######## design 1 ########
**Design 1: track usage over the die**

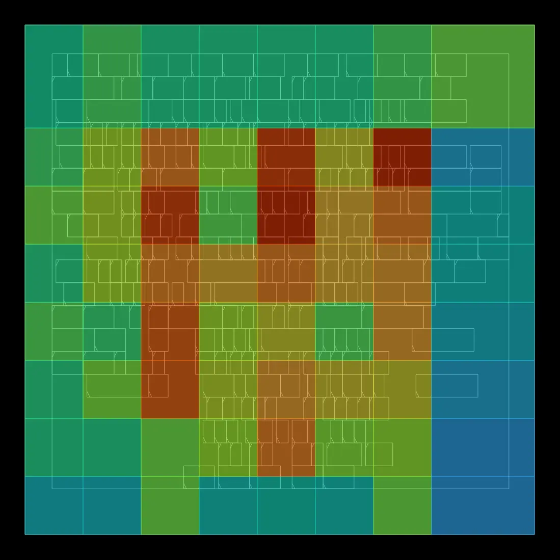
**Design 1: placement by cell class**

Scale: 6 px per µm.
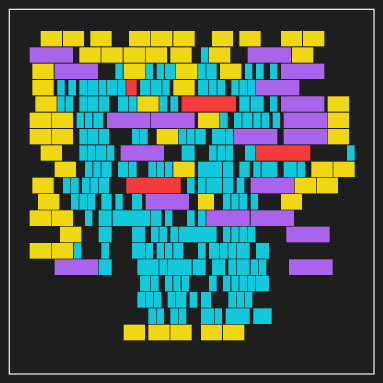
`src/rtl/uart_tx_arbiter.sv`:
```
// ============================================================================
// Module  : uart_tx_arbiter
// Brief   : Round-robin arbiter sharing one UART transmitter between NUM_REQ
//           byte producers; optional tx_done watchdog via UART_ARB_TIMEOUT_EN.
// Revision: 1.0 - initial release
// ============================================================================
`default_nettype none

module uart_tx_arbiter #(
  parameter int NUM_REQ        = 4,
  parameter int DATA_W         = 8,
  parameter int TIMEOUT_CYCLES = 4096
) (
  input  logic                       clk,
  input  logic                       reset,
  input  logic [NUM_REQ-1:0]         req_valid,
  input  logic [NUM_REQ*DATA_W-1:0]  req_data,
  output logic [NUM_REQ-1:0]         req_ready,
  output logic                       tx_en,
  output logic [DATA_W-1:0]          data_in,
  input  logic                       tx_done,
  output logic [$clog2(NUM_REQ)-1:0] grant_id,
  output logic                       busy,
  output logic                       tx_timeout
);

  localparam int GW = $clog2(NUM_REQ);

  typedef enum logic {
    IDLE = 1'b0,
    WAIT = 1'b1
  } state_t;

  state_t              state, state_nxt;
  logic [GW-1:0]       last_grant, last_grant_nxt;
  logic [GW-1:0]       grant_id_nxt;
  logic [DATA_W-1:0]   data_in_nxt;
  logic [NUM_REQ-1:0]  req_ready_nxt;
  logic                tx_en_nxt;
  logic                busy_nxt;
  logic                found;
  logic [GW-1:0]       pick;

`ifdef UART_ARB_TIMEOUT_EN
  logic [31:0]         wd, wd_nxt;
  logic                tx_timeout_nxt;
`endif

  // Rotating priority: scan starts just after the previous winner.
  always_comb begin
    int idx;
    found = 1'b0;
    pick  = '0;
    idx   = 0;
    for (int k = 1; k <= NUM_REQ; k++) begin
      idx = int'(last_grant) + k;
      if (idx >= NUM_REQ) idx = idx - NUM_REQ;
      if (!found && req_valid[idx]) begin
        found = 1'b1;
        pick  = GW'(idx);
      end
    end
  end

  always_comb begin
    state_nxt      = state;
    last_grant_nxt = last_grant;
    grant_id_nxt   = grant_id;
    data_in_nxt    = data_in;
    req_ready_nxt  = '0;
    tx_en_nxt      = 1'b0;
    busy_nxt       = busy;
`ifdef UART_ARB_TIMEOUT_EN
    wd_nxt         = wd;
    tx_timeout_nxt = 1'b0;
`endif
    case (state)
      IDLE: begin
        if (found) begin
          data_in_nxt    = req_data[int'(pick)*DATA_W +: DATA_W];
          grant_id_nxt   = pick;
          last_grant_nxt = pick;
          req_ready_nxt  = NUM_REQ'(1) << pick;
          tx_en_nxt      = 1'b1;
          busy_nxt       = 1'b1;
          state_nxt      = WAIT;
`ifdef UART_ARB_TIMEOUT_EN
          wd_nxt         = '0;
`endif
        end
      end
      WAIT: begin
        // tx_done coinciding with our own start pulse belongs to an older frame
        if (tx_done && !tx_en) begin
          busy_nxt  = 1'b0;
          state_nxt = IDLE;
        end
`ifdef UART_ARB_TIMEOUT_EN
        else if (wd == 32'(TIMEOUT_CYCLES - 1)) begin
          tx_timeout_nxt = 1'b1;
          busy_nxt       = 1'b0;
          state_nxt      = IDLE;
        end else begin
          wd_nxt = wd + 32'd1;
        end
`endif
      end
      default: state_nxt = IDLE;
    endcase
  end

  always_ff @(posedge clk) begin
    if (reset) begin
      state      <= IDLE;
      last_grant <= GW'(NUM_REQ - 1);
      grant_id   <= '0;
      data_in    <= '0;
      req_ready  <= '0;
      tx_en      <= 1'b0;
      busy       <= 1'b0;
    end else begin
      state      <= state_nxt;
      last_grant <= last_grant_nxt;
      grant_id   <= grant_id_nxt;
      data_in    <= data_in_nxt;
      req_ready  <= req_ready_nxt;
      tx_en      <= tx_en_nxt;
      busy       <= busy_nxt;
    end
  end

`ifdef UART_ARB_TIMEOUT_EN
  always_ff @(posedge clk) begin
    if (reset) begin
      wd         <= '0;
      tx_timeout <= 1'b0;
    end else begin
      wd         <= wd_nxt;
      tx_timeout <= tx_timeout_nxt;
    end
  end
`else
  assign tx_timeout = 1'b0;
`endif

endmodule

`default_nettype wire

```
`config.mk`:
```
export PLATFORM = sky130hd
export DESIGN_NAME = uart_tx_arbiter
export DESIGN_NICKNAME = d
export VERILOG_FILES = /design/src/rtl/uart_tx_arbiter.sv
export SDC_FILE = /design/constraint.sdc
export NUM_CORES = 1
export LEC_CHECK = 0
export ABC_AREA = 1
export CAP_MARGIN = 5
export CORE_MARGIN = 3
export CORE_UTILIZATION = 41
export CTS_BUF_LIST = sky130_fd_sc_hd__clkbuf_16
export CTS_CLUSTER_SIZE = 30
export DETAILED_ROUTE_END_ITERATION = 7
export PLACE_DENSITY = 0.9
export SLEW_MARGIN = 20
export SYNTH_ARGS = -nofsm -noshare
export SYNTH_HDL_FRONTEND = slang
export SYNTH_SLANG_ARGS = --single-unit
```
`constraint.sdc`:
```
create_clock -name clk -period 2.4 [get_ports clk]
set_input_delay 0.48 -clock clk [delete_from_list [all_inputs] [get_ports clk]]
set_output_delay 0.48 -clock clk [all_outputs]
set_load 0.05 [all_outputs]
```
==> flow_summary.ini <==
; generated from flow reports
[run_status]
status = complete, no violations

[power]
power_per_cell_area_nw_per_um2 = 1450
p_comb_share_pct = 68.0
power_leakage_nw = 0.903
internal_power_w = 0.00125
top_power_group = combinational cells
p_comb_w = 0.00182
p_sw_share_pct = 53.3
netSwitchingPower_w = 0.00143

[critical_path]
crit_required_ns = 2.60
slowest_stage = clkdlybuf4s50_1
critPathKind = input port to register
critical_path.top_delay_family = simple AND/OR/NAND/NOR gates
cp-start-kind = input port
worstPathArrival_ns = 2.27
cp_slowest_stage_delay_ns = 0.52
cp_cell_sequence = clkdlybuf4s50_1 > nand2_1 > nand2_1 > nand2_1 > nand2_2 > inv_1 > nand3_4 > nand3_4 > inv_4 > nand2_1 > nand3_1 > nand3_1 > nand2_1

[grt]
gr-total-overflow = 0
grt_pass1_wl_mm = 5.12
grt_max_degree = 20
grt_usage_pct = 17.9
antenna_found_initial = 0

[sta]
min_period_ns = 2.08
fmax_mhz = 481
rsz0062_at_grt = false
setup_tns_ns = 0
whs_ns = 0.461

[die]
fp_util_pct = 43.5
tap_cells = 31
core_region_area_um2 = 2810
num_rows = 19
die.size.y_um = 60.5

[finish]
top_area_cell_class = logic gates
layout.area.comb_um2 = 682
area.growth.synth_to_final_pct = 50.7
inv_count = 27
largest-register = data_in
layout-drive-gt1-share_pct = 10.4
layout.area.seq_um2 = 380
layout.nets = 289
comb_share_pct = 37.1
stdcell_area_um2 = 1840
largest_reg_flops = 8

[synth]
top_area_cell = dfxtp_1
ys_seq_share_pct = 31.2
yosys_cells = 195
syn_inst = 195
fp_nets = 234
synth_flops = 19
yosysTopAreaCellShare_pct = 31.2
yosysChipArea_um2 = 1220
avgSynthCellArea_um2 = 6.26

[placement]
placed_cell_area_um2 = 1760
place_ws_ns = 0.0624
dp_hpwl_mm = 2.47
place.port_buffers = 54

[routing]
via_per_inst = 4.81
drtIter0Drc = 55
wl_mm = 3.10

[cts]
cts-buffers-inserted = 3
post_cts_buffers = 0
clkLatencyLatePin_ns = 0.25
cts_tree = yes
htreeDepth = 1

[run]
cap_violations = 0
warning_count = 26
Notes on 'track usage over the die' of design 1 above:
post-DR wirelength/cell: 11.1 µm
grt met1 use: 24.3%
GR peak layer: met2
post-layout util: 65.5%
M3 GR Usage: 3.83%

Notes on 'placement by cell class' of design 1 above:
[remaining logic cells] cyan | cells: 171 | share of their area: 44%
[remaining buffers and delay cells] yellow | cells: 55 | share of their area: 30%
[registers] purple | cells: 19 | share of their area: 21%
[clock drivers and dummy loads] red | cells: 4 | share of their area: 4.5%

## layer usage
layer	part of all wire (%)	track usage, %	routed length, µm	vias to the layer above
li1	-	-	-	715
met4	0.32	4.02	10	0
met2	49	29.2	1520	44
met1	45	24.3	1410	585
met5	0	0	0	-
met3	5.3	3.83	164	2
## cell families after synthesis
kind of cell	after synthesis	share of synthesized area (%)
buf+inv	32	12.9
compound gates	8	3.90
simple gates	135	51.7
flops	19	31.2
other cells	1	0.307
## path summary, 6_finish.rpt
path | start | endpoint | slack, ns | cells past startpoint
max reg2reg | last_grant[0] | data_in[7] | 0.37 | 13
max | req_valid[2] | data_in[7] | 0.32 | 13
min reg2reg | data_in[4] | data_in[4] | 0.46 | 2
min | data_in[4] | data_in[4] | 0.46 | 2
## synth_stat cells
cell type / count
inv_4: 1
a31oi_1: 2
o21ai_0: 2
nand3_1: 28
nor2_4: 2
dfxtp_1: 19
buf_6: 3
nand2_4: 1
o211ai_1: 1
nand4_1: 4
nor2_1: 10
nand3_4: 2
nand2_1: 78
buf_4: 2
inv_1: 21
nand3_2: 1
inv_6: 1
a21oi_1: 2
nand2_2: 9
conb_1: 1
inv_2: 4
o21a_1: 1

######## design 2 ########
**Design 2: the metal 1 layer**

Scale: 4 px per µm.
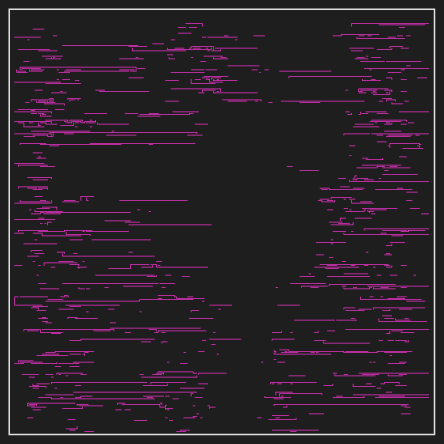
**Design 2: track usage over the die**

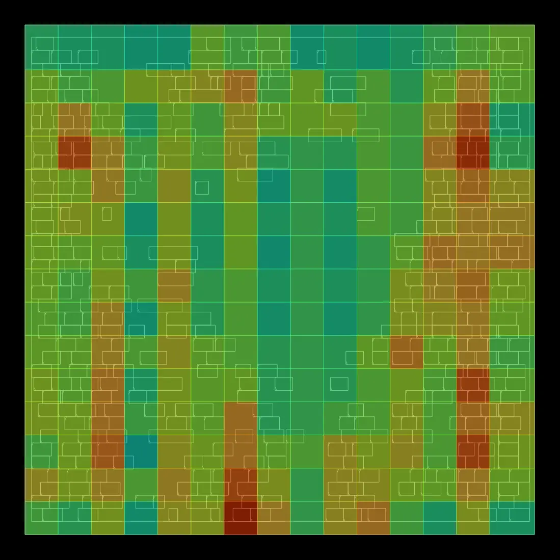
**Design 2: drive-strength map**

Scale: 4 px per µm.
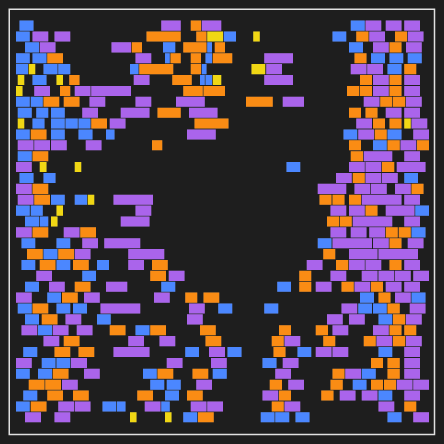
--- config.mk ---
export PLATFORM = sky130hd
export DESIGN_NAME = rv32_mem_arbiter
export DESIGN_NICKNAME = d
export VERILOG_FILES = /design/src/rtl/rv32_mem_arbiter.sv
export SDC_FILE = /design/constraint.sdc
export NUM_CORES = 1
export LEC_CHECK = 0
export CAP_MARGIN = 0
export CELL_PAD_IN_SITES_DETAIL_PLACEMENT = 0
export CELL_PAD_IN_SITES_GLOBAL_PLACEMENT = 1
export CORE_UTILIZATION = 10
export DETAILED_ROUTE_END_ITERATION = 10
export HOLD_SLACK_MARGIN = 0.08
export PLACE_DENSITY_LB_ADDON = 0.1
export REMOVE_ABC_BUFFERS = 1
export SETUP_SLACK_MARGIN = 0.02
export SYNTH_ARGS = -nofsm -noshare
export SYNTH_HDL_FRONTEND = slang
export SYNTH_SLANG_ARGS = --single-unit
--- constraint.sdc ---
create_clock -name clk -period 1.5 [get_ports clk]
set_input_delay 0.3 -clock clk [delete_from_list [all_inputs] [get_ports clk]]
set_output_delay 0.3 -clock clk [all_outputs]
set_load 0.01 [all_outputs]
--- src/rtl/rv32_mem_arbiter.sv ---
// Two-port arbiter sharing one single-ported BRAM between instruction fetch
// and the data port. Reads take one cycle in RD_WAIT to return BRAM data;
// writes complete in the grant cycle. Contention is resolved round-robin.
module rv32_mem_arbiter #(
    parameter int DATA_W = 32,
    parameter int ADDR_W = 10
) (
    input  logic              clk,
    input  logic              rst,
    // instruction fetch port
    input  logic              if_req,
    input  logic [ADDR_W-1:0] if_addr,
    output logic              if_gnt,
    output logic              if_rvalid,
    output logic [DATA_W-1:0] if_rdata,
    // data port
    input  logic              d_req,
    input  logic              d_we,
    input  logic [ADDR_W-1:0] d_addr,
    input  logic [DATA_W-1:0] d_wdata,
    output logic              d_gnt,
    output logic              d_rvalid,
    output logic [DATA_W-1:0] d_rdata,
    // BRAM ports
    output logic              mem_wen,
    output logic [ADDR_W-1:0] mem_waddr,
    output logic [DATA_W-1:0] mem_wdata,
    output logic              mem_ren,
    output logic [ADDR_W-1:0] mem_raddr,
    input  logic [DATA_W-1:0] mem_rdata
);

    typedef enum logic {IDLE, RD_WAIT} state_t;

    state_t state, state_nx;
    logic   last_d, last_d_nx;   // 1: data port won the most recent grant
    logic   rd_d, rd_d_nx;       // 1: outstanding read belongs to data port
    logic   pick_if, pick_d;

    // State, round-robin history and read owner registers
    always_ff @(posedge clk) begin
        if (rst) begin
            state  <= IDLE;
            last_d <= 1'b1;   // fetch wins the first contention
            rd_d   <= 1'b0;
        end else begin
            state  <= state_nx;
            last_d <= last_d_nx;
            rd_d   <= rd_d_nx;
        end
    end

    // Arbitration, BRAM port drive and response routing; all outputs are
    // held at zero while rst is high so a reset during RD_WAIT drops the
    // pending response.
    always_comb begin
        state_nx  = state;
        last_d_nx = last_d;
        rd_d_nx   = rd_d;
        if_gnt    = 1'b0;
        d_gnt     = 1'b0;
        if_rvalid = 1'b0;
        d_rvalid  = 1'b0;
        if_rdata  = '0;
        d_rdata   = '0;
        mem_wen   = 1'b0;
        mem_waddr = '0;
        mem_wdata = '0;
        mem_ren   = 1'b0;
        mem_raddr = '0;
        pick_if   = if_req && (!d_req || last_d);
        pick_d    = d_req && (!if_req || !last_d);
        case (state)
            IDLE: begin
                if (!rst) begin
                    if (pick_if) begin
                        if_gnt    = 1'b1;
                        mem_ren   = 1'b1;
                        mem_raddr = if_addr;
                        last_d_nx = 1'b0;
                        rd_d_nx   = 1'b0;
                        state_nx  = RD_WAIT;
                    end else if (pick_d) begin
                        d_gnt     = 1'b1;
                        last_d_nx = 1'b1;
                        if (d_we) begin
                            mem_wen   = 1'b1;
                            mem_waddr = d_addr;
                            mem_wdata = d_wdata;
                        end else begin
                            mem_ren   = 1'b1;
                            mem_raddr = d_addr;
                            rd_d_nx   = 1'b1;
                            state_nx  = RD_WAIT;
                        end
                    end
                end
            end
            RD_WAIT: begin
                state_nx = IDLE;
                if (!rst) begin
                    if (rd_d) begin
                        d_rvalid = 1'b1;
                        d_rdata  = mem_rdata;
                    end else begin
                        if_rvalid = 1'b1;
                        if_rdata  = mem_rdata;
                    end
                end
            end
            default: state_nx = IDLE;
        endcase
    end

endmodule

==> flow_summary.ini <==
; generated from flow reports
[run_status]
status = finished, violations left
violations = negative setup slack

[routing]
drc_errors = 0

[power]
power.share.clock_pct = 18.4
p_comb_share_pct = 74.1
p_sw_share_pct = 29.9
netSwitchingPower_w = 0.000385
ir_worst_vdd_uv = 245

[finish]
seq_share_pct = 1.53
inv_count = 0
post-route-util_pct = 44.8

[worst_hold_path]
worstHoldStart = rst
hold_class = input port to register

[critical_path]
path_max_fanout = 5
reg2reg_to = state

[placement]
place_inst = 495
dp_hpwl_mm = 5.17

[synth]
yosysChipArea_um2 = 1080
yosysUniqueCellTypes = 23
ys_seq_share_pct = 5.56
yosys_cells = 155

[sta]
whs_ns = 0.471
setup_viol = 120
min_period_over_period_pct = 122
fin_ws_ns = -0.329

[die]
num_rows = 37
tap_cells = 136

[grt]
grt_pass1_vias = 2258
Notes on 'the metal 1 layer' of design 2 above:
share of all routed wire: 33%
wire length on this layer: 2910 µm
total wire length: 8.70 mm
vias: 2196
grt met1 use: 14.1%

Notes on 'track usage over the die' of design 2 above:
M3 GR Usage: 5.21%
post-DR wirelength/cell: 15.8 µm
GR Layer Usage met2: 28.4%

Notes on 'drive-strength map' of design 2 above:
[x1 and smaller] blue | cells: 108 | most used: clkdlybuf4s50_1
[x6 and larger] purple | cells: 164 | most used: buf_6
[x2] yellow | cells: 17 | most used: buf_2
[x3 and x4] orange | cells: 124 | most used: and2_4

## worst max-delay path, cell delays in order (launching register included)
cell and delay, ns:
dfxtp_4 0.34, a21o_4 0.23, nor3_4 0.24, buf_6 0.15
buf_16 0.10, a22o_1 0.13, buf_2 0.12
## metal layers
layer	GRT usage, %	share of wire (%)	wire length (µm)	vias up
li1	-	-	-	1047
met1	14.1	33	2910	985
met2	28.4	54	4740	162
met3	5.21	11	999	2
met4	0.298	0.55	48	0
met5	0	0	0	-
## cells by family after synthesis
| group | synth area share [%] |
|---|---|
| simple gates | 73.9 |
| buf+inv | 9.73 |
| compound gates | 10.8 |
| flops | 5.56 |
## synth_stat cells, drive strengths merged
| master | count |
|---|---|
| a211o | 1 |
| a21o | 1 |
| a21oi | 1 |
| a22o | 10 |
| and2 | 65 |
| and3 | 42 |
| and3b | 1 |
| buf | 13 |
| clkbuf | 4 |
| dfxtp | 3 |
| nand2b | 2 |
| nor2 | 4 |
| nor2b | 1 |
| nor3 | 3 |
| nor3b | 1 |
| or2 | 3 |
## flip-flops by register name (all words and copies together) (netlist names)
signal  count
state       1
last_d      1
rd_d        1

######## design 3 ########
**Design 3: placement by cell class**

Scale: 4 px per µm.
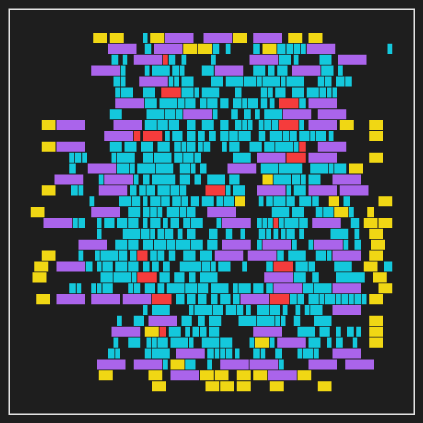
**Design 3: the metal 1 layer**

Scale: 4 px per µm.
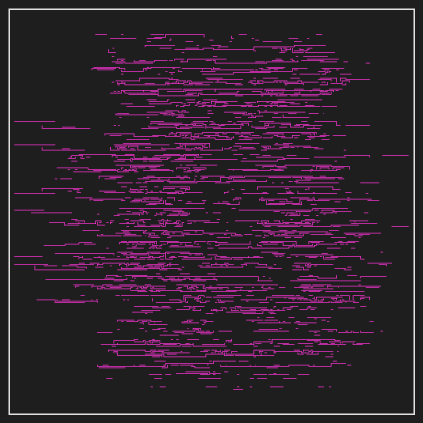
[config.mk]
export PLATFORM = sky130hd
export DESIGN_NAME = mult_accum_flat
export DESIGN_NICKNAME = d
export VERILOG_FILES = /design/src/rtl/mult_accum_if.sv /design/src/rtl/mult_accum.sv /design/src/flat_wrapper.sv
export SDC_FILE = /design/constraint.sdc
export NUM_CORES = 1
export LEC_CHECK = 0
export CORE_MARGIN = 5
export CORE_UTILIZATION = 50
export CTS_CLUSTER_DIAMETER = 30
export DETAILED_ROUTE_END_ITERATION = 10
export PLACE_DENSITY = 0.84
export SYNTH_ARGS = -nofsm -noshare
export SYNTH_HDL_FRONTEND = slang
export SYNTH_SLANG_ARGS = --single-unit
[constraint.sdc]
create_clock -name clk -period 5.6 [get_ports clk]
set_clock_uncertainty 0.2 [all_clocks]
set_input_delay 0.56 -clock clk [delete_from_list [all_inputs] [get_ports clk]]
set_output_delay 0.56 -clock clk [all_outputs]
set_load 0.005 [all_outputs]
[src/rtl/mult_accum_if.sv]
// Product-in / window-sum-out handshake bundle for mult_accum.
interface mult_accum_if #(
  parameter int unsigned BITWIDTH  = 8,
  parameter int unsigned ACC_WIDTH = 32
);
  logic                          in_valid;
  logic                          in_ready;
  logic signed [2*BITWIDTH-1:0]  prod;
  logic                          out_valid;
  logic                          out_ready;
  logic signed [ACC_WIDTH-1:0]   sum;
  logic                          ovf;

  modport slave (
    input  in_valid, prod, out_ready,
    output in_ready, out_valid, sum, ovf
  );

  modport master (
    output in_valid, prod, out_ready,
    input  in_ready, out_valid, sum, ovf
  );
endinterface

[src/rtl/mult_accum.sv]
// Accumulates TERMS signed products into one window sum with valid/ready on both sides.
// Optional macro ACC_SAT_EN: saturating additions plus a sticky per-window ovf flag.
module mult_accum #(
  parameter int unsigned BITWIDTH  = 8,
  parameter int unsigned TERMS     = 25,
  parameter int unsigned ACC_WIDTH = 32
) (
  input  logic          clk,
  input  logic          rst,
  mult_accum_if.slave   ma
);

  localparam int unsigned CW = (TERMS > 1) ? $clog2(TERMS) : 1;

  logic [CW-1:0]               cnt;
  logic signed [ACC_WIDTH-1:0] acc;
  logic signed [ACC_WIDTH-1:0] sum_q;
  logic signed [ACC_WIDTH-1:0] prod_ext;
  logic signed [ACC_WIDTH-1:0] add_res;
  logic                        out_valid_q;
  logic                        in_ready_c;
  logic                        xfer;
  logic                        last;
  logic                        handoff;

  // Downstream back-pressure stalls the whole datapath while a result is unconsumed
  assign in_ready_c = !out_valid_q || ma.out_ready;
  assign xfer       = ma.in_valid && in_ready_c;
  assign handoff    = out_valid_q && ma.out_ready;
  assign last       = (cnt == CW'(TERMS - 1));
  assign prod_ext   = ACC_WIDTH'($signed(ma.prod[2*BITWIDTH-1:0]));

`ifdef ACC_SAT_EN
  localparam logic signed [ACC_WIDTH-1:0] SMAX = {1'b0, {(ACC_WIDTH-1){1'b1}}};
  localparam logic signed [ACC_WIDTH-1:0] SMIN = {1'b1, {(ACC_WIDTH-1){1'b0}}};

  logic signed [ACC_WIDTH:0] wide;
  logic                      sat_now;
  logic                      sat_flag;
  logic                      ovf_q;

  // One guard bit detects signed overflow; clamp toward the overflow direction
  always_comb begin
    wide    = (ACC_WIDTH+1)'(acc) + (ACC_WIDTH+1)'(prod_ext);
    sat_now = wide[ACC_WIDTH] ^ wide[ACC_WIDTH-1];
    add_res = wide[ACC_WIDTH-1:0];
    if (sat_now) begin
      add_res = wide[ACC_WIDTH] ? SMIN : SMAX;
    end
  end

  always_ff @(posedge clk) begin
    if (rst) begin
      sat_flag <= 1'b0;
      ovf_q    <= 1'b0;
    end else if (xfer) begin
      if (last) begin
        ovf_q    <= sat_flag | sat_now;
        sat_flag <= 1'b0;
      end else begin
        sat_flag <= sat_flag | sat_now;
      end
    end
  end

  assign ma.ovf = ovf_q;
`else
  always_comb begin
    add_res = acc + prod_ext;
  end

  assign ma.ovf = 1'b0;
`endif

  // Window accumulation; a completing transfer overrides a same-cycle handoff
  always_ff @(posedge clk) begin
    if (rst) begin
      acc         <= '0;
      cnt         <= '0;
      sum_q       <= '0;
      out_valid_q <= 1'b0;
    end else begin
      if (handoff) begin
        out_valid_q <= 1'b0;
      end
      if (xfer) begin
        if (last) begin
          sum_q       <= add_res;
          out_valid_q <= 1'b1;
          acc         <= '0;
          cnt         <= '0;
        end else begin
          acc <= add_res;
          cnt <= cnt + CW'(1);
        end
      end
    end
  end

  assign ma.in_ready  = in_ready_c;
  assign ma.out_valid = out_valid_q;
  assign ma.sum       = sum_q;

endmodule
[src/flat_wrapper.sv]
// flat-port wrapper written by rule: the top's interface ports become plain ports
module mult_accum_flat 
#(
  parameter int unsigned BITWIDTH  = 8,
  parameter int unsigned TERMS     = 25,
  parameter int unsigned ACC_WIDTH = 32
)
  (clk, rst, ma_in_valid, ma_prod, ma_out_ready, ma_in_ready, ma_out_valid, ma_sum, ma_ovf);
  mult_accum_if #(.BITWIDTH(BITWIDTH), .ACC_WIDTH(ACC_WIDTH)) ma_i ();
  input  logic clk;
  input  logic rst;
  input wire logic [$bits(ma_i.in_valid)-1:0] ma_in_valid;
  input wire logic [$bits(ma_i.prod)-1:0] ma_prod;
  input wire logic [$bits(ma_i.out_ready)-1:0] ma_out_ready;
  output wire logic [$bits(ma_i.in_ready)-1:0] ma_in_ready;
  output wire logic [$bits(ma_i.out_valid)-1:0] ma_out_valid;
  output wire logic [$bits(ma_i.sum)-1:0] ma_sum;
  output wire logic [$bits(ma_i.ovf)-1:0] ma_ovf;
  assign ma_i.in_valid = ma_in_valid;
  assign ma_i.prod = ma_prod;
  assign ma_i.out_ready = ma_out_ready;
  assign ma_in_ready = ma_i.in_ready;
  assign ma_out_valid = ma_i.out_valid;
  assign ma_sum = ma_i.sum;
  assign ma_ovf = ma_i.ovf;
  mult_accum #(.BITWIDTH(BITWIDTH), .TERMS(TERMS), .ACC_WIDTH(ACC_WIDTH)) u_core (.clk(clk), .rst(rst), .ma(ma_i));
endmodule
==> flow_summary.ini <==
; generated from flow reports
[run_status]
status = complete, no violations

[synth]
yosys_cells = 505
ys_sh_mux_pct = 0
ff_type = dfxtp_1

[cts]
cts-buffers-inserted = 9
cts-root-buf = clkbuf_8
cts_tree = yes
postCtsResizedCells = 0

[die]
dieArea_um2 = 10200

[power]
power_per_cell_area_nw_per_um2 = 287
power.share.clock_pct = 25.8

[critical_path]
crit_end = u_core.ma.sum[29]
slowest_stage = clkdlybuf4s50_1

[grt]
antenna_found_initial = 0

[finish]
layout.area.seq_um2 = 1400

[routing]
wl_per_cell_um = 15.3
vias = 3830
drc_errors = 0

[sta]
min_period_ns = 3.71
setup_tns_ns = 0
## Picture notes: 'placement by cell class' of design 3
[remaining buffers and delay cells] yellow | cells: 56 | share of their area: 12%
[registers] purple | cells: 70 | share of their area: 30%
[remaining logic cells] cyan | cells: 403 | share of their area: 55%
[clock drivers and dummy loads] red | cells: 16 | share of their area: 3.6%
core area: 8130 µm²
final instance area: 4840 µm²

## Picture notes: 'the metal 1 layer' of design 3
longest straight run: 23.2 µm
main direction: horizontal
wire length on this layer: 4440 µm
nets with wire on the layer: 554

[metrics by stage]
step                hold WS [ns]  util, %  instance area (µm²)
finish                     0.255     59.5                 4840
global route               0.279     59.5                 4840
CTS                        0.258     59.5                 4840
detailed placement         0.247     57.5                 4670
global placement           0.242     57.5                 4670
floorplan                  0.229        -                 4130
[synthesized netlist by cell type (6+ instances only)]
cell	instances	area [µm²]
a21o_1	18	135
a21oi_1	61	305
a22o_1	13	114
a22oi_1	13	97.6
a31oi_1	6	37.5
buf_2	9	45.0
clkbuf_1	22	82.6
dfxtp_1	70	1400
ha_1	33	413
inv_1	10	37.5
nand2_1	76	285
nand3_1	8	40.0
nand4_1	9	56.3
nor2_1	36	135
nor3_1	8	40.0
o21ai_0	15	75.1
o21bai_1	8	60.1
xnor2_1	15	131
xor2_1	17	149
[layout make-up]
class,count,share of cell area [%]
flip-flops and latches,70,28.9
multi-input cells,393,52.8
clock buffers,12,3.00
well taps,105,2.71
repair buffers,56,11.3
clock inverters,4,0.465
inverters,10,0.775
[state kept, by name, summed over array words and instances, names as in the netlist]
name                 count
u_core.ma.out_valid      1
u_core.ma.sum           32
u_core.acc              32
u_core.cnt               5

######## design 4 ########
**Design 4: track usage over the die**

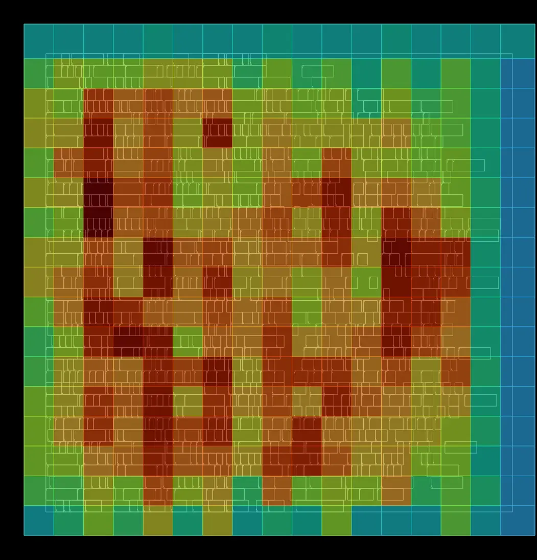
**Design 4: placement by cell class**

Scale: 3 px per µm.
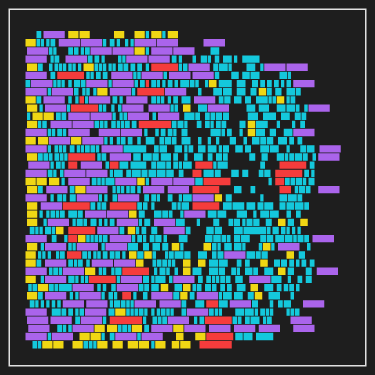
**Design 4: drive-strength map**

Scale: 3 px per µm.
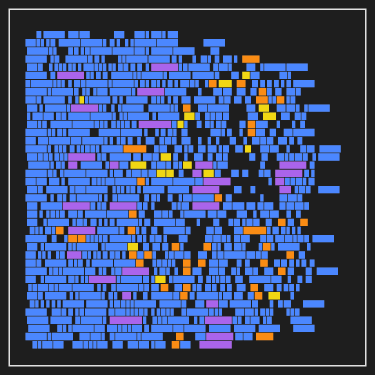
$ cat config.mk
export PLATFORM = sky130hd
export DESIGN_NAME = imem_program_loader
export DESIGN_NICKNAME = d
export VERILOG_FILES = /design/src/rtl/imem_program_loader_pkg.sv /design/src/rtl/imem_program_loader_byte_word_assembler.sv /design/src/rtl/imem_program_loader.sv
export SDC_FILE = /design/constraint.sdc
export NUM_CORES = 1
export LEC_CHECK = 0
export CORE_MARGIN = 5
export CORE_UTILIZATION = 57
export DETAILED_ROUTE_END_ITERATION = 7
export HOLD_SLACK_MARGIN = 0.1
export PLACE_DENSITY = 0.89
export SLEW_MARGIN = 25
export SYNTH_ARGS = -nofsm -noshare
export SYNTH_HDL_FRONTEND = slang
export SYNTH_SLANG_ARGS = --single-unit
$ cat constraint.sdc
create_clock -name clk -period 3.1 [get_ports clk]
set_input_delay 0.465 -clock clk [delete_from_list [all_inputs] [get_ports clk]]
set_output_delay 0.465 -clock clk [all_outputs]
set_load 0.02 [all_outputs]
$ cat src/rtl/imem_program_loader_pkg.sv
`default_nettype none
// ============================================================================
// Module      : imem_program_loader_pkg
// Description : Shared definitions for the instruction-memory program loader.
//               Holds the instruction memory geometry (shared with the
//               instruction memory itself), the loader state encoding and the
//               length-field size of the load stream.
// Revision    : 1.0 - initial release
// ============================================================================
package imem_program_loader_pkg;

    // Word-address bits of the instruction memory; must match its address width.
    localparam int SIZE_INST = 5;
    // Number of 32-bit rows in instruction memory.
    localparam int ROWS      = 1 << SIZE_INST;
    // Bytes in the little-endian word-count header (and in every data word).
    localparam int LEN_BYTES = 4;

    typedef enum logic [2:0] {
        ST_IDLE  = 3'd0,
        ST_LEN   = 3'd1,
        ST_DATA  = 3'd2,
        ST_WRITE = 3'd3,
        ST_DONE  = 3'd4
    } state_e;

endpackage : imem_program_loader_pkg
`default_nettype wire

$ cat src/rtl/imem_program_loader_byte_word_assembler.sv
`default_nettype none
// ============================================================================
// Module      : byte_word_assembler
// Description : Collects bytes into a little-endian 32-bit word. A 2-bit byte
//               counter wraps every four accepted bytes; word_complete_o
//               pulses combinationally on the fourth accepted byte, at which
//               point word_next_o carries the complete word (first byte in
//               bits [7:0]).
// Ports       : clk, reset      - clock, synchronous active-high reset
//               clear_i         - drop any partial word, zero the counter
//               accept_i        - a byte transfer happens this cycle
//               byte_i          - the transferred byte
//               word_next_o     - word including the current byte
//               word_complete_o - current byte completes a word
// Revision    : 1.0 - initial release
// ============================================================================
module byte_word_assembler
    import imem_program_loader_pkg::*;
(
    input  logic        clk,
    input  logic        reset,
    input  logic        clear_i,
    input  logic        accept_i,
    input  logic [7:0]  byte_i,
    output logic [31:0] word_next_o,
    output logic        word_complete_o
);

    logic [1:0]  cnt_q;
    // Only the three most recent bytes need storing: the fourth byte is
    // consumed straight from byte_i when the word completes.
    logic [23:0] shift_q;

    // New bytes enter at the top and older bytes move down, so after four
    // bytes the first one sits in bits [7:0].
    assign word_next_o     = {byte_i, shift_q};
    assign word_complete_o = accept_i && (cnt_q == 2'(LEN_BYTES - 1));

    always_ff @(posedge clk) begin
        if (reset || clear_i) begin
            cnt_q   <= 2'd0;
            shift_q <= 24'd0;
        end else if (accept_i) begin
            cnt_q   <= cnt_q + 2'd1;
            shift_q <= word_next_o[31:8];
        end
    end

endmodule : byte_word_assembler
`default_nettype wire

$ cat src/rtl/imem_program_loader.sv
`default_nettype none
// ============================================================================
// Module      : imem_program_loader
// Description : Writer side of the instruction memory. Receives a byte stream
//               (4-byte little-endian word count N, then N little-endian
//               words), writes each word to consecutive word addresses
//               (wrapping modulo ROWS) and holds the CPU while loading.
// Ports       : clk, reset          - clock, synchronous active-high reset
//               start_i             - begin a load (honoured in IDLE/DONE)
//               byte_valid_i/data_i - byte source
//               byte_ready_o        - loader accepts a byte this cycle
//               imem_we_o/addr_o/wdata_o - instruction memory write port
//               cpu_hold_o          - CPU must not advance while high
//               load_done_o         - load finished
//               load_error_o        - sticky: word count exceeded ROWS
// Revision    : 1.0 - initial release
// ============================================================================
module imem_program_loader
    import imem_program_loader_pkg::*;
(
    input  logic                 clk,
    input  logic                 reset,
    input  logic                 start_i,
    input  logic                 byte_valid_i,
    input  logic [7:0]           byte_data_i,
    output logic                 byte_ready_o,
    output logic                 imem_we_o,
    output logic [SIZE_INST-1:0] imem_addr_o,
    output logic [31:0]          imem_wdata_o,
    output logic                 cpu_hold_o,
    output logic                 load_done_o,
    output logic                 load_error_o
);

    state_e                 state_q;
    logic                   byte_ready_q;
    logic                   imem_we_q;
    logic [SIZE_INST-1:0]   imem_addr_q;
    logic [31:0]            imem_wdata_q;
    logic                   cpu_hold_q;
    logic                   load_done_q;
    logic                   load_error_q;
    logic [31:0]            len_q;
    logic [31:0]            word_cnt_q;
    logic [31:0]            word_cnt_d;

    logic                   w_accept;
    logic                   w_clear;
    logic [31:0]            w_word_next;
    logic                   w_word_complete;

    // byte_ready is only ever high in LEN/DATA, so this is the full
    // transfer condition.
    assign w_accept   = byte_valid_i && byte_ready_q;
    assign w_clear    = start_i && ((state_q == ST_IDLE) || (state_q == ST_DONE));
    assign word_cnt_d = word_cnt_q + 32'd1;

    byte_word_assembler u_assembler (
        .clk             (clk),
        .reset           (reset),
        .clear_i         (w_clear),
        .accept_i        (w_accept),
        .byte_i          (byte_data_i),
        .word_next_o     (w_word_next),
        .word_complete_o (w_word_complete)
    );

    always_ff @(posedge clk) begin
        if (reset) begin
            state_q      <= ST_IDLE;
            byte_ready_q <= 1'b0;
            imem_we_q    <= 1'b0;
            imem_addr_q  <= '0;
            imem_wdata_q <= 32'd0;
            cpu_hold_q   <= 1'b0;
            load_done_q  <= 1'b0;
            load_error_q <= 1'b0;
            len_q        <= 32'd0;
            word_cnt_q   <= 32'd0;
        end else begin
            // The write strobe lives for exactly the single WRITE cycle.
            imem_we_q <= 1'b0;

            unique case (state_q)
                ST_IDLE, ST_DONE: begin
                    if (start_i) begin
                        state_q      <= ST_LEN;
                        byte_ready_q <= 1'b1;
                        cpu_hold_q   <= 1'b1;
                        load_done_q  <= 1'b0;
                        load_error_q <= 1'b0;
                        word_cnt_q   <= 32'd0;
                    end
                end

                ST_LEN: begin
                    if (w_word_complete) begin
                        len_q <= w_word_next;
                        if (w_word_next == 32'd0) begin
                            state_q      <= ST_DONE;
                            byte_ready_q <= 1'b0;
                            cpu_hold_q   <= 1'b0;
                            load_done_q  <= 1'b1;
                        end else begin
                            // Oversized loads still run to completion; later
                            // words simply overwrite earlier rows.
                            if (w_word_next > 32'(ROWS)) begin
                                load_error_q <= 1'b1;
                            end
                            state_q <= ST_DATA;
                        end
                    end
                end

                ST_DATA: begin
                    if (w_word_complete) begin
                        state_q      <= ST_WRITE;
                        byte_ready_q <= 1'b0;
                        imem_we_q    <= 1'b1;
                        imem_addr_q  <= word_cnt_q[SIZE_INST-1:0];
                        imem_wdata_q <= w_word_next;
                    end
                end

                ST_WRITE: begin
                    word_cnt_q <= word_cnt_d;
                    if (word_cnt_d == len_q) begin
                        state_q     <= ST_DONE;
                        cpu_hold_q  <= 1'b0;
                        load_done_q <= 1'b1;
                    end else begin
                        state_q      <= ST_DATA;
                        byte_ready_q <= 1'b1;
                    end
                end

                default: begin
                    state_q      <= ST_IDLE;
                    byte_ready_q <= 1'b0;
                    cpu_hold_q   <= 1'b0;
                end
            endcase
        end
    end

    assign byte_ready_o = byte_ready_q;
    assign imem_we_o    = imem_we_q;
    assign imem_addr_o  = imem_addr_q;
    assign imem_wdata_o = imem_wdata_q;
    assign cpu_hold_o   = cpu_hold_q;
    assign load_done_o  = load_done_q;
    assign load_error_o = load_error_q;

endmodule : imem_program_loader
`default_nettype wire

==> flow_summary.ini <==
; generated from flow reports
[run_status]
status = complete, no violations

[synth]
ff_type = dfxtp_1
top_area_cell = dfxtp_1
most_common_cell = nand2_1
yosysUniqueCellTypes = 64
ys_sh_simple_pct = 30.0
ys_sh_mux_pct = 0.467
avgSynthCellArea_um2 = 7.47
synth_xor_xnor_area_share_pct = 5.23
topCellsByArea = dfxtp_1 (40%), nand2_1 (13%), a21oi_1 (10%)
syn_inst = 896
ys_warn_count = 0
ys_seq_share_pct = 40.4
synth_flops = 135
synthAoiAreaFrac_pct = 19.2
topCombFamilyByArea = simple AND/OR/NAND/NOR gates
yosysChipArea_um2 = 6690

[finish]
final_cell_mix = nand2_1 (238), a21oi_1 (140), dfxtp_1 (135)
inv_count = 7
area.growth.synth_to_final_pct = 19.8
antenna_cells = 0
fillers = 872
comb_share_pct = 46.3
layout.area.comb_um2 = 3710
buffers = 85
layout.area.seq_um2 = 2700

[sta]
slew_headroom_pct = 36.4
setup_viol = 0
hold_viol_final = 0
finClkSkew_ns = 0.00858
fmax_mhz = 351
whs_ns = 0.455

[routing]
drtIter0Drc = 845
drc_errors = 0
via_per_inst = 6.33
vias = 6915
ant_nets = 0
drt_pass1_iterations = 6

[critical_path]
critPathKind = register to register
startpoint = word_cnt_q[4]
reg2regPathDepth = 8
path_max_fanout = 11
worstPathArrival_ns = 3.11
worst-path-buf-inv = 0
path_depth = 8
cp-start-kind = register
end_kind = register
crit_end = state_q[1]
cp_cell_sequence = nand3_2 > or2_4 > or4_4 > a22oi_2 > o2111a_1 > nand4_1 > and4b_1 > a31oi_1
slowest_stage = dfxtp_1

[placement]
place.port_buffers = 53

[grt]
grt_pass1_wl_mm = 33.1
grt_max_degree = 64

[die]
die_width_um = 118
fp_util_pct = 58.4
die.size.y_um = 118

[worst_hold_path]
holdPathEnd = imem_wdata_o[28]
holdPathStages = 2
worstHoldStart = imem_wdata_o[28]
hold_class = register to register

[cts]
cts-root-buf = clkbuf_16
clkLatencyLatePin_ns = 0.42
post_cts_buffers = 0
htreeDepth = 4
cts_buffer_depth = 2
clkSinkCount = 135

[run]
warning_count = 26

[power]
power_per_cell_area_nw_per_um2 = 516
About 'track usage over the die' of design 4:
grt met1 use: 37.3%
post-layout util: 69.9%

About 'placement by cell class' of design 4:
[registers] purple | cells: 135 | share of their area: 34%
[remaining logic cells] cyan | cells: 697 | share of their area: 48%
[clock drivers and dummy loads] red | cells: 32 | share of their area: 8.0%
[remaining buffers and delay cells] yellow | cells: 85 | share of their area: 9.8%
final instance area: 8020 µm²
core area: 11500 µm²
row count: 39

About 'drive-strength map' of design 4:
[x2] yellow | cells: 17 | most used: nand3_2
[x6 and larger] purple | cells: 29 | most used: clkbuf_16
[x3 and x4] orange | cells: 40 | most used: buf_4
[x1 and smaller] blue | cells: 863 | most used: nand2_1

tightest hold or removal path, cell delays in order, from the launching register on:
cell     delay (ns)
dfxtp_1        0.31
nand2_1        0.05
a21oi_1        0.05
metal layers:
metal / vias up / share of wire [%] / global-route usage (%)
li1: 3214 / - / -
met1: 3267 / 41 / 37.3
met2: 352 / 47 / 45.2
met3: 80 / 7.9 / 6.40
met4: 2 / 4.7 / 14.5
met5: - / 0.072 / 0
where the power goes:
group | switching, W | internal, W
combinational | 0.000132 | 0.0000595
clock | 0.000862 | 0.00132
sequential | 0.0000209 | 0.00175
total | 0.00101 | 0.00312
stage by stage:
| step | total power [W] | utilization [%] | cells | worst slack (ns) | area [µm²] |
|---|---|---|---|---|---|
| 2_1_floorplan | 0.00191 | - | 896 | 0.441 | 6690 |
| 3_3_place_gp | 0.00199 | 64.4 | 1060 | 0.244 | 7380 |
| 3_5_place_dp | 0.00199 | 64.4 | 1060 | 0.185 | 7380 |
| 4_1_cts | 0.00412 | 69.9 | 1092 | 0.152 | 8010 |
| 5_1_grt | 0.00423 | 69.9 | 1092 | 0.0423 | 8020 |
| 6_report | 0.00414 | 69.9 | 1092 | 0.254 | 8020 |

######## design 5 ########
**Design 5: placement by cell class**

Scale: 4 px per µm.
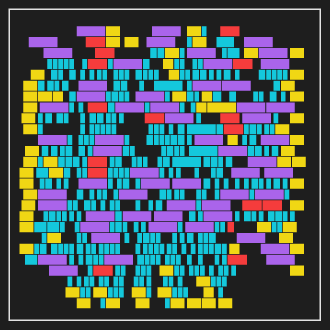
<file path="src/rtl/addsub_pkg.sv">
// Shared types and elaboration helpers for the digit-serial adder/subtractor.
package addsub_pkg;

  typedef enum logic [1:0] {
    IDLE = 2'd0,
    RUN  = 2'd1,
    DONE = 2'd2
  } state_t;

  function automatic int unsigned calc_ndig(input int unsigned width, input int unsigned digit);
    return width / digit;
  endfunction

  // Digit counter width: clog2 of the digit count, never narrower than one bit.
  function automatic int unsigned calc_cnt_w(input int unsigned ndig);
    return (ndig <= 1) ? 1 : $clog2(ndig);
  endfunction

  function automatic bit params_ok(input int unsigned width, input int unsigned digit);
    return (width >= 2) && (digit >= 1) && (digit <= width) && ((width % digit) == 0);
  endfunction

endpackage

</file>
<file path="src/rtl/digit_adder.sv">
// DIGIT-wide ripple-carry slice built from full adders; purely combinational.
module digit_adder #(
  parameter int unsigned DIGIT = 4
) (
  input  logic [DIGIT-1:0] A,
  input  logic [DIGIT-1:0] B,
  input  logic             Cin,
  output logic [DIGIT-1:0] Sum,
  output logic             Cout,
  output logic             Cmsb
);

  logic [DIGIT:0] w_c;

  assign w_c[0] = Cin;

  for (genvar i = 0; i < DIGIT; i++) begin : g_bit
    fulladder u_fa (
      .i_a      (A[i]),
      .i_b      (B[i]),
      .i_c      (w_c[i]),
      .o_sum_c  (Sum[i]),
      .o_cout_c (w_c[i+1])
    );
  end

  assign Cout = w_c[DIGIT];
  // Carry into the top bit of this slice; on the last digit it feeds signed overflow.
  assign Cmsb = w_c[DIGIT-1];

endmodule

</file>
<file path="src/rtl/fulladder.sv">
// Single-bit full adder cell.
module fulladder (
  input  logic i_a,
  input  logic i_b,
  input  logic i_c,
  output logic o_sum_c,
  output logic o_cout_c
);

  assign o_sum_c  = i_a ^ i_b ^ i_c;
  assign o_cout_c = (i_a & i_b) | (i_c & (i_a ^ i_b));

endmodule

</file>
<file path="src/rtl/serial_addsub.sv">
// Digit-serial WIDTH-bit adder/subtractor, DIGIT bits per cycle LSB first,
// with valid/ready handshakes on both the operand and result sides.
module serial_addsub
  import addsub_pkg::*;
#(
  parameter int unsigned WIDTH = 16,
  parameter int unsigned DIGIT = 4
) (
  input  logic             clk,
  input  logic             rst,
  input  logic             in_valid,
  output logic             in_ready,
  input  logic [WIDTH-1:0] A,
  input  logic [WIDTH-1:0] B,
  input  logic             Sub,
  input  logic             Cin,
  output logic             out_valid,
  input  logic             out_ready,
  output logic [WIDTH-1:0] Sum,
  output logic             Cout,
  output logic             Ovf
);

  localparam int unsigned NDIG  = calc_ndig(WIDTH, DIGIT);
  localparam int unsigned CNT_W = calc_cnt_w(NDIG);
  localparam logic [CNT_W-1:0] LAST_CNT = CNT_W'(NDIG - 1);

  if (!params_ok(WIDTH, DIGIT)) begin : g_param_check
    $error("serial_addsub: WIDTH must be >= 2 and an integer multiple of DIGIT");
  end

  state_t             r_state;
  state_t             w_next;
  logic               w_accept;
  logic               w_step;
  logic               w_last;

  logic [WIDTH-1:0]   r_a;
  logic [WIDTH-1:0]   r_b;
  logic [WIDTH-1:0]   r_sum;
  logic               r_carry;
  logic [CNT_W-1:0]   r_cnt;
  logic               r_cout;
  logic               r_ovf;
  logic               r_in_ready;
  logic               r_out_valid;

  logic [DIGIT-1:0]   w_dsum;
  logic               w_dcout;
  logic               w_dcmsb;

  digit_adder #(
    .DIGIT (DIGIT)
  ) u_digit (
    .A    (r_a[DIGIT-1:0]),
    .B    (r_b[DIGIT-1:0]),
    .Cin  (r_carry),
    .Sum  (w_dsum),
    .Cout (w_dcout),
    .Cmsb (w_dcmsb)
  );

  // Next-state and datapath control.
  always_comb begin
    w_next   = r_state;
    w_accept = 1'b0;
    w_step   = 1'b0;
    w_last   = 1'b0;
    case (r_state)
      IDLE: begin
        if (in_valid) begin
          w_accept = 1'b1;
          w_next   = RUN;
        end
      end
      RUN: begin
        w_step = 1'b1;
        if (r_cnt == LAST_CNT) begin
          w_last = 1'b1;
          w_next = DONE;
        end
      end
      DONE: begin
        if (out_ready) begin
          w_next = IDLE;
        end
      end
      default: w_next = IDLE;
    endcase
  end

  always_ff @(posedge clk) begin
    if (rst) begin
      r_state <= IDLE;
    end else begin
      r_state <= w_next;
    end
  end

  // Handshake flags are registered from the next state.
  always_ff @(posedge clk) begin
    if (rst) begin
      r_in_ready  <= 1'b1;
      r_out_valid <= 1'b0;
    end else begin
      r_in_ready  <= (w_next == IDLE);
      r_out_valid <= (w_next == DONE);
    end
  end

  // Subtraction is A + ~B + ~Cin: B is inverted at load, Cin folded into the carry seed.
  always_ff @(posedge clk) begin
    if (rst) begin
      r_a     <= '0;
      r_b     <= '0;
      r_sum   <= '0;
      r_carry <= 1'b0;
      r_cnt   <= '0;
      r_cout  <= 1'b0;
      r_ovf   <= 1'b0;
    end else if (w_accept) begin
      r_a     <= A;
      r_b     <= Sub ? ~B : B;
      r_carry <= Cin ^ Sub;
      r_cnt   <= '0;
    end else if (w_step) begin
      r_a     <= r_a >> DIGIT;
      r_b     <= r_b >> DIGIT;
      r_sum   <= WIDTH'({w_dsum, r_sum} >> DIGIT);
      r_carry <= w_dcout;
      r_cnt   <= r_cnt + CNT_W'(1);
      if (w_last) begin
        r_cout <= w_dcout;
        r_ovf  <= w_dcmsb ^ w_dcout;
      end
    end
  end

  assign in_ready  = r_in_ready;
  assign out_valid = r_out_valid;
  assign Sum       = r_sum;
  assign Cout      = r_cout;
  assign Ovf       = r_ovf;

endmodule

</file>
<file path="config.mk">
export PLATFORM = sky130hd
export DESIGN_NAME = serial_addsub
export DESIGN_NICKNAME = d
export VERILOG_FILES = /design/src/rtl/addsub_pkg.sv /design/src/rtl/digit_adder.sv /design/src/rtl/fulladder.sv /design/src/rtl/serial_addsub.sv
export SDC_FILE = /design/constraint.sdc
export NUM_CORES = 1
export LEC_CHECK = 0
export ABC_AREA = 1
export CAP_MARGIN = 10
export CORE_MARGIN = 2
export CORE_UTILIZATION = 51
export CTS_CLUSTER_SIZE = 20
export DETAILED_ROUTE_END_ITERATION = 6
export PLACE_DENSITY = 0.86
export SYNTH_ARGS = -nofsm -noshare
export SYNTH_HDL_FRONTEND = slang
export SYNTH_SLANG_ARGS = --single-unit
export TNS_END_PERCENT = 30
</file>
<file path="constraint.sdc">
create_clock -name clk -period 2.46 [get_ports clk]
set_input_delay 0.369 -clock clk [delete_from_list [all_inputs] [get_ports clk]]
set_output_delay 0.369 -clock clk [all_outputs]
set_load 0.005 [all_outputs]
</file>
==> flow_summary.ini <==
; generated from flow reports
[synth]
syn_inst = 427
yosysTopAreaCellShare_pct = 41.5
ff_type = dfxtp_1

[die]
die.size.y_um = 77.4
tap_cells = 70
top_level_ports = 58

[finish]
inv_count = 52
layout.nets = 523
area.growth.synth_to_final_pct = 30.6

[power]
p_comb_share_pct = 18.4

[sta]
slew_headroom_pct = 67.5
finClkSkew_ns = 0.00568

[cts]
clkLatencyLatePin_ns = 0.34
post_cts_buffers = 0

[routing]
wl_per_cell_um = 10.9

[critical_path]
reg2regPathDepth = 8

[run_status]
status = complete, no violations

[worst_hold_path]
worstHoldStart = r_a[12]

[grt]
globalRouteMet3Util_pct = 4.19
About 'placement by cell class' of design 5:
[remaining logic cells] cyan | cells: 346 | share of their area: 43%
[remaining buffers and delay cells] yellow | cells: 66 | share of their area: 19%
[clock drivers and dummy loads] red | cells: 16 | share of their area: 6.0%
[registers] purple | cells: 57 | share of their area: 33%
row count: 26
Seq area share: 31.8%
post-layout util: 69.8%
core area: 5140 µm²

-- stage by stage --
stage | area, µm² | hold slack [ns]
after floorplan | 2750 | 0.445
after global placement | 3380 | 0.452
after detailed placement | 3380 | 0.457
after CTS | 3590 | 0.466
after global routing | 3590 | 0.494
final | 3590 | 0.465
-- registers in the layout, indices dropped and copies added, names as in the netlist --
register	count
r_cnt	2
Sum	16
in_ready	1
r_b	16
r_carry	1
Ovf	1
r_a	16
Cout	1
out_valid	1
r_state	2
-- worst max path at each step --
stage | endpoint | slack [ns] | cells past startpoint | startpoint
final | Sum[15] | 0.17 | 8 | r_carry
after global routing | Sum[15] | 0.04 | 8 | r_a[0]
after floorplan | Ovf | 0.35 | 11 | r_carry
after CTS | Sum[15] | 0.16 | 8 | r_a[0]
after detailed placement | Sum[15] | 0.20 | 8 | r_a[0]
after global placement | Ovf | 0.30 | 11 | r_carry
-- logic make-up after synthesis --
logic type                 count (synthesis)  share of synthesized area [%]
adders and majority gates                  5                           3.37
xor gates and xnor gates                   5                           1.59
and+or+nand+nor                          245                           35.3
AOI/OAI and AO/OA                         39                           7.10
buffers and inverters                     76                           11.1
DFF                                       57                           41.5

######## design 6 ########
**Design 6: zoomed window**

Region (22, 90) to (47, 115) µm. Cells in grey, sequential cells in the stronger grey; small squares are vias.
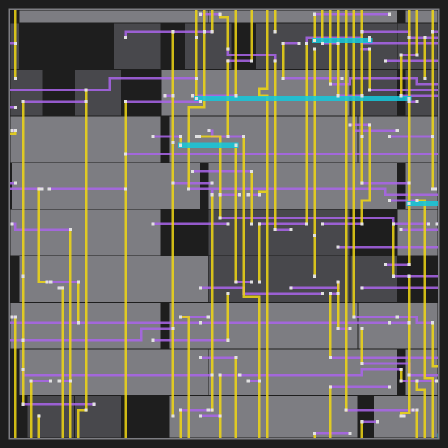
**Design 6: drive-strength map**

Scale: 3 px per µm.
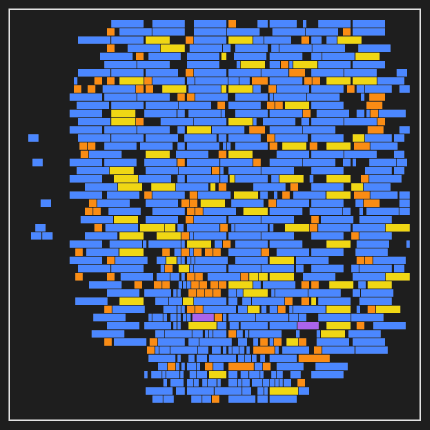
## config.mk

```make
export PLATFORM = sky130hd
export DESIGN_NAME = fb_capture_buf_flat
export DESIGN_NICKNAME = d
export VERILOG_FILES = /design/src/rtl/fb_capture_buf_if.sv /design/src/rtl/fb_capture_buf.sv /design/src/flat_wrapper.sv
export SDC_FILE = /design/constraint.sdc
export NUM_CORES = 1
export LEC_CHECK = 0
export CAP_MARGIN = 20
export CORE_MARGIN = 3
export CORE_UTILIZATION = 56
export CTS_BUF_LIST = sky130_fd_sc_hd__clkbuf_4
export DETAILED_ROUTE_END_ITERATION = 7
export GPL_ROUTABILITY_DRIVEN = 0
export PLACE_DENSITY = 0.89
export RECOVER_POWER = 50
export SLEW_MARGIN = 20
export SYNTH_ARGS = -nofsm -noshare
export SYNTH_HDL_FRONTEND = slang
export SYNTH_SLANG_ARGS = --single-unit
```

## constraint.sdc

```tcl
create_clock -name clk -period 2.9 [get_ports clk]
set_input_delay 0.435 -clock clk [delete_from_list [all_inputs] [get_ports clk]]
set_output_delay 0.435 -clock clk [all_outputs]
set_load 0.05 [all_outputs]
```

## src/rtl/fb_capture_buf_if.sv

```systemverilog
// Feedback capture buffer bus: capture-side inputs and readout-side outputs.
interface fb_capture_buf_if #(
    parameter int unsigned DW    = 13,
    parameter int unsigned DEPTH = 16
);
    localparam int unsigned PW = $clog2(DEPTH) + 1;

    logic          store_strb;
    logic          fb_valid;
    logic [DW-1:0] fb_sgnl;
    logic          oflow;
    logic          rd_req;
    logic [DW-1:0] rd_data;
    logic          rd_valid;
    logic          rd_oflow;
    logic [PW-1:0] cap_count;
    logic          ready;
    logic          drop;

    // Driver of stimulus / consumer of readout
    modport master (
        output store_strb, fb_valid, fb_sgnl, oflow, rd_req,
        input  rd_data, rd_valid, rd_oflow, cap_count, ready, drop
    );

    // The capture buffer itself
    modport slave (
        input  store_strb, fb_valid, fb_sgnl, oflow, rd_req,
        output rd_data, rd_valid, rd_oflow, cap_count, ready, drop
    );
endinterface

```

## src/rtl/fb_capture_buf.sv

```systemverilog
// Feedback DAC capture buffer: records fb_sgnl samples during a store_strb
// window, then plays them back one entry per rd_req.
// Optional feature macro: FB_CAPTURE_OFLOW_TAG_EN stores the oflow flag
// per entry and returns it on rd_oflow; otherwise rd_oflow is tied to 0.
module fb_capture_buf #(
    parameter int unsigned DEPTH = 16,
    parameter int unsigned DW    = 13
) (
    input  logic             clk,
    input  logic             rst_n,
    fb_capture_buf_if.slave  bus
);
    localparam int unsigned AW = $clog2(DEPTH);
    localparam int unsigned PW = AW + 1;

    typedef enum logic [1:0] {IDLE, ARMED, HOLD} state_e;

    state_e        state_q, state_d;
    logic          store_q;
    logic [PW-1:0] wr_ptr_q, wr_ptr_d;
    logic [PW-1:0] rd_ptr_q, rd_ptr_d;
    logic [PW-1:0] cap_count_q, cap_count_d;
    logic          drop_q, drop_d;
    logic          rd_valid_q, rd_valid_d;
    logic          ready_q;
    logic [DW-1:0] rd_data_q;
    logic          rise_c, fall_c, full_c, wr_en_c, rd_en_c;

    logic [DW-1:0] mem [DEPTH];

    // Next-state, pointer and strobe decode
    always_comb begin
        state_d     = state_q;
        wr_ptr_d    = wr_ptr_q;
        rd_ptr_d    = rd_ptr_q;
        cap_count_d = cap_count_q;
        drop_d      = drop_q;
        rd_valid_d  = 1'b0;
        wr_en_c     = 1'b0;
        rd_en_c     = 1'b0;
        rise_c      = bus.store_strb & ~store_q;
        fall_c      = ~bus.store_strb & store_q;
        full_c      = (cap_count_q == PW'(DEPTH));

        if (rise_c) begin
            // A new window always restarts capture, discarding unread data
            state_d     = ARMED;
            wr_ptr_d    = '0;
            rd_ptr_d    = '0;
            cap_count_d = '0;
            drop_d      = 1'b0;
        end else begin
            unique case (state_q)
                IDLE: ;
                ARMED: begin
                    if (bus.fb_valid) begin
                        if (full_c) begin
                            drop_d = 1'b1;
                        end else begin
                            wr_en_c     = 1'b1;
                            wr_ptr_d    = wr_ptr_q + PW'(1);
                            cap_count_d = cap_count_q + PW'(1);
                        end
                    end
                    if (fall_c) begin
                        state_d = HOLD;
                    end
                end
                HOLD: begin
                    // Only reachable with nothing to read when the window was empty
                    if (rd_ptr_q == cap_count_q) begin
                        state_d = IDLE;
                    end else if (bus.rd_req) begin
                        rd_en_c    = 1'b1;
                        rd_valid_d = 1'b1;
                        rd_ptr_d   = rd_ptr_q + PW'(1);
                        if (rd_ptr_d == cap_count_q) begin
                            state_d = IDLE;
                        end
                    end
                end
                default: state_d = IDLE;
            endcase
        end
    end

    // State, pointers and registered outputs
    always_ff @(posedge clk or negedge rst_n) begin
        if (!rst_n) begin
            state_q     <= IDLE;
            store_q     <= 1'b1;  // a strobe already high at release is not an edge
            wr_ptr_q    <= '0;
            rd_ptr_q    <= '0;
            cap_count_q <= '0;
            drop_q      <= 1'b0;
            rd_valid_q  <= 1'b0;
            ready_q     <= 1'b0;
            rd_data_q   <= '0;
        end else begin
            state_q     <= state_d;
            store_q     <= bus.store_strb;
            wr_ptr_q    <= wr_ptr_d;
            rd_ptr_q    <= rd_ptr_d;
            cap_count_q <= cap_count_d;
            drop_q      <= drop_d;
            rd_valid_q  <= rd_valid_d;
            ready_q     <= (state_d == HOLD);
            if (rd_en_c) begin
                rd_data_q <= mem[rd_ptr_q[AW-1:0]];
            end
        end
    end

    // Sample storage write port (contents need no reset)
    always_ff @(posedge clk) begin
        if (wr_en_c) begin
            mem[wr_ptr_q[AW-1:0]] <= bus.fb_sgnl;
        end
    end

`ifdef FB_CAPTURE_OFLOW_TAG_EN
    logic tag_mem [DEPTH];
    logic rd_oflow_q;

    // Overflow tag write port, alongside the sample
    always_ff @(posedge clk) begin
        if (wr_en_c) begin
            tag_mem[wr_ptr_q[AW-1:0]] <= bus.oflow;
        end
    end

    // Overflow tag read register, same timing as rd_data
    always_ff @(posedge clk or negedge rst_n) begin
        if (!rst_n) begin
            rd_oflow_q <= 1'b0;
        end else if (rd_en_c) begin
            rd_oflow_q <= tag_mem[rd_ptr_q[AW-1:0]];
        end
    end

    assign bus.rd_oflow = rd_oflow_q;
`else
    logic unused_oflow;
    assign unused_oflow = bus.oflow;
    assign bus.rd_oflow = 1'b0;
`endif

    assign bus.rd_data   = rd_data_q;
    assign bus.rd_valid  = rd_valid_q;
    assign bus.cap_count = cap_count_q;
    assign bus.ready     = ready_q;
    assign bus.drop      = drop_q;

endmodule

```

## src/flat_wrapper.sv

```systemverilog
// flat-port wrapper written by rule: the top's interface ports become plain ports
module fb_capture_buf_flat 
#(
    parameter int unsigned DEPTH = 16,
    parameter int unsigned DW    = 13
)
  (clk, rst_n, bus_store_strb, bus_fb_valid, bus_fb_sgnl, bus_oflow, bus_rd_req, bus_rd_data, bus_rd_valid, bus_rd_oflow, bus_cap_count, bus_ready, bus_drop);
  fb_capture_buf_if #(.DW(DW), .DEPTH(DEPTH)) bus_i ();
  input  logic clk;
  input  logic rst_n;
  input wire logic [$bits(bus_i.store_strb)-1:0] bus_store_strb;
  input wire logic [$bits(bus_i.fb_valid)-1:0] bus_fb_valid;
  input wire logic [$bits(bus_i.fb_sgnl)-1:0] bus_fb_sgnl;
  input wire logic [$bits(bus_i.oflow)-1:0] bus_oflow;
  input wire logic [$bits(bus_i.rd_req)-1:0] bus_rd_req;
  output wire logic [$bits(bus_i.rd_data)-1:0] bus_rd_data;
  output wire logic [$bits(bus_i.rd_valid)-1:0] bus_rd_valid;
  output wire logic [$bits(bus_i.rd_oflow)-1:0] bus_rd_oflow;
  output wire logic [$bits(bus_i.cap_count)-1:0] bus_cap_count;
  output wire logic [$bits(bus_i.ready)-1:0] bus_ready;
  output wire logic [$bits(bus_i.drop)-1:0] bus_drop;
  assign bus_i.store_strb = bus_store_strb;
  assign bus_i.fb_valid = bus_fb_valid;
  assign bus_i.fb_sgnl = bus_fb_sgnl;
  assign bus_i.oflow = bus_oflow;
  assign bus_i.rd_req = bus_rd_req;
  assign bus_rd_data = bus_i.rd_data;
  assign bus_rd_valid = bus_i.rd_valid;
  assign bus_rd_oflow = bus_i.rd_oflow;
  assign bus_cap_count = bus_i.cap_count;
  assign bus_ready = bus_i.ready;
  assign bus_drop = bus_i.drop;
  fb_capture_buf #(.DEPTH(DEPTH), .DW(DW)) u_core (.clk(clk), .rst_n(rst_n), .bus(bus_i));
endmodule
```

==> flow_summary.ini <==
; generated from flow reports
[grt]
busiest_layer = met2
grt_usage_pct = 22.8
gr-total-overflow = 0
antenna_found_initial = 0

[sta]
slew_viol_final = 34
slew_headroom_pct = -27.6
min_period_ns = 2.45

[synth]
yosysUniqueCellTypes = 40
top_cells_by_count = edfxtp_1 (208), mux4_2 (52), dfrtp_1 (32), nor2_1 (31), a22oi_1 (26)
synth_flops = 241
synth_area_um2 = 9540
syn_inst = 483
avgSynthCellArea_um2 = 19.7
yosysTopAreaCellShare_pct = 65.5

[run_status]
violations = max-capacitance violations, max-slew violations
status = finished, violations left

[cts]
cts-root-buf = clkbuf_4
htreeDepth = 2
cts_hold_buffers = 1

[die]
top_level_ports = 41
die.size.y_um = 137
fp_util_pct = 57.3

[critical_path]
critPathKind = register to primary output
path_depth = 1
reg2reg_to = u_core.mem[2][11]

[finish]
layout-drive-gt1-share_pct = 31.2
final_cell_mix = edfxtp_1 (208), clkbuf_4 (84), mux4_2 (52)
layout.cells.non_filler = 850
lay_top_count = edfxtp_1

[worst_hold_path]
hold_class = input port to register

[power]
power_leakage_nw = 3.76

[run]
cap_violations = 1
About 'zoomed window' of design 6:
[M2] yellow
[M3] cyan
[M1] purple
most frequent: edfxtp_1 (12), clkbuf_4 (10), mux4_2 (3)
cells with their middle in the window: 25
sequential cells in the window: 12
netlist names of flops here include: u_core.mem (12)

About 'drive-strength map' of design 6:
[x6 and larger] purple | cells: 2 | most used: buf_12
[x3 and x4] orange | cells: 124 | most used: clkbuf_4
[x1 and smaller] blue | cells: 433 | most used: edfxtp_1
[x2] yellow | cells: 70 | most used: mux4_2

## layout make-up
cell class | instances | share of cell area (%)
Sequential cell | 241 | 64.1
Timing Repair Buffer | 70 | 5.74
Clock inverter | 17 | 0.668
Clock buffer | 84 | 5.71
Multi-Input combinational cell | 212 | 21.1
Tap cell | 220 | 2.49
Antenna cell | 1 | 0.0227
Inverter | 5 | 0.170
## logic make-up (layout without fill, tap and decap cells)
family | count (synthesis) | after routing | share of synthesized area, %
adders and majority gates | 7 | 7 | 0.918
muxes | 68 | 68 | 14.5
buffers and inverters | 30 | 176 | 1.67
other | 1 | 2 | 0.0393
and+or+nand+nor | 80 | 80 | 4.04
AOI/OAI and AO/OA | 38 | 38 | 2.96
DFF | 241 | 241 | 74.2
xor gates and xnor gates | 18 | 18 | 1.73
## where the power goes
group,switching (W),internal [W],total [W]
sequential,0.0000863,0.00388,0.00397
combinational,0.000554,0.000393,0.000947
clock,0.00125,0.00133,0.00257

######## design 7 ########
**Design 7: placement by cell class**

Scale: 4 px per µm.
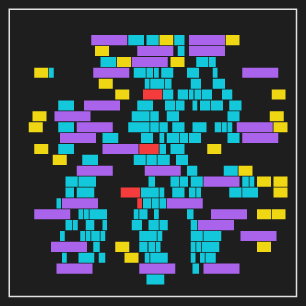
**Design 7: the metal 1 layer**

Scale: 6 px per µm.
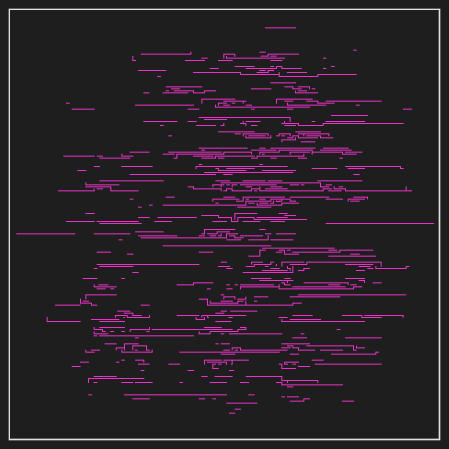
**Design 7: track usage over the die**

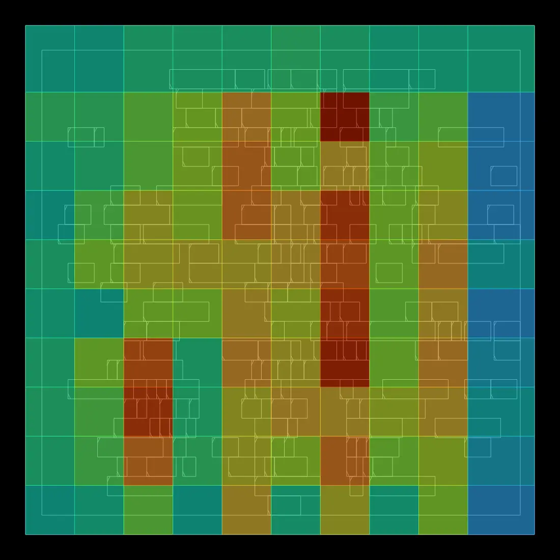
File: src/rtl/truth_table_sequencer_pkg.sv
// Shared definitions for the truth-table sequencer: FSM state encoding,
// settle counter width and the truth-table width helper.
package truth_table_sequencer_pkg;

   // Width of the settle counter; SETTLE values 0..15 fit.
   localparam int SETTLE_W = 4;

   typedef enum logic [1:0] {
      IDLE   = 2'd0,
      HOLD   = 2'd1,
      SAMPLE = 2'd2,
      FINISH = 2'd3
   } state_e;

   // Number of rows in the truth table of an n-input gate.
   function automatic int tt_width(input int n);
      return 1 << n;
   endfunction

endpackage

File: src/rtl/truth_table_sequencer_settle_timer.sv
// Loadable down-counter that times the hold window of each input vector.
// expire_o is high while the count is 1, i.e. in the last hold cycle.
module settle_timer
   import truth_table_sequencer_pkg::*;
(
   input  logic                clk_i,
   input  logic                rst_i,
   input  logic                load_i,
   input  logic [SETTLE_W-1:0] load_val_i,
   output logic                expire_o
);

   logic [SETTLE_W-1:0] cnt_q;
   logic [SETTLE_W-1:0] cnt_d;

   // Load has priority; otherwise count down and rest at zero.
   always_comb begin
      cnt_d = cnt_q;
      if (load_i) begin
         cnt_d = load_val_i;
      end else if (cnt_q != '0) begin
         cnt_d = cnt_q - 1'b1;
      end
   end

   // Counter register, cleared asynchronously.
   always_ff @(posedge clk_i or posedge rst_i) begin
      if (rst_i) begin
         cnt_q <= '0;
      end else begin
         cnt_q <= cnt_d;
      end
   end

   assign expire_o = (cnt_q == SETTLE_W'(1));

endmodule

File: src/rtl/truth_table_sequencer.sv
// Truth-table sequencer: walks every input vector of a small combinational
// gate, holds each for SETTLE+1 cycles, samples the gate output into a
// truth-table word and compares it with the expected word latched at start.
module truth_table_sequencer
   import truth_table_sequencer_pkg::*;
#(
   parameter int N_IN   = 3,
   parameter int SETTLE = 1
)(
   input  logic                        clk,
   input  logic                        reset,
   input  logic                        start,
   input  logic [tt_width(N_IN)-1:0]   expected,
   output logic [N_IN-1:0]             vec,
   input  logic                        resp,
   output logic                        busy,
   output logic                        done,
   output logic                        pass,
   output logic [tt_width(N_IN)-1:0]   truth_table
);

   localparam int TW = tt_width(N_IN);
   localparam logic [SETTLE_W-1:0] SETTLE_LD = SETTLE_W'(SETTLE);
   // With no settle time the FSM skips HOLD and samples every cycle.
   localparam state_e AFTER_LOAD = (SETTLE == 0) ? SAMPLE : HOLD;

   state_e          state_q, state_d;
   logic [N_IN-1:0] vec_q,   vec_d;
   logic [TW-1:0]   table_q, table_d;
   logic [TW-1:0]   exp_q,   exp_d;
   logic            pass_q,  pass_d;
   logic            done_q,  done_d;
   logic            tmr_load;
   logic            tmr_expire;

   settle_timer u_settle_timer (
      .clk_i      (clk),
      .rst_i      (reset),
      .load_i     (tmr_load),
      .load_val_i (SETTLE_LD),
      .expire_o   (tmr_expire)
   );

   // Next-state logic for the FSM, vector counter, capture and compare.
   always_comb begin
      state_d  = state_q;
      vec_d    = vec_q;
      table_d  = table_q;
      exp_d    = exp_q;
      pass_d   = pass_q;
      done_d   = 1'b0;
      tmr_load = 1'b0;
      case (state_q)
         IDLE: begin
            vec_d = '0;
            if (start) begin
               exp_d    = expected;
               table_d  = '0;
               pass_d   = 1'b0;
               tmr_load = 1'b1;
               state_d  = AFTER_LOAD;
            end
         end
         HOLD: begin
            if (tmr_expire) begin
               state_d = SAMPLE;
            end
         end
         SAMPLE: begin
            table_d[vec_q] = resp;
            if (&vec_q) begin
               // Compare uses table_d so the final sample is included.
               pass_d  = (table_d == exp_q);
               done_d  = 1'b1;
               vec_d   = '0;
               state_d = FINISH;
            end else begin
               vec_d    = vec_q + 1'b1;
               tmr_load = 1'b1;
               state_d  = AFTER_LOAD;
            end
         end
         FINISH: begin
            vec_d   = '0;
            state_d = IDLE;
         end
         default: begin
            state_d = IDLE;
         end
      endcase
   end

   // State and datapath registers, all cleared asynchronously.
   always_ff @(posedge clk or posedge reset) begin
      if (reset) begin
         state_q <= IDLE;
         vec_q   <= '0;
         table_q <= '0;
         exp_q   <= '0;
         pass_q  <= 1'b0;
         done_q  <= 1'b0;
      end else begin
         state_q <= state_d;
         vec_q   <= vec_d;
         table_q <= table_d;
         exp_q   <= exp_d;
         pass_q  <= pass_d;
         done_q  <= done_d;
      end
   end

   assign vec         = vec_q;
   assign truth_table = table_q;
   assign pass        = pass_q;
   assign done        = done_q;
   assign busy        = (state_q == HOLD) || (state_q == SAMPLE);

endmodule

File: config.mk
export PLATFORM = sky130hd
export DESIGN_NAME = truth_table_sequencer
export DESIGN_NICKNAME = d
export VERILOG_FILES = /design/src/rtl/truth_table_sequencer_pkg.sv /design/src/rtl/truth_table_sequencer_settle_timer.sv /design/src/rtl/truth_table_sequencer.sv
export SDC_FILE = /design/constraint.sdc
export NUM_CORES = 1
export LEC_CHECK = 0
export CAP_MARGIN = 20
export CORE_MARGIN = 2
export CORE_UTILIZATION = 35
export CTS_CLUSTER_SIZE = 8
export DETAILED_ROUTE_END_ITERATION = 12
export HOLD_SLACK_MARGIN = 0.05
export PLACE_DENSITY = 0.62
export REMOVE_ABC_BUFFERS = 1
export SLEW_MARGIN = 20
export SYNTH_ARGS = -nofsm -noshare
export SYNTH_HDL_FRONTEND = slang
export SYNTH_SLANG_ARGS = --single-unit
export TNS_END_PERCENT = 50
File: constraint.sdc
create_clock -name clk -period 5.2 [get_ports clk]
set_input_delay 0.52 -clock clk [delete_from_list [all_inputs] [get_ports clk]]
set_output_delay 0.52 -clock clk [all_outputs]
set_load 0.005 [all_outputs]
==> flow_summary.ini <==
; generated from flow reports
[die]
die_width_um = 71.5
dieArea_um2 = 5110
top_level_ports = 26

[run_status]
status = complete, no violations

[critical_path]
reg2regPathDepth = 8
path_depth = 3
end_kind = primary output
reg2reg_slack_ns = 3.14
reg2reg_to = pass
cp_slowest_stage_delay_ns = 0.52
startpoint = state_q[0]
critical_path.top_delay_family = buffers and inverters
critPathKind = register to primary output

[sta]
slew_viol_final = 0
rsz0062_at_grt = false
tightest_slew_ns = 0.763
fin_ws_ns = 3.02

[synth]
yosysTopAreaCellShare_pct = 42.4
top_area_cell = dfrtp_1
ys_sh_simple_pct = 15.9
topCellsByArea = dfrtp_1 (42%), ha_1 (7.1%), mux2_2 (6.4%)
synthAoiAreaFrac_pct = 18.9
yosysChipArea_um2 = 1590
ys_sh_adder_pct = 7.07
avgSynthCellArea_um2 = 10.1
ys_seq_share_pct = 42.4
synth_flops = 27
ys_sh_mux_pct = 8.88
topCombFamilyByArea = AND-OR/OR-AND gates
edf_count = 0

[power]
p_sw_share_pct = 41.9
ir_worst_vdd_uv = 172
netSwitchingPower_w = 0.000435
power.share.clock_pct = 11.5
p_seq_share_pct = 38.9

[routing]
wl_met2_mm = 1.78
drtIter0Drc = 142
wl_met3_um = 197

[grt]
grt_pass1_vias = 1350
gr-total-overflow = 0
antenna_found_initial = 0
grt_pass1_wl_mm = 6.40

[placement]
dp_hpwl_mm = 2.75
place_ws_ns = 3.08

[finish]
layout-drive-gt1-share_pct = 8.84
final_cell_mix = dfrtp_1 (27), clkdlybuf4s50_1 (25), nand2_1 (17)

[cts]
cts_hold_buffers = 0
clkSinkCount = 27
cts-root-buf = clkbuf_8
clkLatencyLatePin_ns = 0.27
cts_tree = yes
htreeDepth = 1
post_cts_buffers = 0
cts_buffer_depth = 2
postCtsResizedCells = 0

[worst_hold_path]
worstHoldStart = state_q[1]
holdPathStages = 1
hold_class = register to register
## Picture notes: 'placement by cell class' of design 7
[remaining logic cells] cyan | cells: 125 | share of their area: 48%
[remaining buffers and delay cells] yellow | cells: 25 | share of their area: 13%
[clock drivers and dummy loads] red | cells: 4 | share of their area: 2.4%
[registers] purple | cells: 27 | share of their area: 36%
core area: 4380 µm²
post-layout util: 43.9%
Seq area share: 35.1%
row count: 24

## Picture notes: 'the metal 1 layer' of design 7
nets with wire on the layer: 168
wire length on this layer: 1630 µm
share of all routed wire: 45%
main direction: horizontal
grt met1 use: 20.2%
vias: 1318
total wire length: 3.64 mm

## Picture notes: 'track usage over the die' of design 7
post-DR wirelength/cell: 15.6 µm
total track usage: 15.8%
M3 GR Usage: 2.81%
GR Layer Usage met2: 27.0%
GR peak layer: met2

## flip-flops by register name, summed over array words and instances (netlist names)
signal                cells
exp_q                     8
truth_table               8
u_settle_timer.cnt_q      4
vec                       3
state_q                   2
done                      1
pass                      1
## stage by stage
step                cell area, µm²  cells  total power (W)  utilization (%)
floorplan                     1570    152         0.000733                -
detailed placement            1880    229         0.000923             42.9
global route                  1930    233          0.00114             43.9
CTS                           1930    233          0.00105             43.9
finish                        1930    233          0.00104             43.9
global placement              1880    229         0.000899             42.9
## cell type report
class | instances | area, µm² | share of cell area (%)
inverter | 8 | 30.0 | 1.56
clock buffer | 4 | 45.0 | 2.34
multi-input combinational | 117 | 861 | 44.7
sequential | 27 | 676 | 35.1
timing repair buffer | 25 | 250 | 13.0
tap | 52 | 65.1 | 3.38
## power by group through the flow
| stage | clock (W) | combinational [W] | sequential, W |
|---|---|---|---|
| CTS | 0.000126 | 0.000518 | 0.000402 |
| floorplan | 0 | 0.000359 | 0.000375 |
| finish | 0.000119 | 0.000516 | 0.000405 |
| global placement | 0 | 0.000496 | 0.000403 |
| global route | 0.000135 | 0.000579 | 0.000422 |
| detailed placement | 0 | 0.000517 | 0.000407 |

######## design 8 ########
**config.mk**
```make
export PLATFORM = sky130hd
export DESIGN_NAME = switch_debouncer_flat
export DESIGN_NICKNAME = d
export VERILOG_FILES = /design/src/rtl/switch_debouncer_if.sv /design/src/rtl/switch_debouncer.sv /design/src/flat_wrapper.sv
export SDC_FILE = /design/constraint.sdc
export NUM_CORES = 1
export LEC_CHECK = 0
export ABC_AREA = 1
export ABC_CLOCK_PERIOD_IN_PS = 2000
export CELL_PAD_IN_SITES_DETAIL_PLACEMENT = 0
export CELL_PAD_IN_SITES_GLOBAL_PLACEMENT = 1
export CORE_MARGIN = 2
export CORE_UTILIZATION = 43
export CTS_CLUSTER_DIAMETER = 200
export DETAILED_ROUTE_END_ITERATION = 8
export PLACE_DENSITY_LB_ADDON = 0.15
export REMOVE_ABC_BUFFERS = 1
export SKIP_CTS_REPAIR_TIMING = 1
export SLEW_MARGIN = 25
export SYNTH_ARGS = -nofsm -noshare
export SYNTH_HDL_FRONTEND = slang
export SYNTH_SLANG_ARGS = --single-unit
```
**constraint.sdc**
```tcl
create_clock -name clk -period 2 [get_ports clk]
set_clock_uncertainty 0.05 [all_clocks]
set_input_delay 0.2 -clock clk [delete_from_list [all_inputs] [get_ports clk]]
set_output_delay 0.2 -clock clk [all_outputs]
set_load 0.01 [all_outputs]
```
**src/rtl/switch_debouncer_if.sv**
```systemverilog
// Signal bundle between a raw switch source and the debouncer.
// The master drives the raw pin; the slave returns the cleaned level and busy flag.
interface switch_debouncer_if;
   logic sw;
   logic db;
   logic busy;

   modport master (output sw, input db, input busy);
   modport slave  (input sw, output db, output busy);
endinterface

```
**src/rtl/switch_debouncer.sv**
```systemverilog
// Debounces a raw switch input: two-flop synchroniser, free-running sample tick,
// and a Moore FSM that accepts a new level only after it holds for STABLE_TICKS ticks.
module switch_debouncer #(
   parameter int TICK_W       = 19,
   parameter int STABLE_TICKS = 3
) (
   input  logic              clk,
   input  logic              reset,
   switch_debouncer_if.slave bus
);

   localparam int CNT_W = $clog2(STABLE_TICKS + 1);
   localparam logic [CNT_W-1:0] CNT_LOAD = CNT_W'(STABLE_TICKS);
   localparam logic [CNT_W-1:0] CNT_ONE  = CNT_W'(1);

   // Encodings chosen so bit 1 is the debounced level and bit 0 the busy flag
   typedef enum logic [1:0] {
      ZERO  = 2'b00,
      WAIT1 = 2'b01,
      ONE   = 2'b10,
      WAIT0 = 2'b11
   } state_t;

   state_t           state_q, state_d;
   logic [1:0]       sync_q;
   logic [TICK_W-1:0] tickCnt_q;
   logic [CNT_W-1:0] qCnt_q, qCnt_d;
   logic             swS;
   logic             mTick;

   assign swS   = sync_q[1];
   assign mTick = &tickCnt_q;

   always_ff @(posedge clk) begin
      if (reset) begin
         sync_q    <= '0;
         tickCnt_q <= '0;
         qCnt_q    <= '0;
         state_q   <= ZERO;
      end else begin
         sync_q    <= {sync_q[0], bus.sw};
         tickCnt_q <= tickCnt_q + 1'b1;
         qCnt_q    <= qCnt_d;
         state_q   <= state_d;
      end
   end

   // A level reversal during qualification always wins over a coincident tick
   always_comb begin
      state_d = state_q;
      qCnt_d  = qCnt_q;
      case (state_q)
         ZERO: begin
            if (swS) begin
               state_d = WAIT1;
               qCnt_d  = CNT_LOAD;
            end
         end
         WAIT1: begin
            if (!swS) begin
               state_d = ZERO;
            end else if (mTick) begin
               if (qCnt_q == CNT_ONE) begin
                  state_d = ONE;
               end else begin
                  qCnt_d = qCnt_q - 1'b1;
               end
            end
         end
         ONE: begin
            if (!swS) begin
               state_d = WAIT0;
               qCnt_d  = CNT_LOAD;
            end
         end
         WAIT0: begin
            if (swS) begin
               state_d = ONE;
            end else if (mTick) begin
               if (qCnt_q == CNT_ONE) begin
                  state_d = ZERO;
               end else begin
                  qCnt_d = qCnt_q - 1'b1;
               end
            end
         end
         default: state_d = ZERO;
      endcase
   end

   assign bus.db   = (state_q == ONE)   || (state_q == WAIT0);
   assign bus.busy = (state_q == WAIT1) || (state_q == WAIT0);

endmodule

```
**src/flat_wrapper.sv**
```systemverilog
// flat-port wrapper written by rule: the top's interface ports become plain ports
module switch_debouncer_flat 
#(
   parameter int TICK_W       = 19,
   parameter int STABLE_TICKS = 3
)
  (clk, reset, bus_sw, bus_db, bus_busy);
  switch_debouncer_if bus_i ();
  input  logic clk;
  input  logic reset;
  input wire logic [$bits(bus_i.sw)-1:0] bus_sw;
  output wire logic [$bits(bus_i.db)-1:0] bus_db;
  output wire logic [$bits(bus_i.busy)-1:0] bus_busy;
  assign bus_i.sw = bus_sw;
  assign bus_db = bus_i.db;
  assign bus_busy = bus_i.busy;
  switch_debouncer #(.TICK_W(TICK_W), .STABLE_TICKS(STABLE_TICKS)) u_core (.clk(clk), .reset(reset), .bus(bus_i));
endmodule
```
**Design 8: zoomed window**

Region (2, 30) to (27, 55) µm. Cells in grey, sequential cells in the stronger grey; small squares are vias.
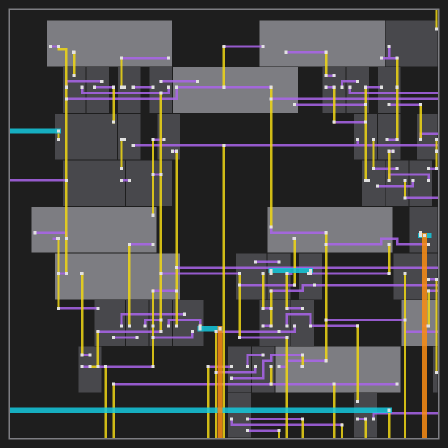
[M1] purple
[M2] yellow
[M4] orange
[M3] cyan
most frequent: nand2_1 (10), nor2_1 (8)
netlist names of flops here include: u_core.tickCnt_q (4), u_core.sync_q (2)
cells with their middle in the window: 42
sequential cells in the window: 7

==> flow_summary.ini <==
; generated from flow reports
[critical_path]
crit_end = u_core.qCnt_q[1]
cp-start-kind = register
cp_slowest_stage_delay_ns = 0.42
path_depth = 8
worstPathArrival_ns = 1.85

[synth]
synth_flops = 25
topCellsByArea = dfxtp_1 (41%), nand2_1 (11%), nor2_1 (8.3%)
top_area_cell = dfxtp_1
yosys_cells = 168
ys_warn_count = 0
most_common_cell = nand2_1
top_cells_by_count = nand2_1 (36), nor2_1 (27), dfxtp_1 (25), inv_1 (19), a21oi_1 (12)
ff_type = dfxtp_1

[worst_hold_path]
holdPathStages = 3

[cts]
cts_buffer_depth = 2

[finish]
antenna_cells = 0

[routing]
drt_pass1_iterations = 4
wl_mm = 2.28

[placement]
gp_congestion = 0.783

[sta]
slew_viol_final = 0
setup_viol = 0

[power]
ir_worst_vdd_uv = 394

[run_status]
status = complete, no violations
layout make-up:
type	instances	area, µm²	share of cell area [%]
Multi-Input combinational cell	119	624	47.5
Sequential cell	25	500	38.1
Inverter	20	75.1	5.71
Timing Repair Buffer	5	47.5	3.62
Tap cell	31	38.8	2.95
Clock buffer	3	22.5	1.71
Clock inverter	1	5.00	0.381
flip-flops by register name, summed over array words and instances (netlist names), named ones only:
| signal | count |
|---|---|
| u_core.qCnt_q | 2 |
| u_core.state_q | 1 |
| u_core.sync_q | 2 |
| u_core.tickCnt_q | 19 |
per-stage QoR:
| step | util (%) | cells | area [µm²] | setup WS [ns] | hold slack (ns) |
|---|---|---|---|---|---|
| after floorplan | - | 164 | 1200 | 0.539 | 0.217 |
| after global placement | 47.5 | 200 | 1290 | 0.456 | 0.341 |
| after detailed placement | 47.5 | 200 | 1290 | 0.356 | 0.348 |
| after CTS | 48.5 | 204 | 1310 | 0.341 | 0.313 |
| after global routing | 48.5 | 204 | 1310 | 0.190 | 0.349 |
| final | 48.5 | 204 | 1310 | 0.333 | 0.324 |

######## design 9 ########
**Design 9: track usage over the die**

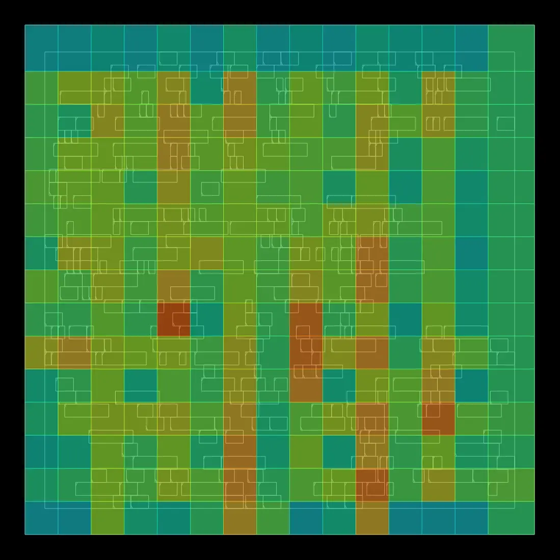
**Design 9: placement by cell class**

Scale: 4 px per µm.
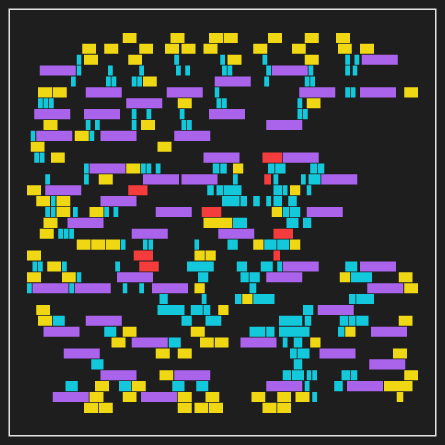
==> src/rtl/cpu_bus_bridge_pkg.sv <==
// Shared encodings for the CPU-to-fabric bus bridge.
// FSM states and CPU read/write direction codes.
package cpu_bus_bridge_pkg;

  localparam logic ENUM__CPU_WH_RDWR__READ  = 1'b0;
  localparam logic ENUM__CPU_WH_RDWR__WRITE = 1'b1;

  localparam int ENUM__CPU_BUS_ST__MSB_POS = 1;

  typedef enum logic [ENUM__CPU_BUS_ST__MSB_POS:0] {
    ENUM__CPU_BUS_ST__IDLE  = 2'd0,
    ENUM__CPU_BUS_ST__ISSUE = 2'd1,
    ENUM__CPU_BUS_ST__DONE  = 2'd2
  } cpu_bus_st_e;

endpackage

==> src/rtl/cpu_bus_bridge_if.sv <==
// CPU request side plus memory valid/ack side of the bridge.
// master: bridge view; slave: CPU + fabric view.
interface cpu_bus_bridge_if #(
  parameter int ADDR_WIDTH = 16,
  parameter int DATA_WIDTH = 8
);
  logic                  cpu_req_rdwr;
  logic                  cpu_which_rdwr;
  logic [ADDR_WIDTH-1:0] cpu_addr;
  logic [DATA_WIDTH-1:0] cpu_data_out;
  logic                  cpu_enable;
  logic [DATA_WIDTH-1:0] cpu_data_in;
  logic                  mem_req;
  logic                  mem_we;
  logic [ADDR_WIDTH-1:0] mem_addr;
  logic [DATA_WIDTH-1:0] mem_wdata;
  logic                  mem_ack;
  logic [DATA_WIDTH-1:0] mem_rdata;
  logic                  bus_err;
  logic [7:0]            err_count;

  modport master (
    input  cpu_req_rdwr, cpu_which_rdwr,
    input  cpu_addr, cpu_data_out,
    input  mem_ack, mem_rdata,
    output cpu_enable, cpu_data_in,
    output mem_req, mem_we,
    output mem_addr, mem_wdata,
    output bus_err, err_count
  );

  modport slave (
    output cpu_req_rdwr, cpu_which_rdwr,
    output cpu_addr, cpu_data_out,
    output mem_ack, mem_rdata,
    input  cpu_enable, cpu_data_in,
    input  mem_req, mem_we,
    input  mem_addr, mem_wdata,
    input  bus_err, err_count
  );
endinterface

==> src/rtl/cpu_bus_bridge.sv <==
// Turns CPU rd/wr requests into valid/ack bus cycles, stalling the CPU.
// Ports: clk, rst (async, active-low), bus (cpu_* and mem_* signals).
module cpu_bus_bridge
  import cpu_bus_bridge_pkg::*;
#(
  parameter int ADDR_WIDTH     = 16,
  parameter int DATA_WIDTH     = 8,
  parameter int TIMEOUT_CYCLES = 255,
  parameter logic [DATA_WIDTH-1:0] ERR_DATA =
    DATA_WIDTH'(8'hFF)
) (
  input logic               clk,
  input logic               rst,
  cpu_bus_bridge_if.master  bus
);

  localparam logic [7:0] TO_LAST =
    8'(TIMEOUT_CYCLES - 1);

  cpu_bus_st_e           state_q;
  cpu_bus_st_e           state_d;
  logic [7:0]            cnt_q;
  logic                  we_q;
  logic [ADDR_WIDTH-1:0] addr_q;
  logic [DATA_WIDTH-1:0] wdata_q;
  logic [DATA_WIDTH-1:0] rdata_q;
  logic                  err_q;
  logic [7:0]            err_cnt_q;
  logic                  to_hit;
  logic                  is_idle;
  logic                  is_issue;
  logic                  is_done;

  assign is_idle  = state_q == ENUM__CPU_BUS_ST__IDLE;
  assign is_issue = state_q == ENUM__CPU_BUS_ST__ISSUE;
  assign is_done  = state_q == ENUM__CPU_BUS_ST__DONE;
  assign to_hit   = cnt_q == TO_LAST;

  assign bus.cpu_enable =
    (is_idle && !bus.cpu_req_rdwr) || is_done;
  assign bus.mem_req     = is_issue;
  assign bus.mem_we      = we_q;
  assign bus.mem_addr    = addr_q;
  assign bus.mem_wdata   = wdata_q;
  assign bus.cpu_data_in = rdata_q;
  assign bus.bus_err     = err_q;
  assign bus.err_count   = err_cnt_q;

  always_comb begin
    state_d = state_q;
    unique case (1'b1)
      is_idle:
        if (bus.cpu_req_rdwr)
          state_d = ENUM__CPU_BUS_ST__ISSUE;
      is_issue:
        if (bus.mem_ack || to_hit)
          state_d = ENUM__CPU_BUS_ST__DONE;
      is_done:
        state_d = ENUM__CPU_BUS_ST__IDLE;
      default:
        state_d = ENUM__CPU_BUS_ST__IDLE;
    endcase
  end

  always_ff @(posedge clk or negedge rst) begin
    if (!rst) begin
      state_q <= ENUM__CPU_BUS_ST__IDLE;
    end else begin
      state_q <= state_d;
    end
  end

  // Ack is checked before the timeout so a coincident ack wins.
  always_ff @(posedge clk or negedge rst) begin
    if (!rst) begin
      cnt_q     <= '0;
      we_q      <= 1'b0;
      addr_q    <= '0;
      wdata_q   <= '0;
      rdata_q   <= '0;
      err_q     <= 1'b0;
      err_cnt_q <= '0;
    end else begin
      err_q <= 1'b0;
      if (is_idle && bus.cpu_req_rdwr) begin
        addr_q  <= bus.cpu_addr;
        wdata_q <= bus.cpu_data_out;
        we_q    <= bus.cpu_which_rdwr;
        cnt_q   <= '0;
      end else if (is_issue) begin
        if (bus.mem_ack) begin
          if (we_q == ENUM__CPU_WH_RDWR__READ)
            rdata_q <= bus.mem_rdata;
        end else if (to_hit) begin
          if (we_q == ENUM__CPU_WH_RDWR__READ)
            rdata_q <= ERR_DATA;
          err_q <= 1'b1;
          if (err_cnt_q != 8'hFF)
            err_cnt_q <= err_cnt_q + 8'd1;
        end else begin
          cnt_q <= cnt_q + 8'd1;
        end
      end
    end
  end

endmodule

==> src/flat_wrapper.sv <==
// flat-port wrapper written by rule: the top's interface ports become plain ports
module cpu_bus_bridge_flat import cpu_bus_bridge_pkg::*;
#(
  parameter int ADDR_WIDTH     = 16,
  parameter int DATA_WIDTH     = 8,
  parameter int TIMEOUT_CYCLES = 255,
  parameter logic [DATA_WIDTH-1:0] ERR_DATA =
    DATA_WIDTH'(8'hFF)
)
  (clk, rst, bus_cpu_req_rdwr, bus_cpu_which_rdwr, bus_cpu_addr, bus_cpu_data_out, bus_mem_ack, bus_mem_rdata, bus_cpu_enable, bus_cpu_data_in, bus_mem_req, bus_mem_we, bus_mem_addr, bus_mem_wdata, bus_bus_err, bus_err_count);
  cpu_bus_bridge_if #(.ADDR_WIDTH(ADDR_WIDTH), .DATA_WIDTH(DATA_WIDTH)) bus_i ();
  input logic clk;
  input logic rst;
  input wire logic [$bits(bus_i.cpu_req_rdwr)-1:0] bus_cpu_req_rdwr;
  input wire logic [$bits(bus_i.cpu_which_rdwr)-1:0] bus_cpu_which_rdwr;
  input wire logic [$bits(bus_i.cpu_addr)-1:0] bus_cpu_addr;
  input wire logic [$bits(bus_i.cpu_data_out)-1:0] bus_cpu_data_out;
  input wire logic [$bits(bus_i.mem_ack)-1:0] bus_mem_ack;
  input wire logic [$bits(bus_i.mem_rdata)-1:0] bus_mem_rdata;
  output wire logic [$bits(bus_i.cpu_enable)-1:0] bus_cpu_enable;
  output wire logic [$bits(bus_i.cpu_data_in)-1:0] bus_cpu_data_in;
  output wire logic [$bits(bus_i.mem_req)-1:0] bus_mem_req;
  output wire logic [$bits(bus_i.mem_we)-1:0] bus_mem_we;
  output wire logic [$bits(bus_i.mem_addr)-1:0] bus_mem_addr;
  output wire logic [$bits(bus_i.mem_wdata)-1:0] bus_mem_wdata;
  output wire logic [$bits(bus_i.bus_err)-1:0] bus_bus_err;
  output wire logic [$bits(bus_i.err_count)-1:0] bus_err_count;
  assign bus_i.cpu_req_rdwr = bus_cpu_req_rdwr;
  assign bus_i.cpu_which_rdwr = bus_cpu_which_rdwr;
  assign bus_i.cpu_addr = bus_cpu_addr;
  assign bus_i.cpu_data_out = bus_cpu_data_out;
  assign bus_i.mem_ack = bus_mem_ack;
  assign bus_i.mem_rdata = bus_mem_rdata;
  assign bus_cpu_enable = bus_i.cpu_enable;
  assign bus_cpu_data_in = bus_i.cpu_data_in;
  assign bus_mem_req = bus_i.mem_req;
  assign bus_mem_we = bus_i.mem_we;
  assign bus_mem_addr = bus_i.mem_addr;
  assign bus_mem_wdata = bus_i.mem_wdata;
  assign bus_bus_err = bus_i.bus_err;
  assign bus_err_count = bus_i.err_count;
  cpu_bus_bridge #(.ADDR_WIDTH(ADDR_WIDTH), .DATA_WIDTH(DATA_WIDTH), .TIMEOUT_CYCLES(TIMEOUT_CYCLES), .ERR_DATA(ERR_DATA)) u_core (.clk(clk), .rst(rst), .bus(bus_i));
endmodule
==> config.mk <==
export PLATFORM = sky130hd
export DESIGN_NAME = cpu_bus_bridge_flat
export DESIGN_NICKNAME = d
export VERILOG_FILES = /design/src/rtl/cpu_bus_bridge_pkg.sv /design/src/rtl/cpu_bus_bridge_if.sv /design/src/rtl/cpu_bus_bridge.sv /design/src/flat_wrapper.sv
export SDC_FILE = /design/constraint.sdc
export NUM_CORES = 1
export LEC_CHECK = 0
export CAP_MARGIN = 15
export CORE_MARGIN = 4
export CORE_UTILIZATION = 23
export CTS_CLUSTER_DIAMETER = 100
export DETAILED_ROUTE_END_ITERATION = 12
export PLACE_DENSITY_LB_ADDON = 0.05
export SLEW_MARGIN = 25
export SYNTH_ARGS = -nofsm -noshare
export SYNTH_HDL_FRONTEND = slang
export SYNTH_SLANG_ARGS = --single-unit
==> constraint.sdc <==
create_clock -name clk -period 1.9 [get_ports clk]
set_clock_uncertainty 0.05 [all_clocks]
set_input_delay 0.19 -clock clk [delete_from_list [all_inputs] [get_ports clk]]
set_output_delay 0.19 -clock clk [all_outputs]
set_load 0.005 [all_outputs]
==> flow_summary.ini <==
; generated from flow reports
[finish]
largest_reg_flops = 16
layout.cells.non_filler = 444
area.growth.synth_to_final_pct = 53.2

[synth]
topCombFamilyByArea = simple AND/OR/NAND/NOR gates
avgSynthCellArea_um2 = 10.2
synth_area_um2 = 2220
topCellsByArea = dfrtp_1 (59%), nand2_1 (14%), o22a_1 (3.2%)
ys_sh_simple_pct = 25.7
ys_sh_adder_pct = 1.69
ys_sh_mux_pct = 1.63

[sta]
slew_headroom_pct = 72.3
setup_viol = 0
min_period_ns = 1.79
tightest_slew_ns = 0.415
rsz0062_at_grt = false
whs_ns = 0.355

[critical_path]
worstPathArrival_ns = 1.55
cp-start-kind = register
crit_required_ns = 1.66
cp_slowest_stage_delay_ns = 0.54
path_depth = 3
reg2reg_to = u_core.cnt_q[7]

[grt]
grt_pass1_wl_mm = 9.75
antenna_found_initial = 0

[power]
power_w = 0.00367
ir_worst_vdd_uv = 360

[cts]
clkSinkCount = 52
clk_pin_slew_ns = 0.09
clkLatencyLatePin_ns = 0.30
cts-root-buf = clkbuf_8

[routing]
ant_nets = 0
drt_pass1_iterations = 4
wl_met1_mm = 2.58

[worst_hold_path]
hold_class = input port to asynchronous set/reset pin

[run_status]
status = complete, no violations

[die]
top_level_ports = 81
dieArea_um2 = 11300

[placement]
dp_hpwl_mm = 4.11
place_inst = 435

[run]
warning_count = 27
Notes on 'track usage over the die' of design 9 above:
grt met1 use: 13.4%
post-layout util: 36.5%
M3 GR Usage: 3.28%

Notes on 'placement by cell class' of design 9 above:
[remaining buffers and delay cells] yellow | cells: 96 | share of their area: 29%
[clock drivers and dummy loads] red | cells: 8 | share of their area: 2.9%
[remaining logic cells] cyan | cells: 159 | share of their area: 28%
[registers] purple | cells: 52 | share of their area: 40%
core area: 9330 µm²
final instance area: 3400 µm²
row count: 35
Seq area share: 38.2%

cells in the final DEF (no fill, tap or decap), types with 2 or more instances in the layout:
cell type	n
nand2_1	83
clkdlybuf4s50_1	79
dfrtp_1	52
buf_4	13
nand3_1	12
o22a_1	8
clkbuf_8	6
xnor2_1	5
a21oi_1	4
nor2_1	4
nand4_1	3
o21ai_0	3
ha_1	3
inv_1	2
or2_2	2
nand3b_1	2
nor3b_4	2
or3_1	2
o211ai_1	2
nor2b_1	2
clkinv_2	2
buf_12	2
cell type report:
class | instances | area (µm²)
Clock buffer | 6 | 82.6
Sequential cell | 52 | 1300
Clock inverter | 2 | 10.0
Fill cell | 948 | 5930
Inverter | 2 | 7.51
Multi-Input combinational cell | 157 | 896
Timing Repair Buffer | 96 | 943
Tap cell | 129 | 161
power by group through the flow:
stage	clock (W)	combinational, W	sequential [W]
4_1_cts	0.000709	0.00141	0.00164
3_3_place_gp	0	0.00141	0.00165
2_1_floorplan	0	0.000428	0.00167
3_5_place_dp	0	0.00141	0.00165
5_1_grt	0.000750	0.00153	0.00169
6_report	0.000651	0.00139	0.00163

######## design 10 ########
<file path="src/rtl/serial_arith_pkg.sv">
`default_nettype none
// ============================================================================
//  Module      : serial_arith_pkg
//  Description : Shared definitions for the digit-serial adder/subtractor:
//                FSM state encoding, digit-counter width helper and the
//                parameter legality check used at elaboration.
//  Revision    : 1.0 - initial release
// ============================================================================
package serial_arith_pkg;

    // Two-state controller: waiting for a request, or stepping digits.
    typedef enum logic [0:0] {
        IDLE = 1'b0,
        RUN  = 1'b1
    } state_t;

    // Width of a counter that must hold 0 .. n-1; never narrower than 1 bit
    // so a single-digit configuration still has a legal vector.
    function automatic int cnt_width(input int n);
        if (n <= 1) begin
            return 1;
        end
        return $clog2(n);
    endfunction

    // Legal configurations: at least two result bits, and the digit size
    // must tile the operand exactly so the last digit lands on the MSB.
    function automatic bit params_ok(input int width, input int digit);
        return (width >= 2) && (digit >= 1) && (digit <= width)
               && ((width % digit) == 0);
    endfunction

endpackage
`default_nettype wire

</file>
<file path="src/rtl/serial_digit_adder.sv">
`default_nettype none
// ============================================================================
//  Module      : serial_digit_adder
//  Description : Combinational DIGIT-bit ripple-carry adder slice.
//  Ports       : a, b  - digit operands (DIGIT bits)
//                cin   - carry into bit 0
//                sum   - digit sum (DIGIT bits)
//                cout  - carry out of the digit MSB
//                cmsb  - carry into the digit MSB (for signed overflow)
//  Revision    : 1.0 - initial release
// ============================================================================
module serial_digit_adder #(
    parameter int DIGIT = 1
) (
    input  logic [DIGIT-1:0] a,
    input  logic [DIGIT-1:0] b,
    input  logic             cin,
    output logic [DIGIT-1:0] sum,
    output logic             cout,
    output logic             cmsb
);

    // The carry is walked through a loop-local variable instead of a carry
    // vector so the chain stays a single combinational evaluation.
    always_comb begin
        logic carry;
        carry = cin;
        sum   = '0;
        cmsb  = cin;
        for (int i = 0; i < DIGIT; i++) begin
            sum[i] = a[i] ^ b[i] ^ carry;
            cmsb   = carry;  // last iteration leaves the carry into the MSB
            carry  = (a[i] & b[i]) | (carry & (a[i] ^ b[i]));
        end
        cout = carry;
    end

endmodule
`default_nettype wire

</file>
<file path="src/rtl/serial_addsub.sv">
`default_nettype none
// ============================================================================
//  Module      : serial_addsub
//  Description : Digit-serial adder/subtractor. Operands are captured on a
//                start request, processed DIGIT bits per clock LSB-first,
//                and the result is presented with a one-cycle done pulse.
//  Ports       : clk      - rising-edge clock
//                reset    - synchronous active-high reset
//                start    - request, honoured only while idle
//                sub      - 0: A+B, 1: A-B (sampled with start)
//                data_a   - operand A (sampled with start)
//                data_b   - operand B (sampled with start)
//                busy     - operation in flight
//                done     - one-cycle completion pulse
//                result   - sum/difference, held until the next completion
//                cout     - carry out of MSB (subtract: 1 = no borrow)
//                overflow - two's-complement signed overflow
//  Revision    : 1.0 - initial release
// ============================================================================
module serial_addsub
    import serial_arith_pkg::*;
#(
    parameter int WIDTH = 16,
    parameter int DIGIT = 1
) (
    input  logic             clk,
    input  logic             reset,
    input  logic             start,
    input  logic             sub,
    input  logic [WIDTH-1:0] data_a,
    input  logic [WIDTH-1:0] data_b,
    output logic             busy,
    output logic             done,
    output logic [WIDTH-1:0] result,
    output logic             cout,
    output logic             overflow
);

    localparam int              c_NDIG = WIDTH / DIGIT;
    localparam int              c_CW   = cnt_width(c_NDIG);
    localparam logic [c_CW-1:0] c_LAST = c_CW'(c_NDIG - 1);
    localparam logic [c_CW-1:0] c_ONE  = c_CW'(1);

    generate
        if (!params_ok(WIDTH, DIGIT)) begin : g_param_check
            $error("serial_addsub: WIDTH must be >= 2 and a multiple of DIGIT");
        end
    endgenerate

    state_t           r_state;
    state_t           w_state_next;
    logic [WIDTH-1:0] r_a;
    logic [WIDTH-1:0] r_b;
    logic [WIDTH-1:0] r_acc;
    logic             r_carry;
    logic [c_CW-1:0]  r_cnt;
    logic [WIDTH-1:0] r_result;
    logic             r_cout;
    logic             r_ovf;
    logic             r_done;

    logic [DIGIT-1:0] w_sum;
    logic             w_dcout;
    logic             w_dcmsb;
    logic [WIDTH-1:0] w_acc_next;
    logic             w_last;

    serial_digit_adder #(
        .DIGIT (DIGIT)
    ) u_digit (
        .a    (r_a[DIGIT-1:0]),
        .b    (r_b[DIGIT-1:0]),
        .cin  (r_carry),
        .sum  (w_sum),
        .cout (w_dcout),
        .cmsb (w_dcmsb)
    );

    // New digit enters at the top of the accumulator; after all digits the
    // first (least significant) digit has been pushed down to bit 0.
    generate
        if (DIGIT == WIDTH) begin : g_acc_full
            assign w_acc_next = w_sum;
        end else begin : g_acc_shift
            assign w_acc_next = {w_sum, r_acc[WIDTH-1:DIGIT]};
        end
    endgenerate

    assign w_last = (r_cnt == c_LAST);

    // ---------------------------------------------------------------- FSM
    always_ff @(posedge clk) begin
        if (reset) begin
            r_state <= IDLE;
        end else begin
            r_state <= w_state_next;
        end
    end

    always_comb begin
        w_state_next = r_state;
        case (r_state)
            IDLE:    if (start)  w_state_next = RUN;
            RUN:     if (w_last) w_state_next = IDLE;
            default: w_state_next = IDLE;
        endcase
    end

    // ----------------------------------------------------------- datapath
    always_ff @(posedge clk) begin
        if (reset) begin
            r_a      <= '0;
            r_b      <= '0;
            r_acc    <= '0;
            r_carry  <= 1'b0;
            r_cnt    <= '0;
            r_result <= '0;
            r_cout   <= 1'b0;
            r_ovf    <= 1'b0;
            r_done   <= 1'b0;
        end else begin
            r_done <= 1'b0;
            case (r_state)
                IDLE: begin
                    if (start) begin
                        // Subtraction is A + ~B + 1: invert B here and
                        // seed the carry with the +1.
                        r_a     <= data_a;
                        r_b     <= sub ? ~data_b : data_b;
                        r_carry <= sub;
                        r_cnt   <= '0;
                    end
                end
                RUN: begin
                    r_a     <= r_a >> DIGIT;
                    r_b     <= r_b >> DIGIT;
                    r_acc   <= w_acc_next;
                    r_carry <= w_dcout;
                    r_cnt   <= r_cnt + c_ONE;
                    if (w_last) begin
                        r_result <= w_acc_next;
                        r_cout   <= w_dcout;
                        r_ovf    <= w_dcmsb ^ w_dcout;
                        r_done   <= 1'b1;
                    end
                end
                default: ;
            endcase
        end
    end

    assign busy     = (r_state == RUN);
    assign done     = r_done;
    assign result   = r_result;
    assign cout     = r_cout;
    assign overflow = r_ovf;

endmodule
`default_nettype wire

</file>
<file path="config.mk">
export PLATFORM = sky130hd
export DESIGN_NAME = serial_addsub
export DESIGN_NICKNAME = d
export VERILOG_FILES = /design/src/rtl/serial_arith_pkg.sv /design/src/rtl/serial_digit_adder.sv /design/src/rtl/serial_addsub.sv
export SDC_FILE = /design/constraint.sdc
export NUM_CORES = 1
export LEC_CHECK = 0
export CORE_MARGIN = 2
export CORE_UTILIZATION = 47
export CTS_CLUSTER_DIAMETER = 100
export DETAILED_ROUTE_END_ITERATION = 10
export PLACE_DENSITY = 0.81
export SYNTH_ARGS = -nofsm -noshare
export SYNTH_HDL_FRONTEND = slang
export SYNTH_SLANG_ARGS = --single-unit
</file>
<file path="constraint.sdc">
create_clock -name clk -period 1.42 [get_ports clk]
set_input_delay 0.284 -clock clk [delete_from_list [all_inputs] [get_ports clk]]
set_output_delay 0.284 -clock clk [all_outputs]
set_load 0.05 [all_outputs]
</file>
**Design 10: drive-strength map**

Scale: 4 px per µm.
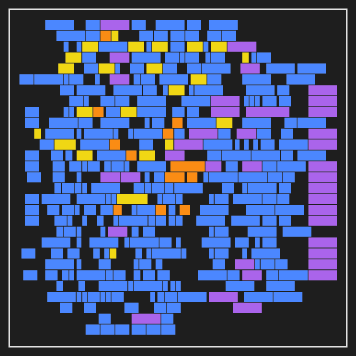
[x6 and larger] purple | cells: 37 | most used: buf_12
[x2] yellow | cells: 23 | most used: mux2_2
[x3 and x4] orange | cells: 12 | most used: buf_4
[x1 and smaller] blue | cells: 283 | most used: dfxtp_1

**Design 10: placement by cell class**

Scale: 4 px per µm.
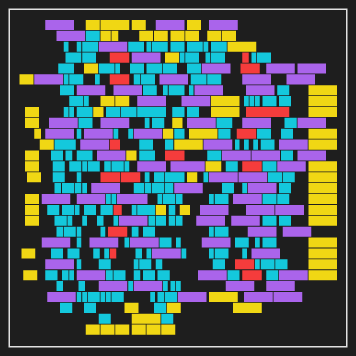
[remaining logic cells] cyan | cells: 199 | share of their area: 36%
[clock drivers and dummy loads] red | cells: 16 | share of their area: 5.2%
[remaining buffers and delay cells] yellow | cells: 68 | share of their area: 22%
[registers] purple | cells: 72 | share of their area: 36%

==> flow_summary.ini <==
; generated from flow reports
[critical_path]
worstPathArrival_ns = 1.09
reg2regPathDepth = 5
reg2reg_slack_ns = 0.09

[cts]
cts_hold_buffers = 0
cts-root-buf = clkbuf_8

[synth]
yosysChipArea_um2 = 3010
ys_sh_adder_pct = 1.08
synth_xor_xnor_area_share_pct = 5.24
synth_area_um2 = 3010
top_area_cell = dfxtp_1
ff_type = dfxtp_1
yosys_cells = 296
fp_nets = 334

[die]
top_level_ports = 56
dieArea_um2 = 7050
die.size.y_um = 84.0

[sta]
fmax_mhz = 730
slew_viol_final = 0
finClkSkew_ns = 0.00954
whs_ns = 0.255
tightest_slew_ns = 0.376
setup_viol = 0

[grt]
grt_pass1_wl_mm = 9.36
grt_max_degree = 45
antenna_found_initial = 0
grt_use_met2_pct = 28.9
grt_pass1_vias = 2125

[finish]
lay_top_count = dfxtp_1
antenna_cells = 0
post-route-util_pct = 64.7

[run]
warning_count = 26

[routing]
ant_nets = 0
wl_mm = 5.62

[power]
netSwitchingPower_w = 0.00102
power.share.clock_pct = 38.0

[run_status]
status = complete, no violations
[metal layers]
metal | up-vias | wire length, µm
met5 | - | 0
met4 | 0 | 103
met3 | 7 | 161
met2 | 46 | 2820
met1 | 1071 | 2530
li1 | 1133 | -
[registers in the layout, indices dropped and copies added (netlist names)]
signal,count
busy,1
cout,1
done,1
overflow,1
r_a,16
r_acc,15
r_b,16
r_carry,1
r_cnt,4
result,16
[layout make-up]
type | instances | area [µm²] | share of cell area [%]
sequential | 72 | 1450 | 35.6
clock buffer | 11 | 151 | 3.73
multi-input combinational | 198 | 1420 | 34.9
inverter | 1 | 3.75 | 0.0924
tap | 77 | 96.3 | 2.37
timing repair buffer | 68 | 892 | 22.0
clock inverter | 5 | 53.8 | 1.32
[metrics by stage]
step,total power (W),setup TNS (ns)
after floorplan,0.00254,0
after global placement,0.00270,-1.71
after detailed placement,0.00272,-2.18
after CTS,0.00434,0
after global routing,0.00447,0
final,0.00431,0
[worst min path at each step]
stage	cells after the start	endpoint	start
floorplan	2	r_b[0]	r_b[1]
global placement	2	r_b[7]	r_b[8]
detailed placement	2	r_b[8]	r_b[9]
CTS	2	r_b[15]	reset
global route	2	r_b[15]	reset
finish	2	r_b[15]	reset

######## design 11 ########
### src/rtl/mem_req_arb_if.sv
// Shared request/response memory bus between the arbiter (master) and the
// memory-side slave. Requests use an addr_ok handshake, responses data_ok.
interface mem_req_arb_if;
    logic        bus_req;
    logic        bus_wr;
    logic [1:0]  bus_size;
    logic [31:0] bus_addr;
    logic [31:0] bus_wdata;
    logic        bus_addr_ok;
    logic        bus_data_ok;
    logic [31:0] bus_rdata;

    modport master (
        output bus_req, bus_wr, bus_size, bus_addr, bus_wdata,
        input  bus_addr_ok, bus_data_ok, bus_rdata
    );

    modport slave (
        input  bus_req, bus_wr, bus_size, bus_addr, bus_wdata,
        output bus_addr_ok, bus_data_ok, bus_rdata
    );
endinterface

### src/rtl/mem_req_arb.sv
// Merges the core's fetch and data request streams onto one shared memory
// bus, one transaction in flight, data ahead of fetch. Holds the core via
// stall while any of its requests is outstanding and counts stall cycles.
module mem_req_arb #(
    parameter int CNT_W = 32
) (
    input  logic             clk,
    input  logic             rst,
    input  logic             inst_req,
    input  logic [31:0]      inst_addr,
    output logic [31:0]      inst_rdata,
    output logic             inst_valid,
    input  logic             data_req,
    input  logic [3:0]       data_wen,
    input  logic [31:0]      data_addr,
    input  logic [31:0]      data_wdata,
    output logic [31:0]      data_rdata,
    output logic             data_valid,
    output logic             stall,
    mem_req_arb_if.master    bus,
    output logic [CNT_W-1:0] stall_cnt
);

    typedef enum logic [2:0] {
        IDLE  = 3'd0,
        DREQ  = 3'd1,
        DWAIT = 3'd2,
        IREQ  = 3'd3,
        IWAIT = 3'd4,
        RESP  = 3'd5
    } state_t;

    state_t state;

    // Byte enables to {size, low address bits}; unsupported masks act as a word.
    function automatic logic [3:0] wen_decode(input logic [3:0] wen);
        logic [3:0] r;
        // NOTE: default assigned before the case so every path writes r; no latch.
        r = {2'd2, 2'b00};
        case (wen)
            4'b1111: r = {2'd2, 2'b00};
            4'b0011: r = {2'd1, 2'b00};
            4'b1100: r = {2'd1, 2'b10};
            4'b0001: r = {2'd0, 2'b00};
            4'b0010: r = {2'd0, 2'b01};
            4'b0100: r = {2'd0, 2'b10};
            4'b1000: r = {2'd0, 2'b11};
            default: r = {2'd2, 2'b00};
        endcase
        return r;
    endfunction

    logic [3:0] wr_code;
    assign wr_code = wen_decode(data_wen);

    // Core hold: a request is pending until its own valid pulse is seen.
    assign stall = (inst_req & ~inst_valid) | (data_req & ~data_valid);

    // Transaction FSM; all bus and response outputs are registered here.
    always_ff @(posedge clk) begin
        if (rst) begin
            state         <= IDLE;
            bus.bus_req   <= 1'b0;
            bus.bus_wr    <= 1'b0;
            bus.bus_size  <= 2'd0;
            bus.bus_addr  <= 32'd0;
            bus.bus_wdata <= 32'd0;
            inst_valid    <= 1'b0;
            data_valid    <= 1'b0;
            inst_rdata    <= 32'd0;
            data_rdata    <= 32'd0;
        end else begin
            // NOTE: non-blocking throughout so every register sees pre-edge values.
            inst_valid <= 1'b0;
            data_valid <= 1'b0;
            case (state)
                IDLE: begin
                    if (data_req) begin
                        bus.bus_req   <= 1'b1;
                        bus.bus_wdata <= data_wdata;
                        if (data_wen == 4'b0000) begin
                            bus.bus_wr   <= 1'b0;
                            bus.bus_size <= 2'd2;
                            bus.bus_addr <= data_addr & 32'hFFFF_FFFC;
                        end else begin
                            bus.bus_wr   <= 1'b1;
                            bus.bus_size <= wr_code[3:2];
                            bus.bus_addr <= (data_addr & 32'hFFFF_FFFC) | {30'd0, wr_code[1:0]};
                        end
                        state <= DREQ;
                    end else if (inst_req) begin
                        bus.bus_req  <= 1'b1;
                        bus.bus_wr   <= 1'b0;
                        bus.bus_size <= 2'd2;
                        bus.bus_addr <= inst_addr & 32'hFFFF_FFFC;
                        state        <= IREQ;
                    end
                end
                DREQ: begin
                    if (bus.bus_addr_ok) begin
                        bus.bus_req <= 1'b0;
                        state       <= DWAIT;
                    end
                end
                IREQ: begin
                    if (bus.bus_addr_ok) begin
                        bus.bus_req <= 1'b0;
                        state       <= IWAIT;
                    end
                end
                DWAIT: begin
                    if (bus.bus_data_ok) begin
                        data_rdata <= bus.bus_rdata;
                        data_valid <= 1'b1;
                        state      <= RESP;
                    end
                end
                IWAIT: begin
                    if (bus.bus_data_ok) begin
                        inst_rdata <= bus.bus_rdata;
                        inst_valid <= 1'b1;
                        state      <= RESP;
                    end
                end
                RESP:    state <= IDLE;
                default: state <= IDLE;
            endcase
        end
    end

    // Saturating count of cycles the core spends stalled.
    always_ff @(posedge clk) begin
        if (rst) begin
            stall_cnt <= '0;
        end else if (stall && (stall_cnt != {CNT_W{1'b1}})) begin
            stall_cnt <= stall_cnt + CNT_W'(1);
        end
    end

endmodule

### src/flat_wrapper.sv
// flat-port wrapper written by rule: the top's interface ports become plain ports
module mem_req_arb_flat 
#(
    parameter int CNT_W = 32
)
  (clk, rst, inst_req, inst_addr, inst_rdata, inst_valid, data_req, data_wen, data_addr, data_wdata, data_rdata, data_valid, stall, stall_cnt, bus_bus_req, bus_bus_wr, bus_bus_size, bus_bus_addr, bus_bus_wdata, bus_bus_addr_ok, bus_bus_data_ok, bus_bus_rdata);
  mem_req_arb_if bus_i ();
  input  logic clk;
  input  logic rst;
  input  logic inst_req;
  input  logic [31:0] inst_addr;
  output logic [31:0] inst_rdata;
  output logic inst_valid;
  input  logic data_req;
  input  logic [3:0] data_wen;
  input  logic [31:0] data_addr;
  input  logic [31:0] data_wdata;
  output logic [31:0] data_rdata;
  output logic data_valid;
  output logic stall;
  output logic [CNT_W-1:0] stall_cnt;
  output wire logic [$bits(bus_i.bus_req)-1:0] bus_bus_req;
  output wire logic [$bits(bus_i.bus_wr)-1:0] bus_bus_wr;
  output wire logic [$bits(bus_i.bus_size)-1:0] bus_bus_size;
  output wire logic [$bits(bus_i.bus_addr)-1:0] bus_bus_addr;
  output wire logic [$bits(bus_i.bus_wdata)-1:0] bus_bus_wdata;
  input wire logic [$bits(bus_i.bus_addr_ok)-1:0] bus_bus_addr_ok;
  input wire logic [$bits(bus_i.bus_data_ok)-1:0] bus_bus_data_ok;
  input wire logic [$bits(bus_i.bus_rdata)-1:0] bus_bus_rdata;
  assign bus_bus_req = bus_i.bus_req;
  assign bus_bus_wr = bus_i.bus_wr;
  assign bus_bus_size = bus_i.bus_size;
  assign bus_bus_addr = bus_i.bus_addr;
  assign bus_bus_wdata = bus_i.bus_wdata;
  assign bus_i.bus_addr_ok = bus_bus_addr_ok;
  assign bus_i.bus_data_ok = bus_bus_data_ok;
  assign bus_i.bus_rdata = bus_bus_rdata;
  mem_req_arb #(.CNT_W(CNT_W)) u_core (.clk(clk), .rst(rst), .inst_req(inst_req), .inst_addr(inst_addr), .inst_rdata(inst_rdata), .inst_valid(inst_valid), .data_req(data_req), .data_wen(data_wen), .data_addr(data_addr), .data_wdata(data_wdata), .data_rdata(data_rdata), .data_valid(data_valid), .stall(stall), .bus(bus_i), .stall_cnt(stall_cnt));
endmodule
### config.mk
export PLATFORM = sky130hd
export DESIGN_NAME = mem_req_arb_flat
export DESIGN_NICKNAME = d
export VERILOG_FILES = /design/src/rtl/mem_req_arb_if.sv /design/src/rtl/mem_req_arb.sv /design/src/flat_wrapper.sv
export SDC_FILE = /design/constraint.sdc
export NUM_CORES = 1
export LEC_CHECK = 0
export ABC_AREA = 1
export ABC_CLOCK_PERIOD_IN_PS = 3530
export CAP_MARGIN = 20
export CORE_ASPECT_RATIO = 1.1
export CORE_MARGIN = 2
export CORE_UTILIZATION = 46
export DETAILED_ROUTE_END_ITERATION = 10
export GPL_TIMING_DRIVEN = 1
export PLACE_DENSITY = 0.9
export SYNTH_ARGS = -nofsm -noshare
export SYNTH_HDL_FRONTEND = slang
export SYNTH_SLANG_ARGS = --single-unit
### constraint.sdc
create_clock -name clk -period 3.53 [get_ports clk]
set_input_delay 0.706 -clock clk [delete_from_list [all_inputs] [get_ports clk]]
set_output_delay 0.706 -clock clk [all_outputs]
set_load 0.01 [all_outputs]
**Design 11: the metal 1 layer**

Scale: 3 px per µm.
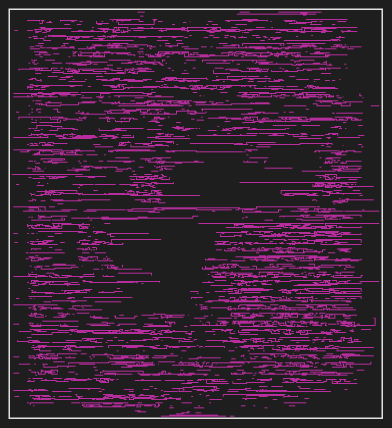
wire length on this layer: 8900 µm
nets with wire on the layer: 1247
total wire length: 22.8 mm
vias: 7728
grt met1 use: 31.2%

**Design 11: placement by cell class**

Scale: 3 px per µm.
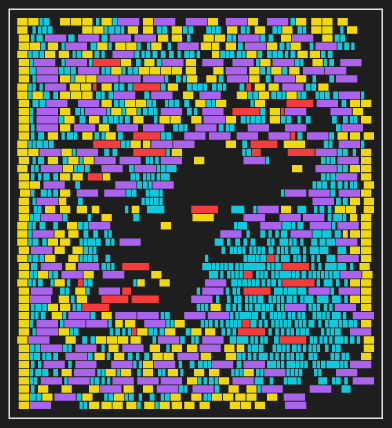
[registers] purple | cells: 169 | share of their area: 32%
[remaining logic cells] cyan | cells: 784 | share of their area: 34%
[clock drivers and dummy loads] red | cells: 31 | share of their area: 5.3%
[remaining buffers and delay cells] yellow | cells: 313 | share of their area: 29%

==> flow_summary.ini <==
; generated from flow reports
[synth]
synth_flops = 169
synth_area_um2 = 7270
yosys_cells = 1012
yosysTopAreaCellShare_pct = 46.5
edf_count = 0
topCellsByArea = dfxtp_1 (47%), nand2_1 (13%), o21ai_0 (7.2%)
ys_warn_count = 0
ys_seq_share_pct = 46.5
syn_inst = 1012

[placement]
place_ws_ns = 0.692
place.port_buffers = 300

[critical_path]
path_depth = 4
reg2reg_to = u_core.inst_rdata[17]
cp_cell_sequence = clkdlybuf4s50_1 > inv_1 > o22ai_2 > clkdlybuf4s50_1
cp-start-kind = input port
path_common_cell = clkdlybuf4s50_1

[die]
fp_util_pct = 46.7
num_rows = 48
die.size.y_um = 136
top_level_ports = 305

[worst_hold_path]
holdPathEnd = u_core.data_rdata[27]

[cts]
cts_tree = yes
htreeDepth = 4
cts-root-buf = clkbuf_16

[finish]
clkbuf_count = 20
multi_input_comb_cells = 712
layout-drive-gt1-share_pct = 6.86
top_area_cell_class = flip-flops and latches
fillers = 1202

[power]
powerClk_w = 0.00183
power_leakage_nw = 4.02

[run_status]
status = complete, no violations

[sta]
hold_viol_final = 0
tightest_slew_ns = 0.985

[run]
cap_violations = 0

[grt]
globalRouteMet3Util_pct = 8.05
grt_usage_pct = 26.9

[routing]
via_per_inst = 5.16
wl_per_cell_um = 15.3
ant_nets = 0
[cell usage in the layout (no fill, tap or decap), types with 2 or more instances in the layout]
cell type / instances
clkdlybuf4s50_1: 299
nand2_1: 247
dfxtp_1: 169
nor2_1: 132
o21ai_0: 104
a21oi_1: 78
inv_1: 68
nand3_1: 52
a31oi_1: 30
a21oi_2: 20
clkbuf_16: 17
buf_4: 11
nand2_2: 10
xor2_1: 9
nand4_1: 5
xnor2_1: 5
nor2_2: 4
clkinv_2: 4
inv_2: 3
nand2_4: 3
nor3_1: 2
nor2_4: 2
clkbuf_1: 2
inv_6: 2
clkinvlp_4: 2
bufinv_16: 2
buf_12: 2
[cells by family after synthesis]
kind of cell | Yosys count | synth area share, %
XOR/XNOR | 14 | 1.69
AND/OR/NAND/NOR | 460 | 26.1
flip-flops | 169 | 46.5
buffers and inverters | 131 | 7.31
AND-OR/OR-AND | 237 | 18.2
adder cells (fa/ha/maj) | 1 | 0.172
[worst min-delay path, stage by stage, from the launching register on]
cell and delay (ns):
dfxtp_1 0.31, inv_1 0.05, a21oi_1 0.05


==> screenshots <==
Zoomed window.
panel A
Region (18, 89) to (43, 114) µm. Cells in grey, sequential cells in the stronger grey; small squares are vias.
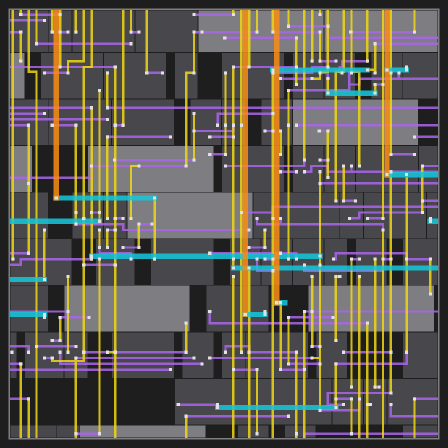
panel B
Region (5, 41) to (30, 66) µm. Cells in grey, sequential cells in the stronger grey; small squares are vias.
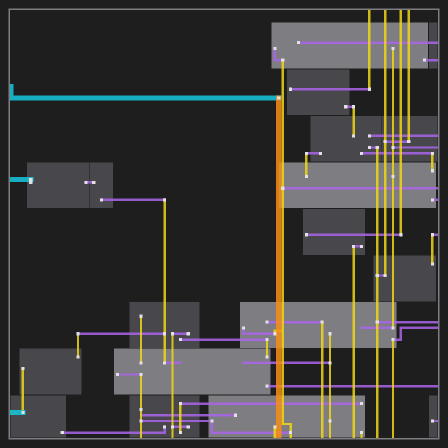
panel C
Region (14, 67) to (39, 92) µm. Cells in grey, sequential cells in the stronger grey; small squares are vias.
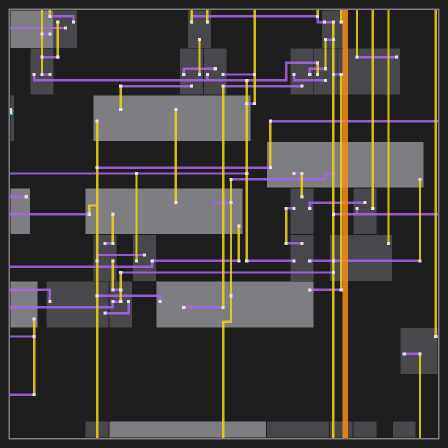
panel D
Region (17, 76) to (42, 101) µm. Cells in grey, sequential cells in the stronger grey; small squares are vias.
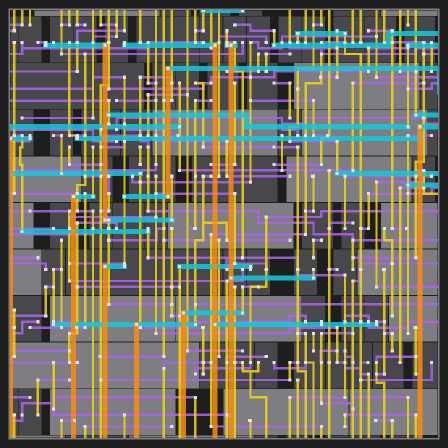
panel E
Region (13, 63) to (38, 88) µm. Cells in grey, sequential cells in the stronger grey; small squares are vias.
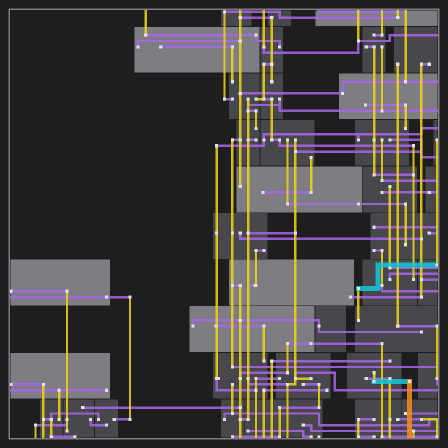
panel F
Region (8, 50) to (33, 75) µm. Cells in grey, sequential cells in the stronger grey; small squares are vias.
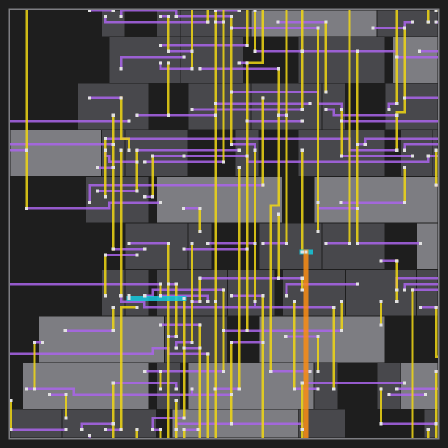
| picture | from |
|---|---|
| panel A | design 11 |
| panel E | design 3 |
| panel F | design 10 |
| panel B | design 7 |
| panel C | design 9 |
| panel D | design 4 |


==> layout pictures side by side <==
Drive-strength map.
shot_01.png
Scale: 4 px per µm.
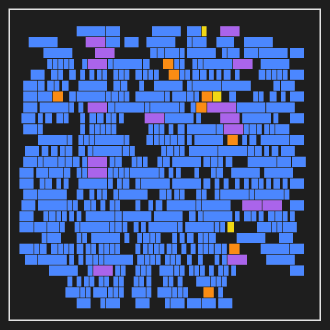
shot_02.png
Scale: 4 px per µm.
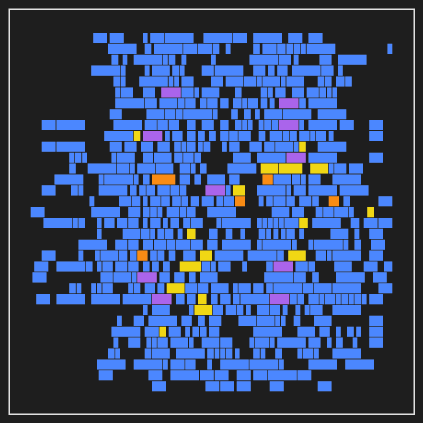
shot_03.png
Scale: 4 px per µm.
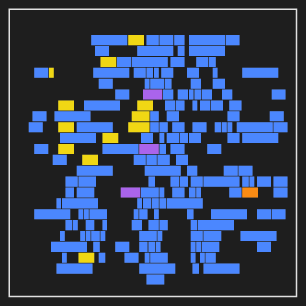
shot_04.png
Scale: 3 px per µm.
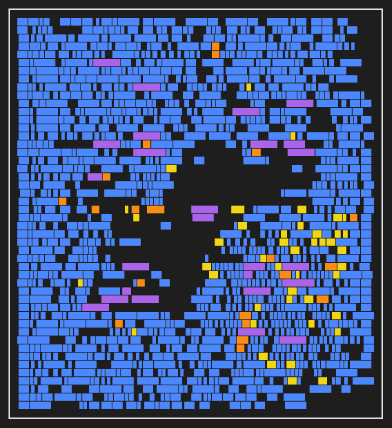
shot_05.png
Scale: 4 px per µm.
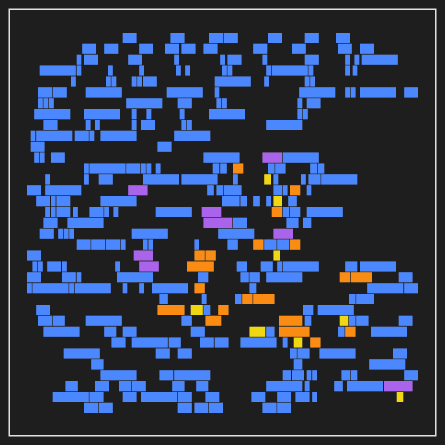
shot_06.png
Scale: 6 px per µm.
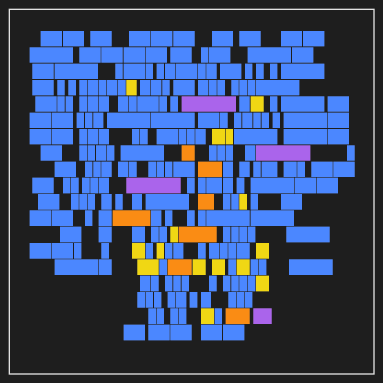
| picture | from |
|---|---|
| shot_02.png | design 3 |
| shot_04.png | design 11 |
| shot_03.png | design 7 |
| shot_05.png | design 9 |
| shot_01.png | design 5 |
| shot_06.png | design 1 |
The one with the most cells is shot_04.png.
The one with the largest die is shot_04.png.

Key to shot_03.png:
[x1 and smaller] blue | cells: 165 | most used: dfrtp_1
[x2] yellow | cells: 12 | most used: mux2_2
[x6 and larger] purple | cells: 3 | most used: clkbuf_8
[x3 and x4] orange | cells: 1 | most used: or3b_4

Power figures rest on the tool's default switching activity, not on a simulated workload.
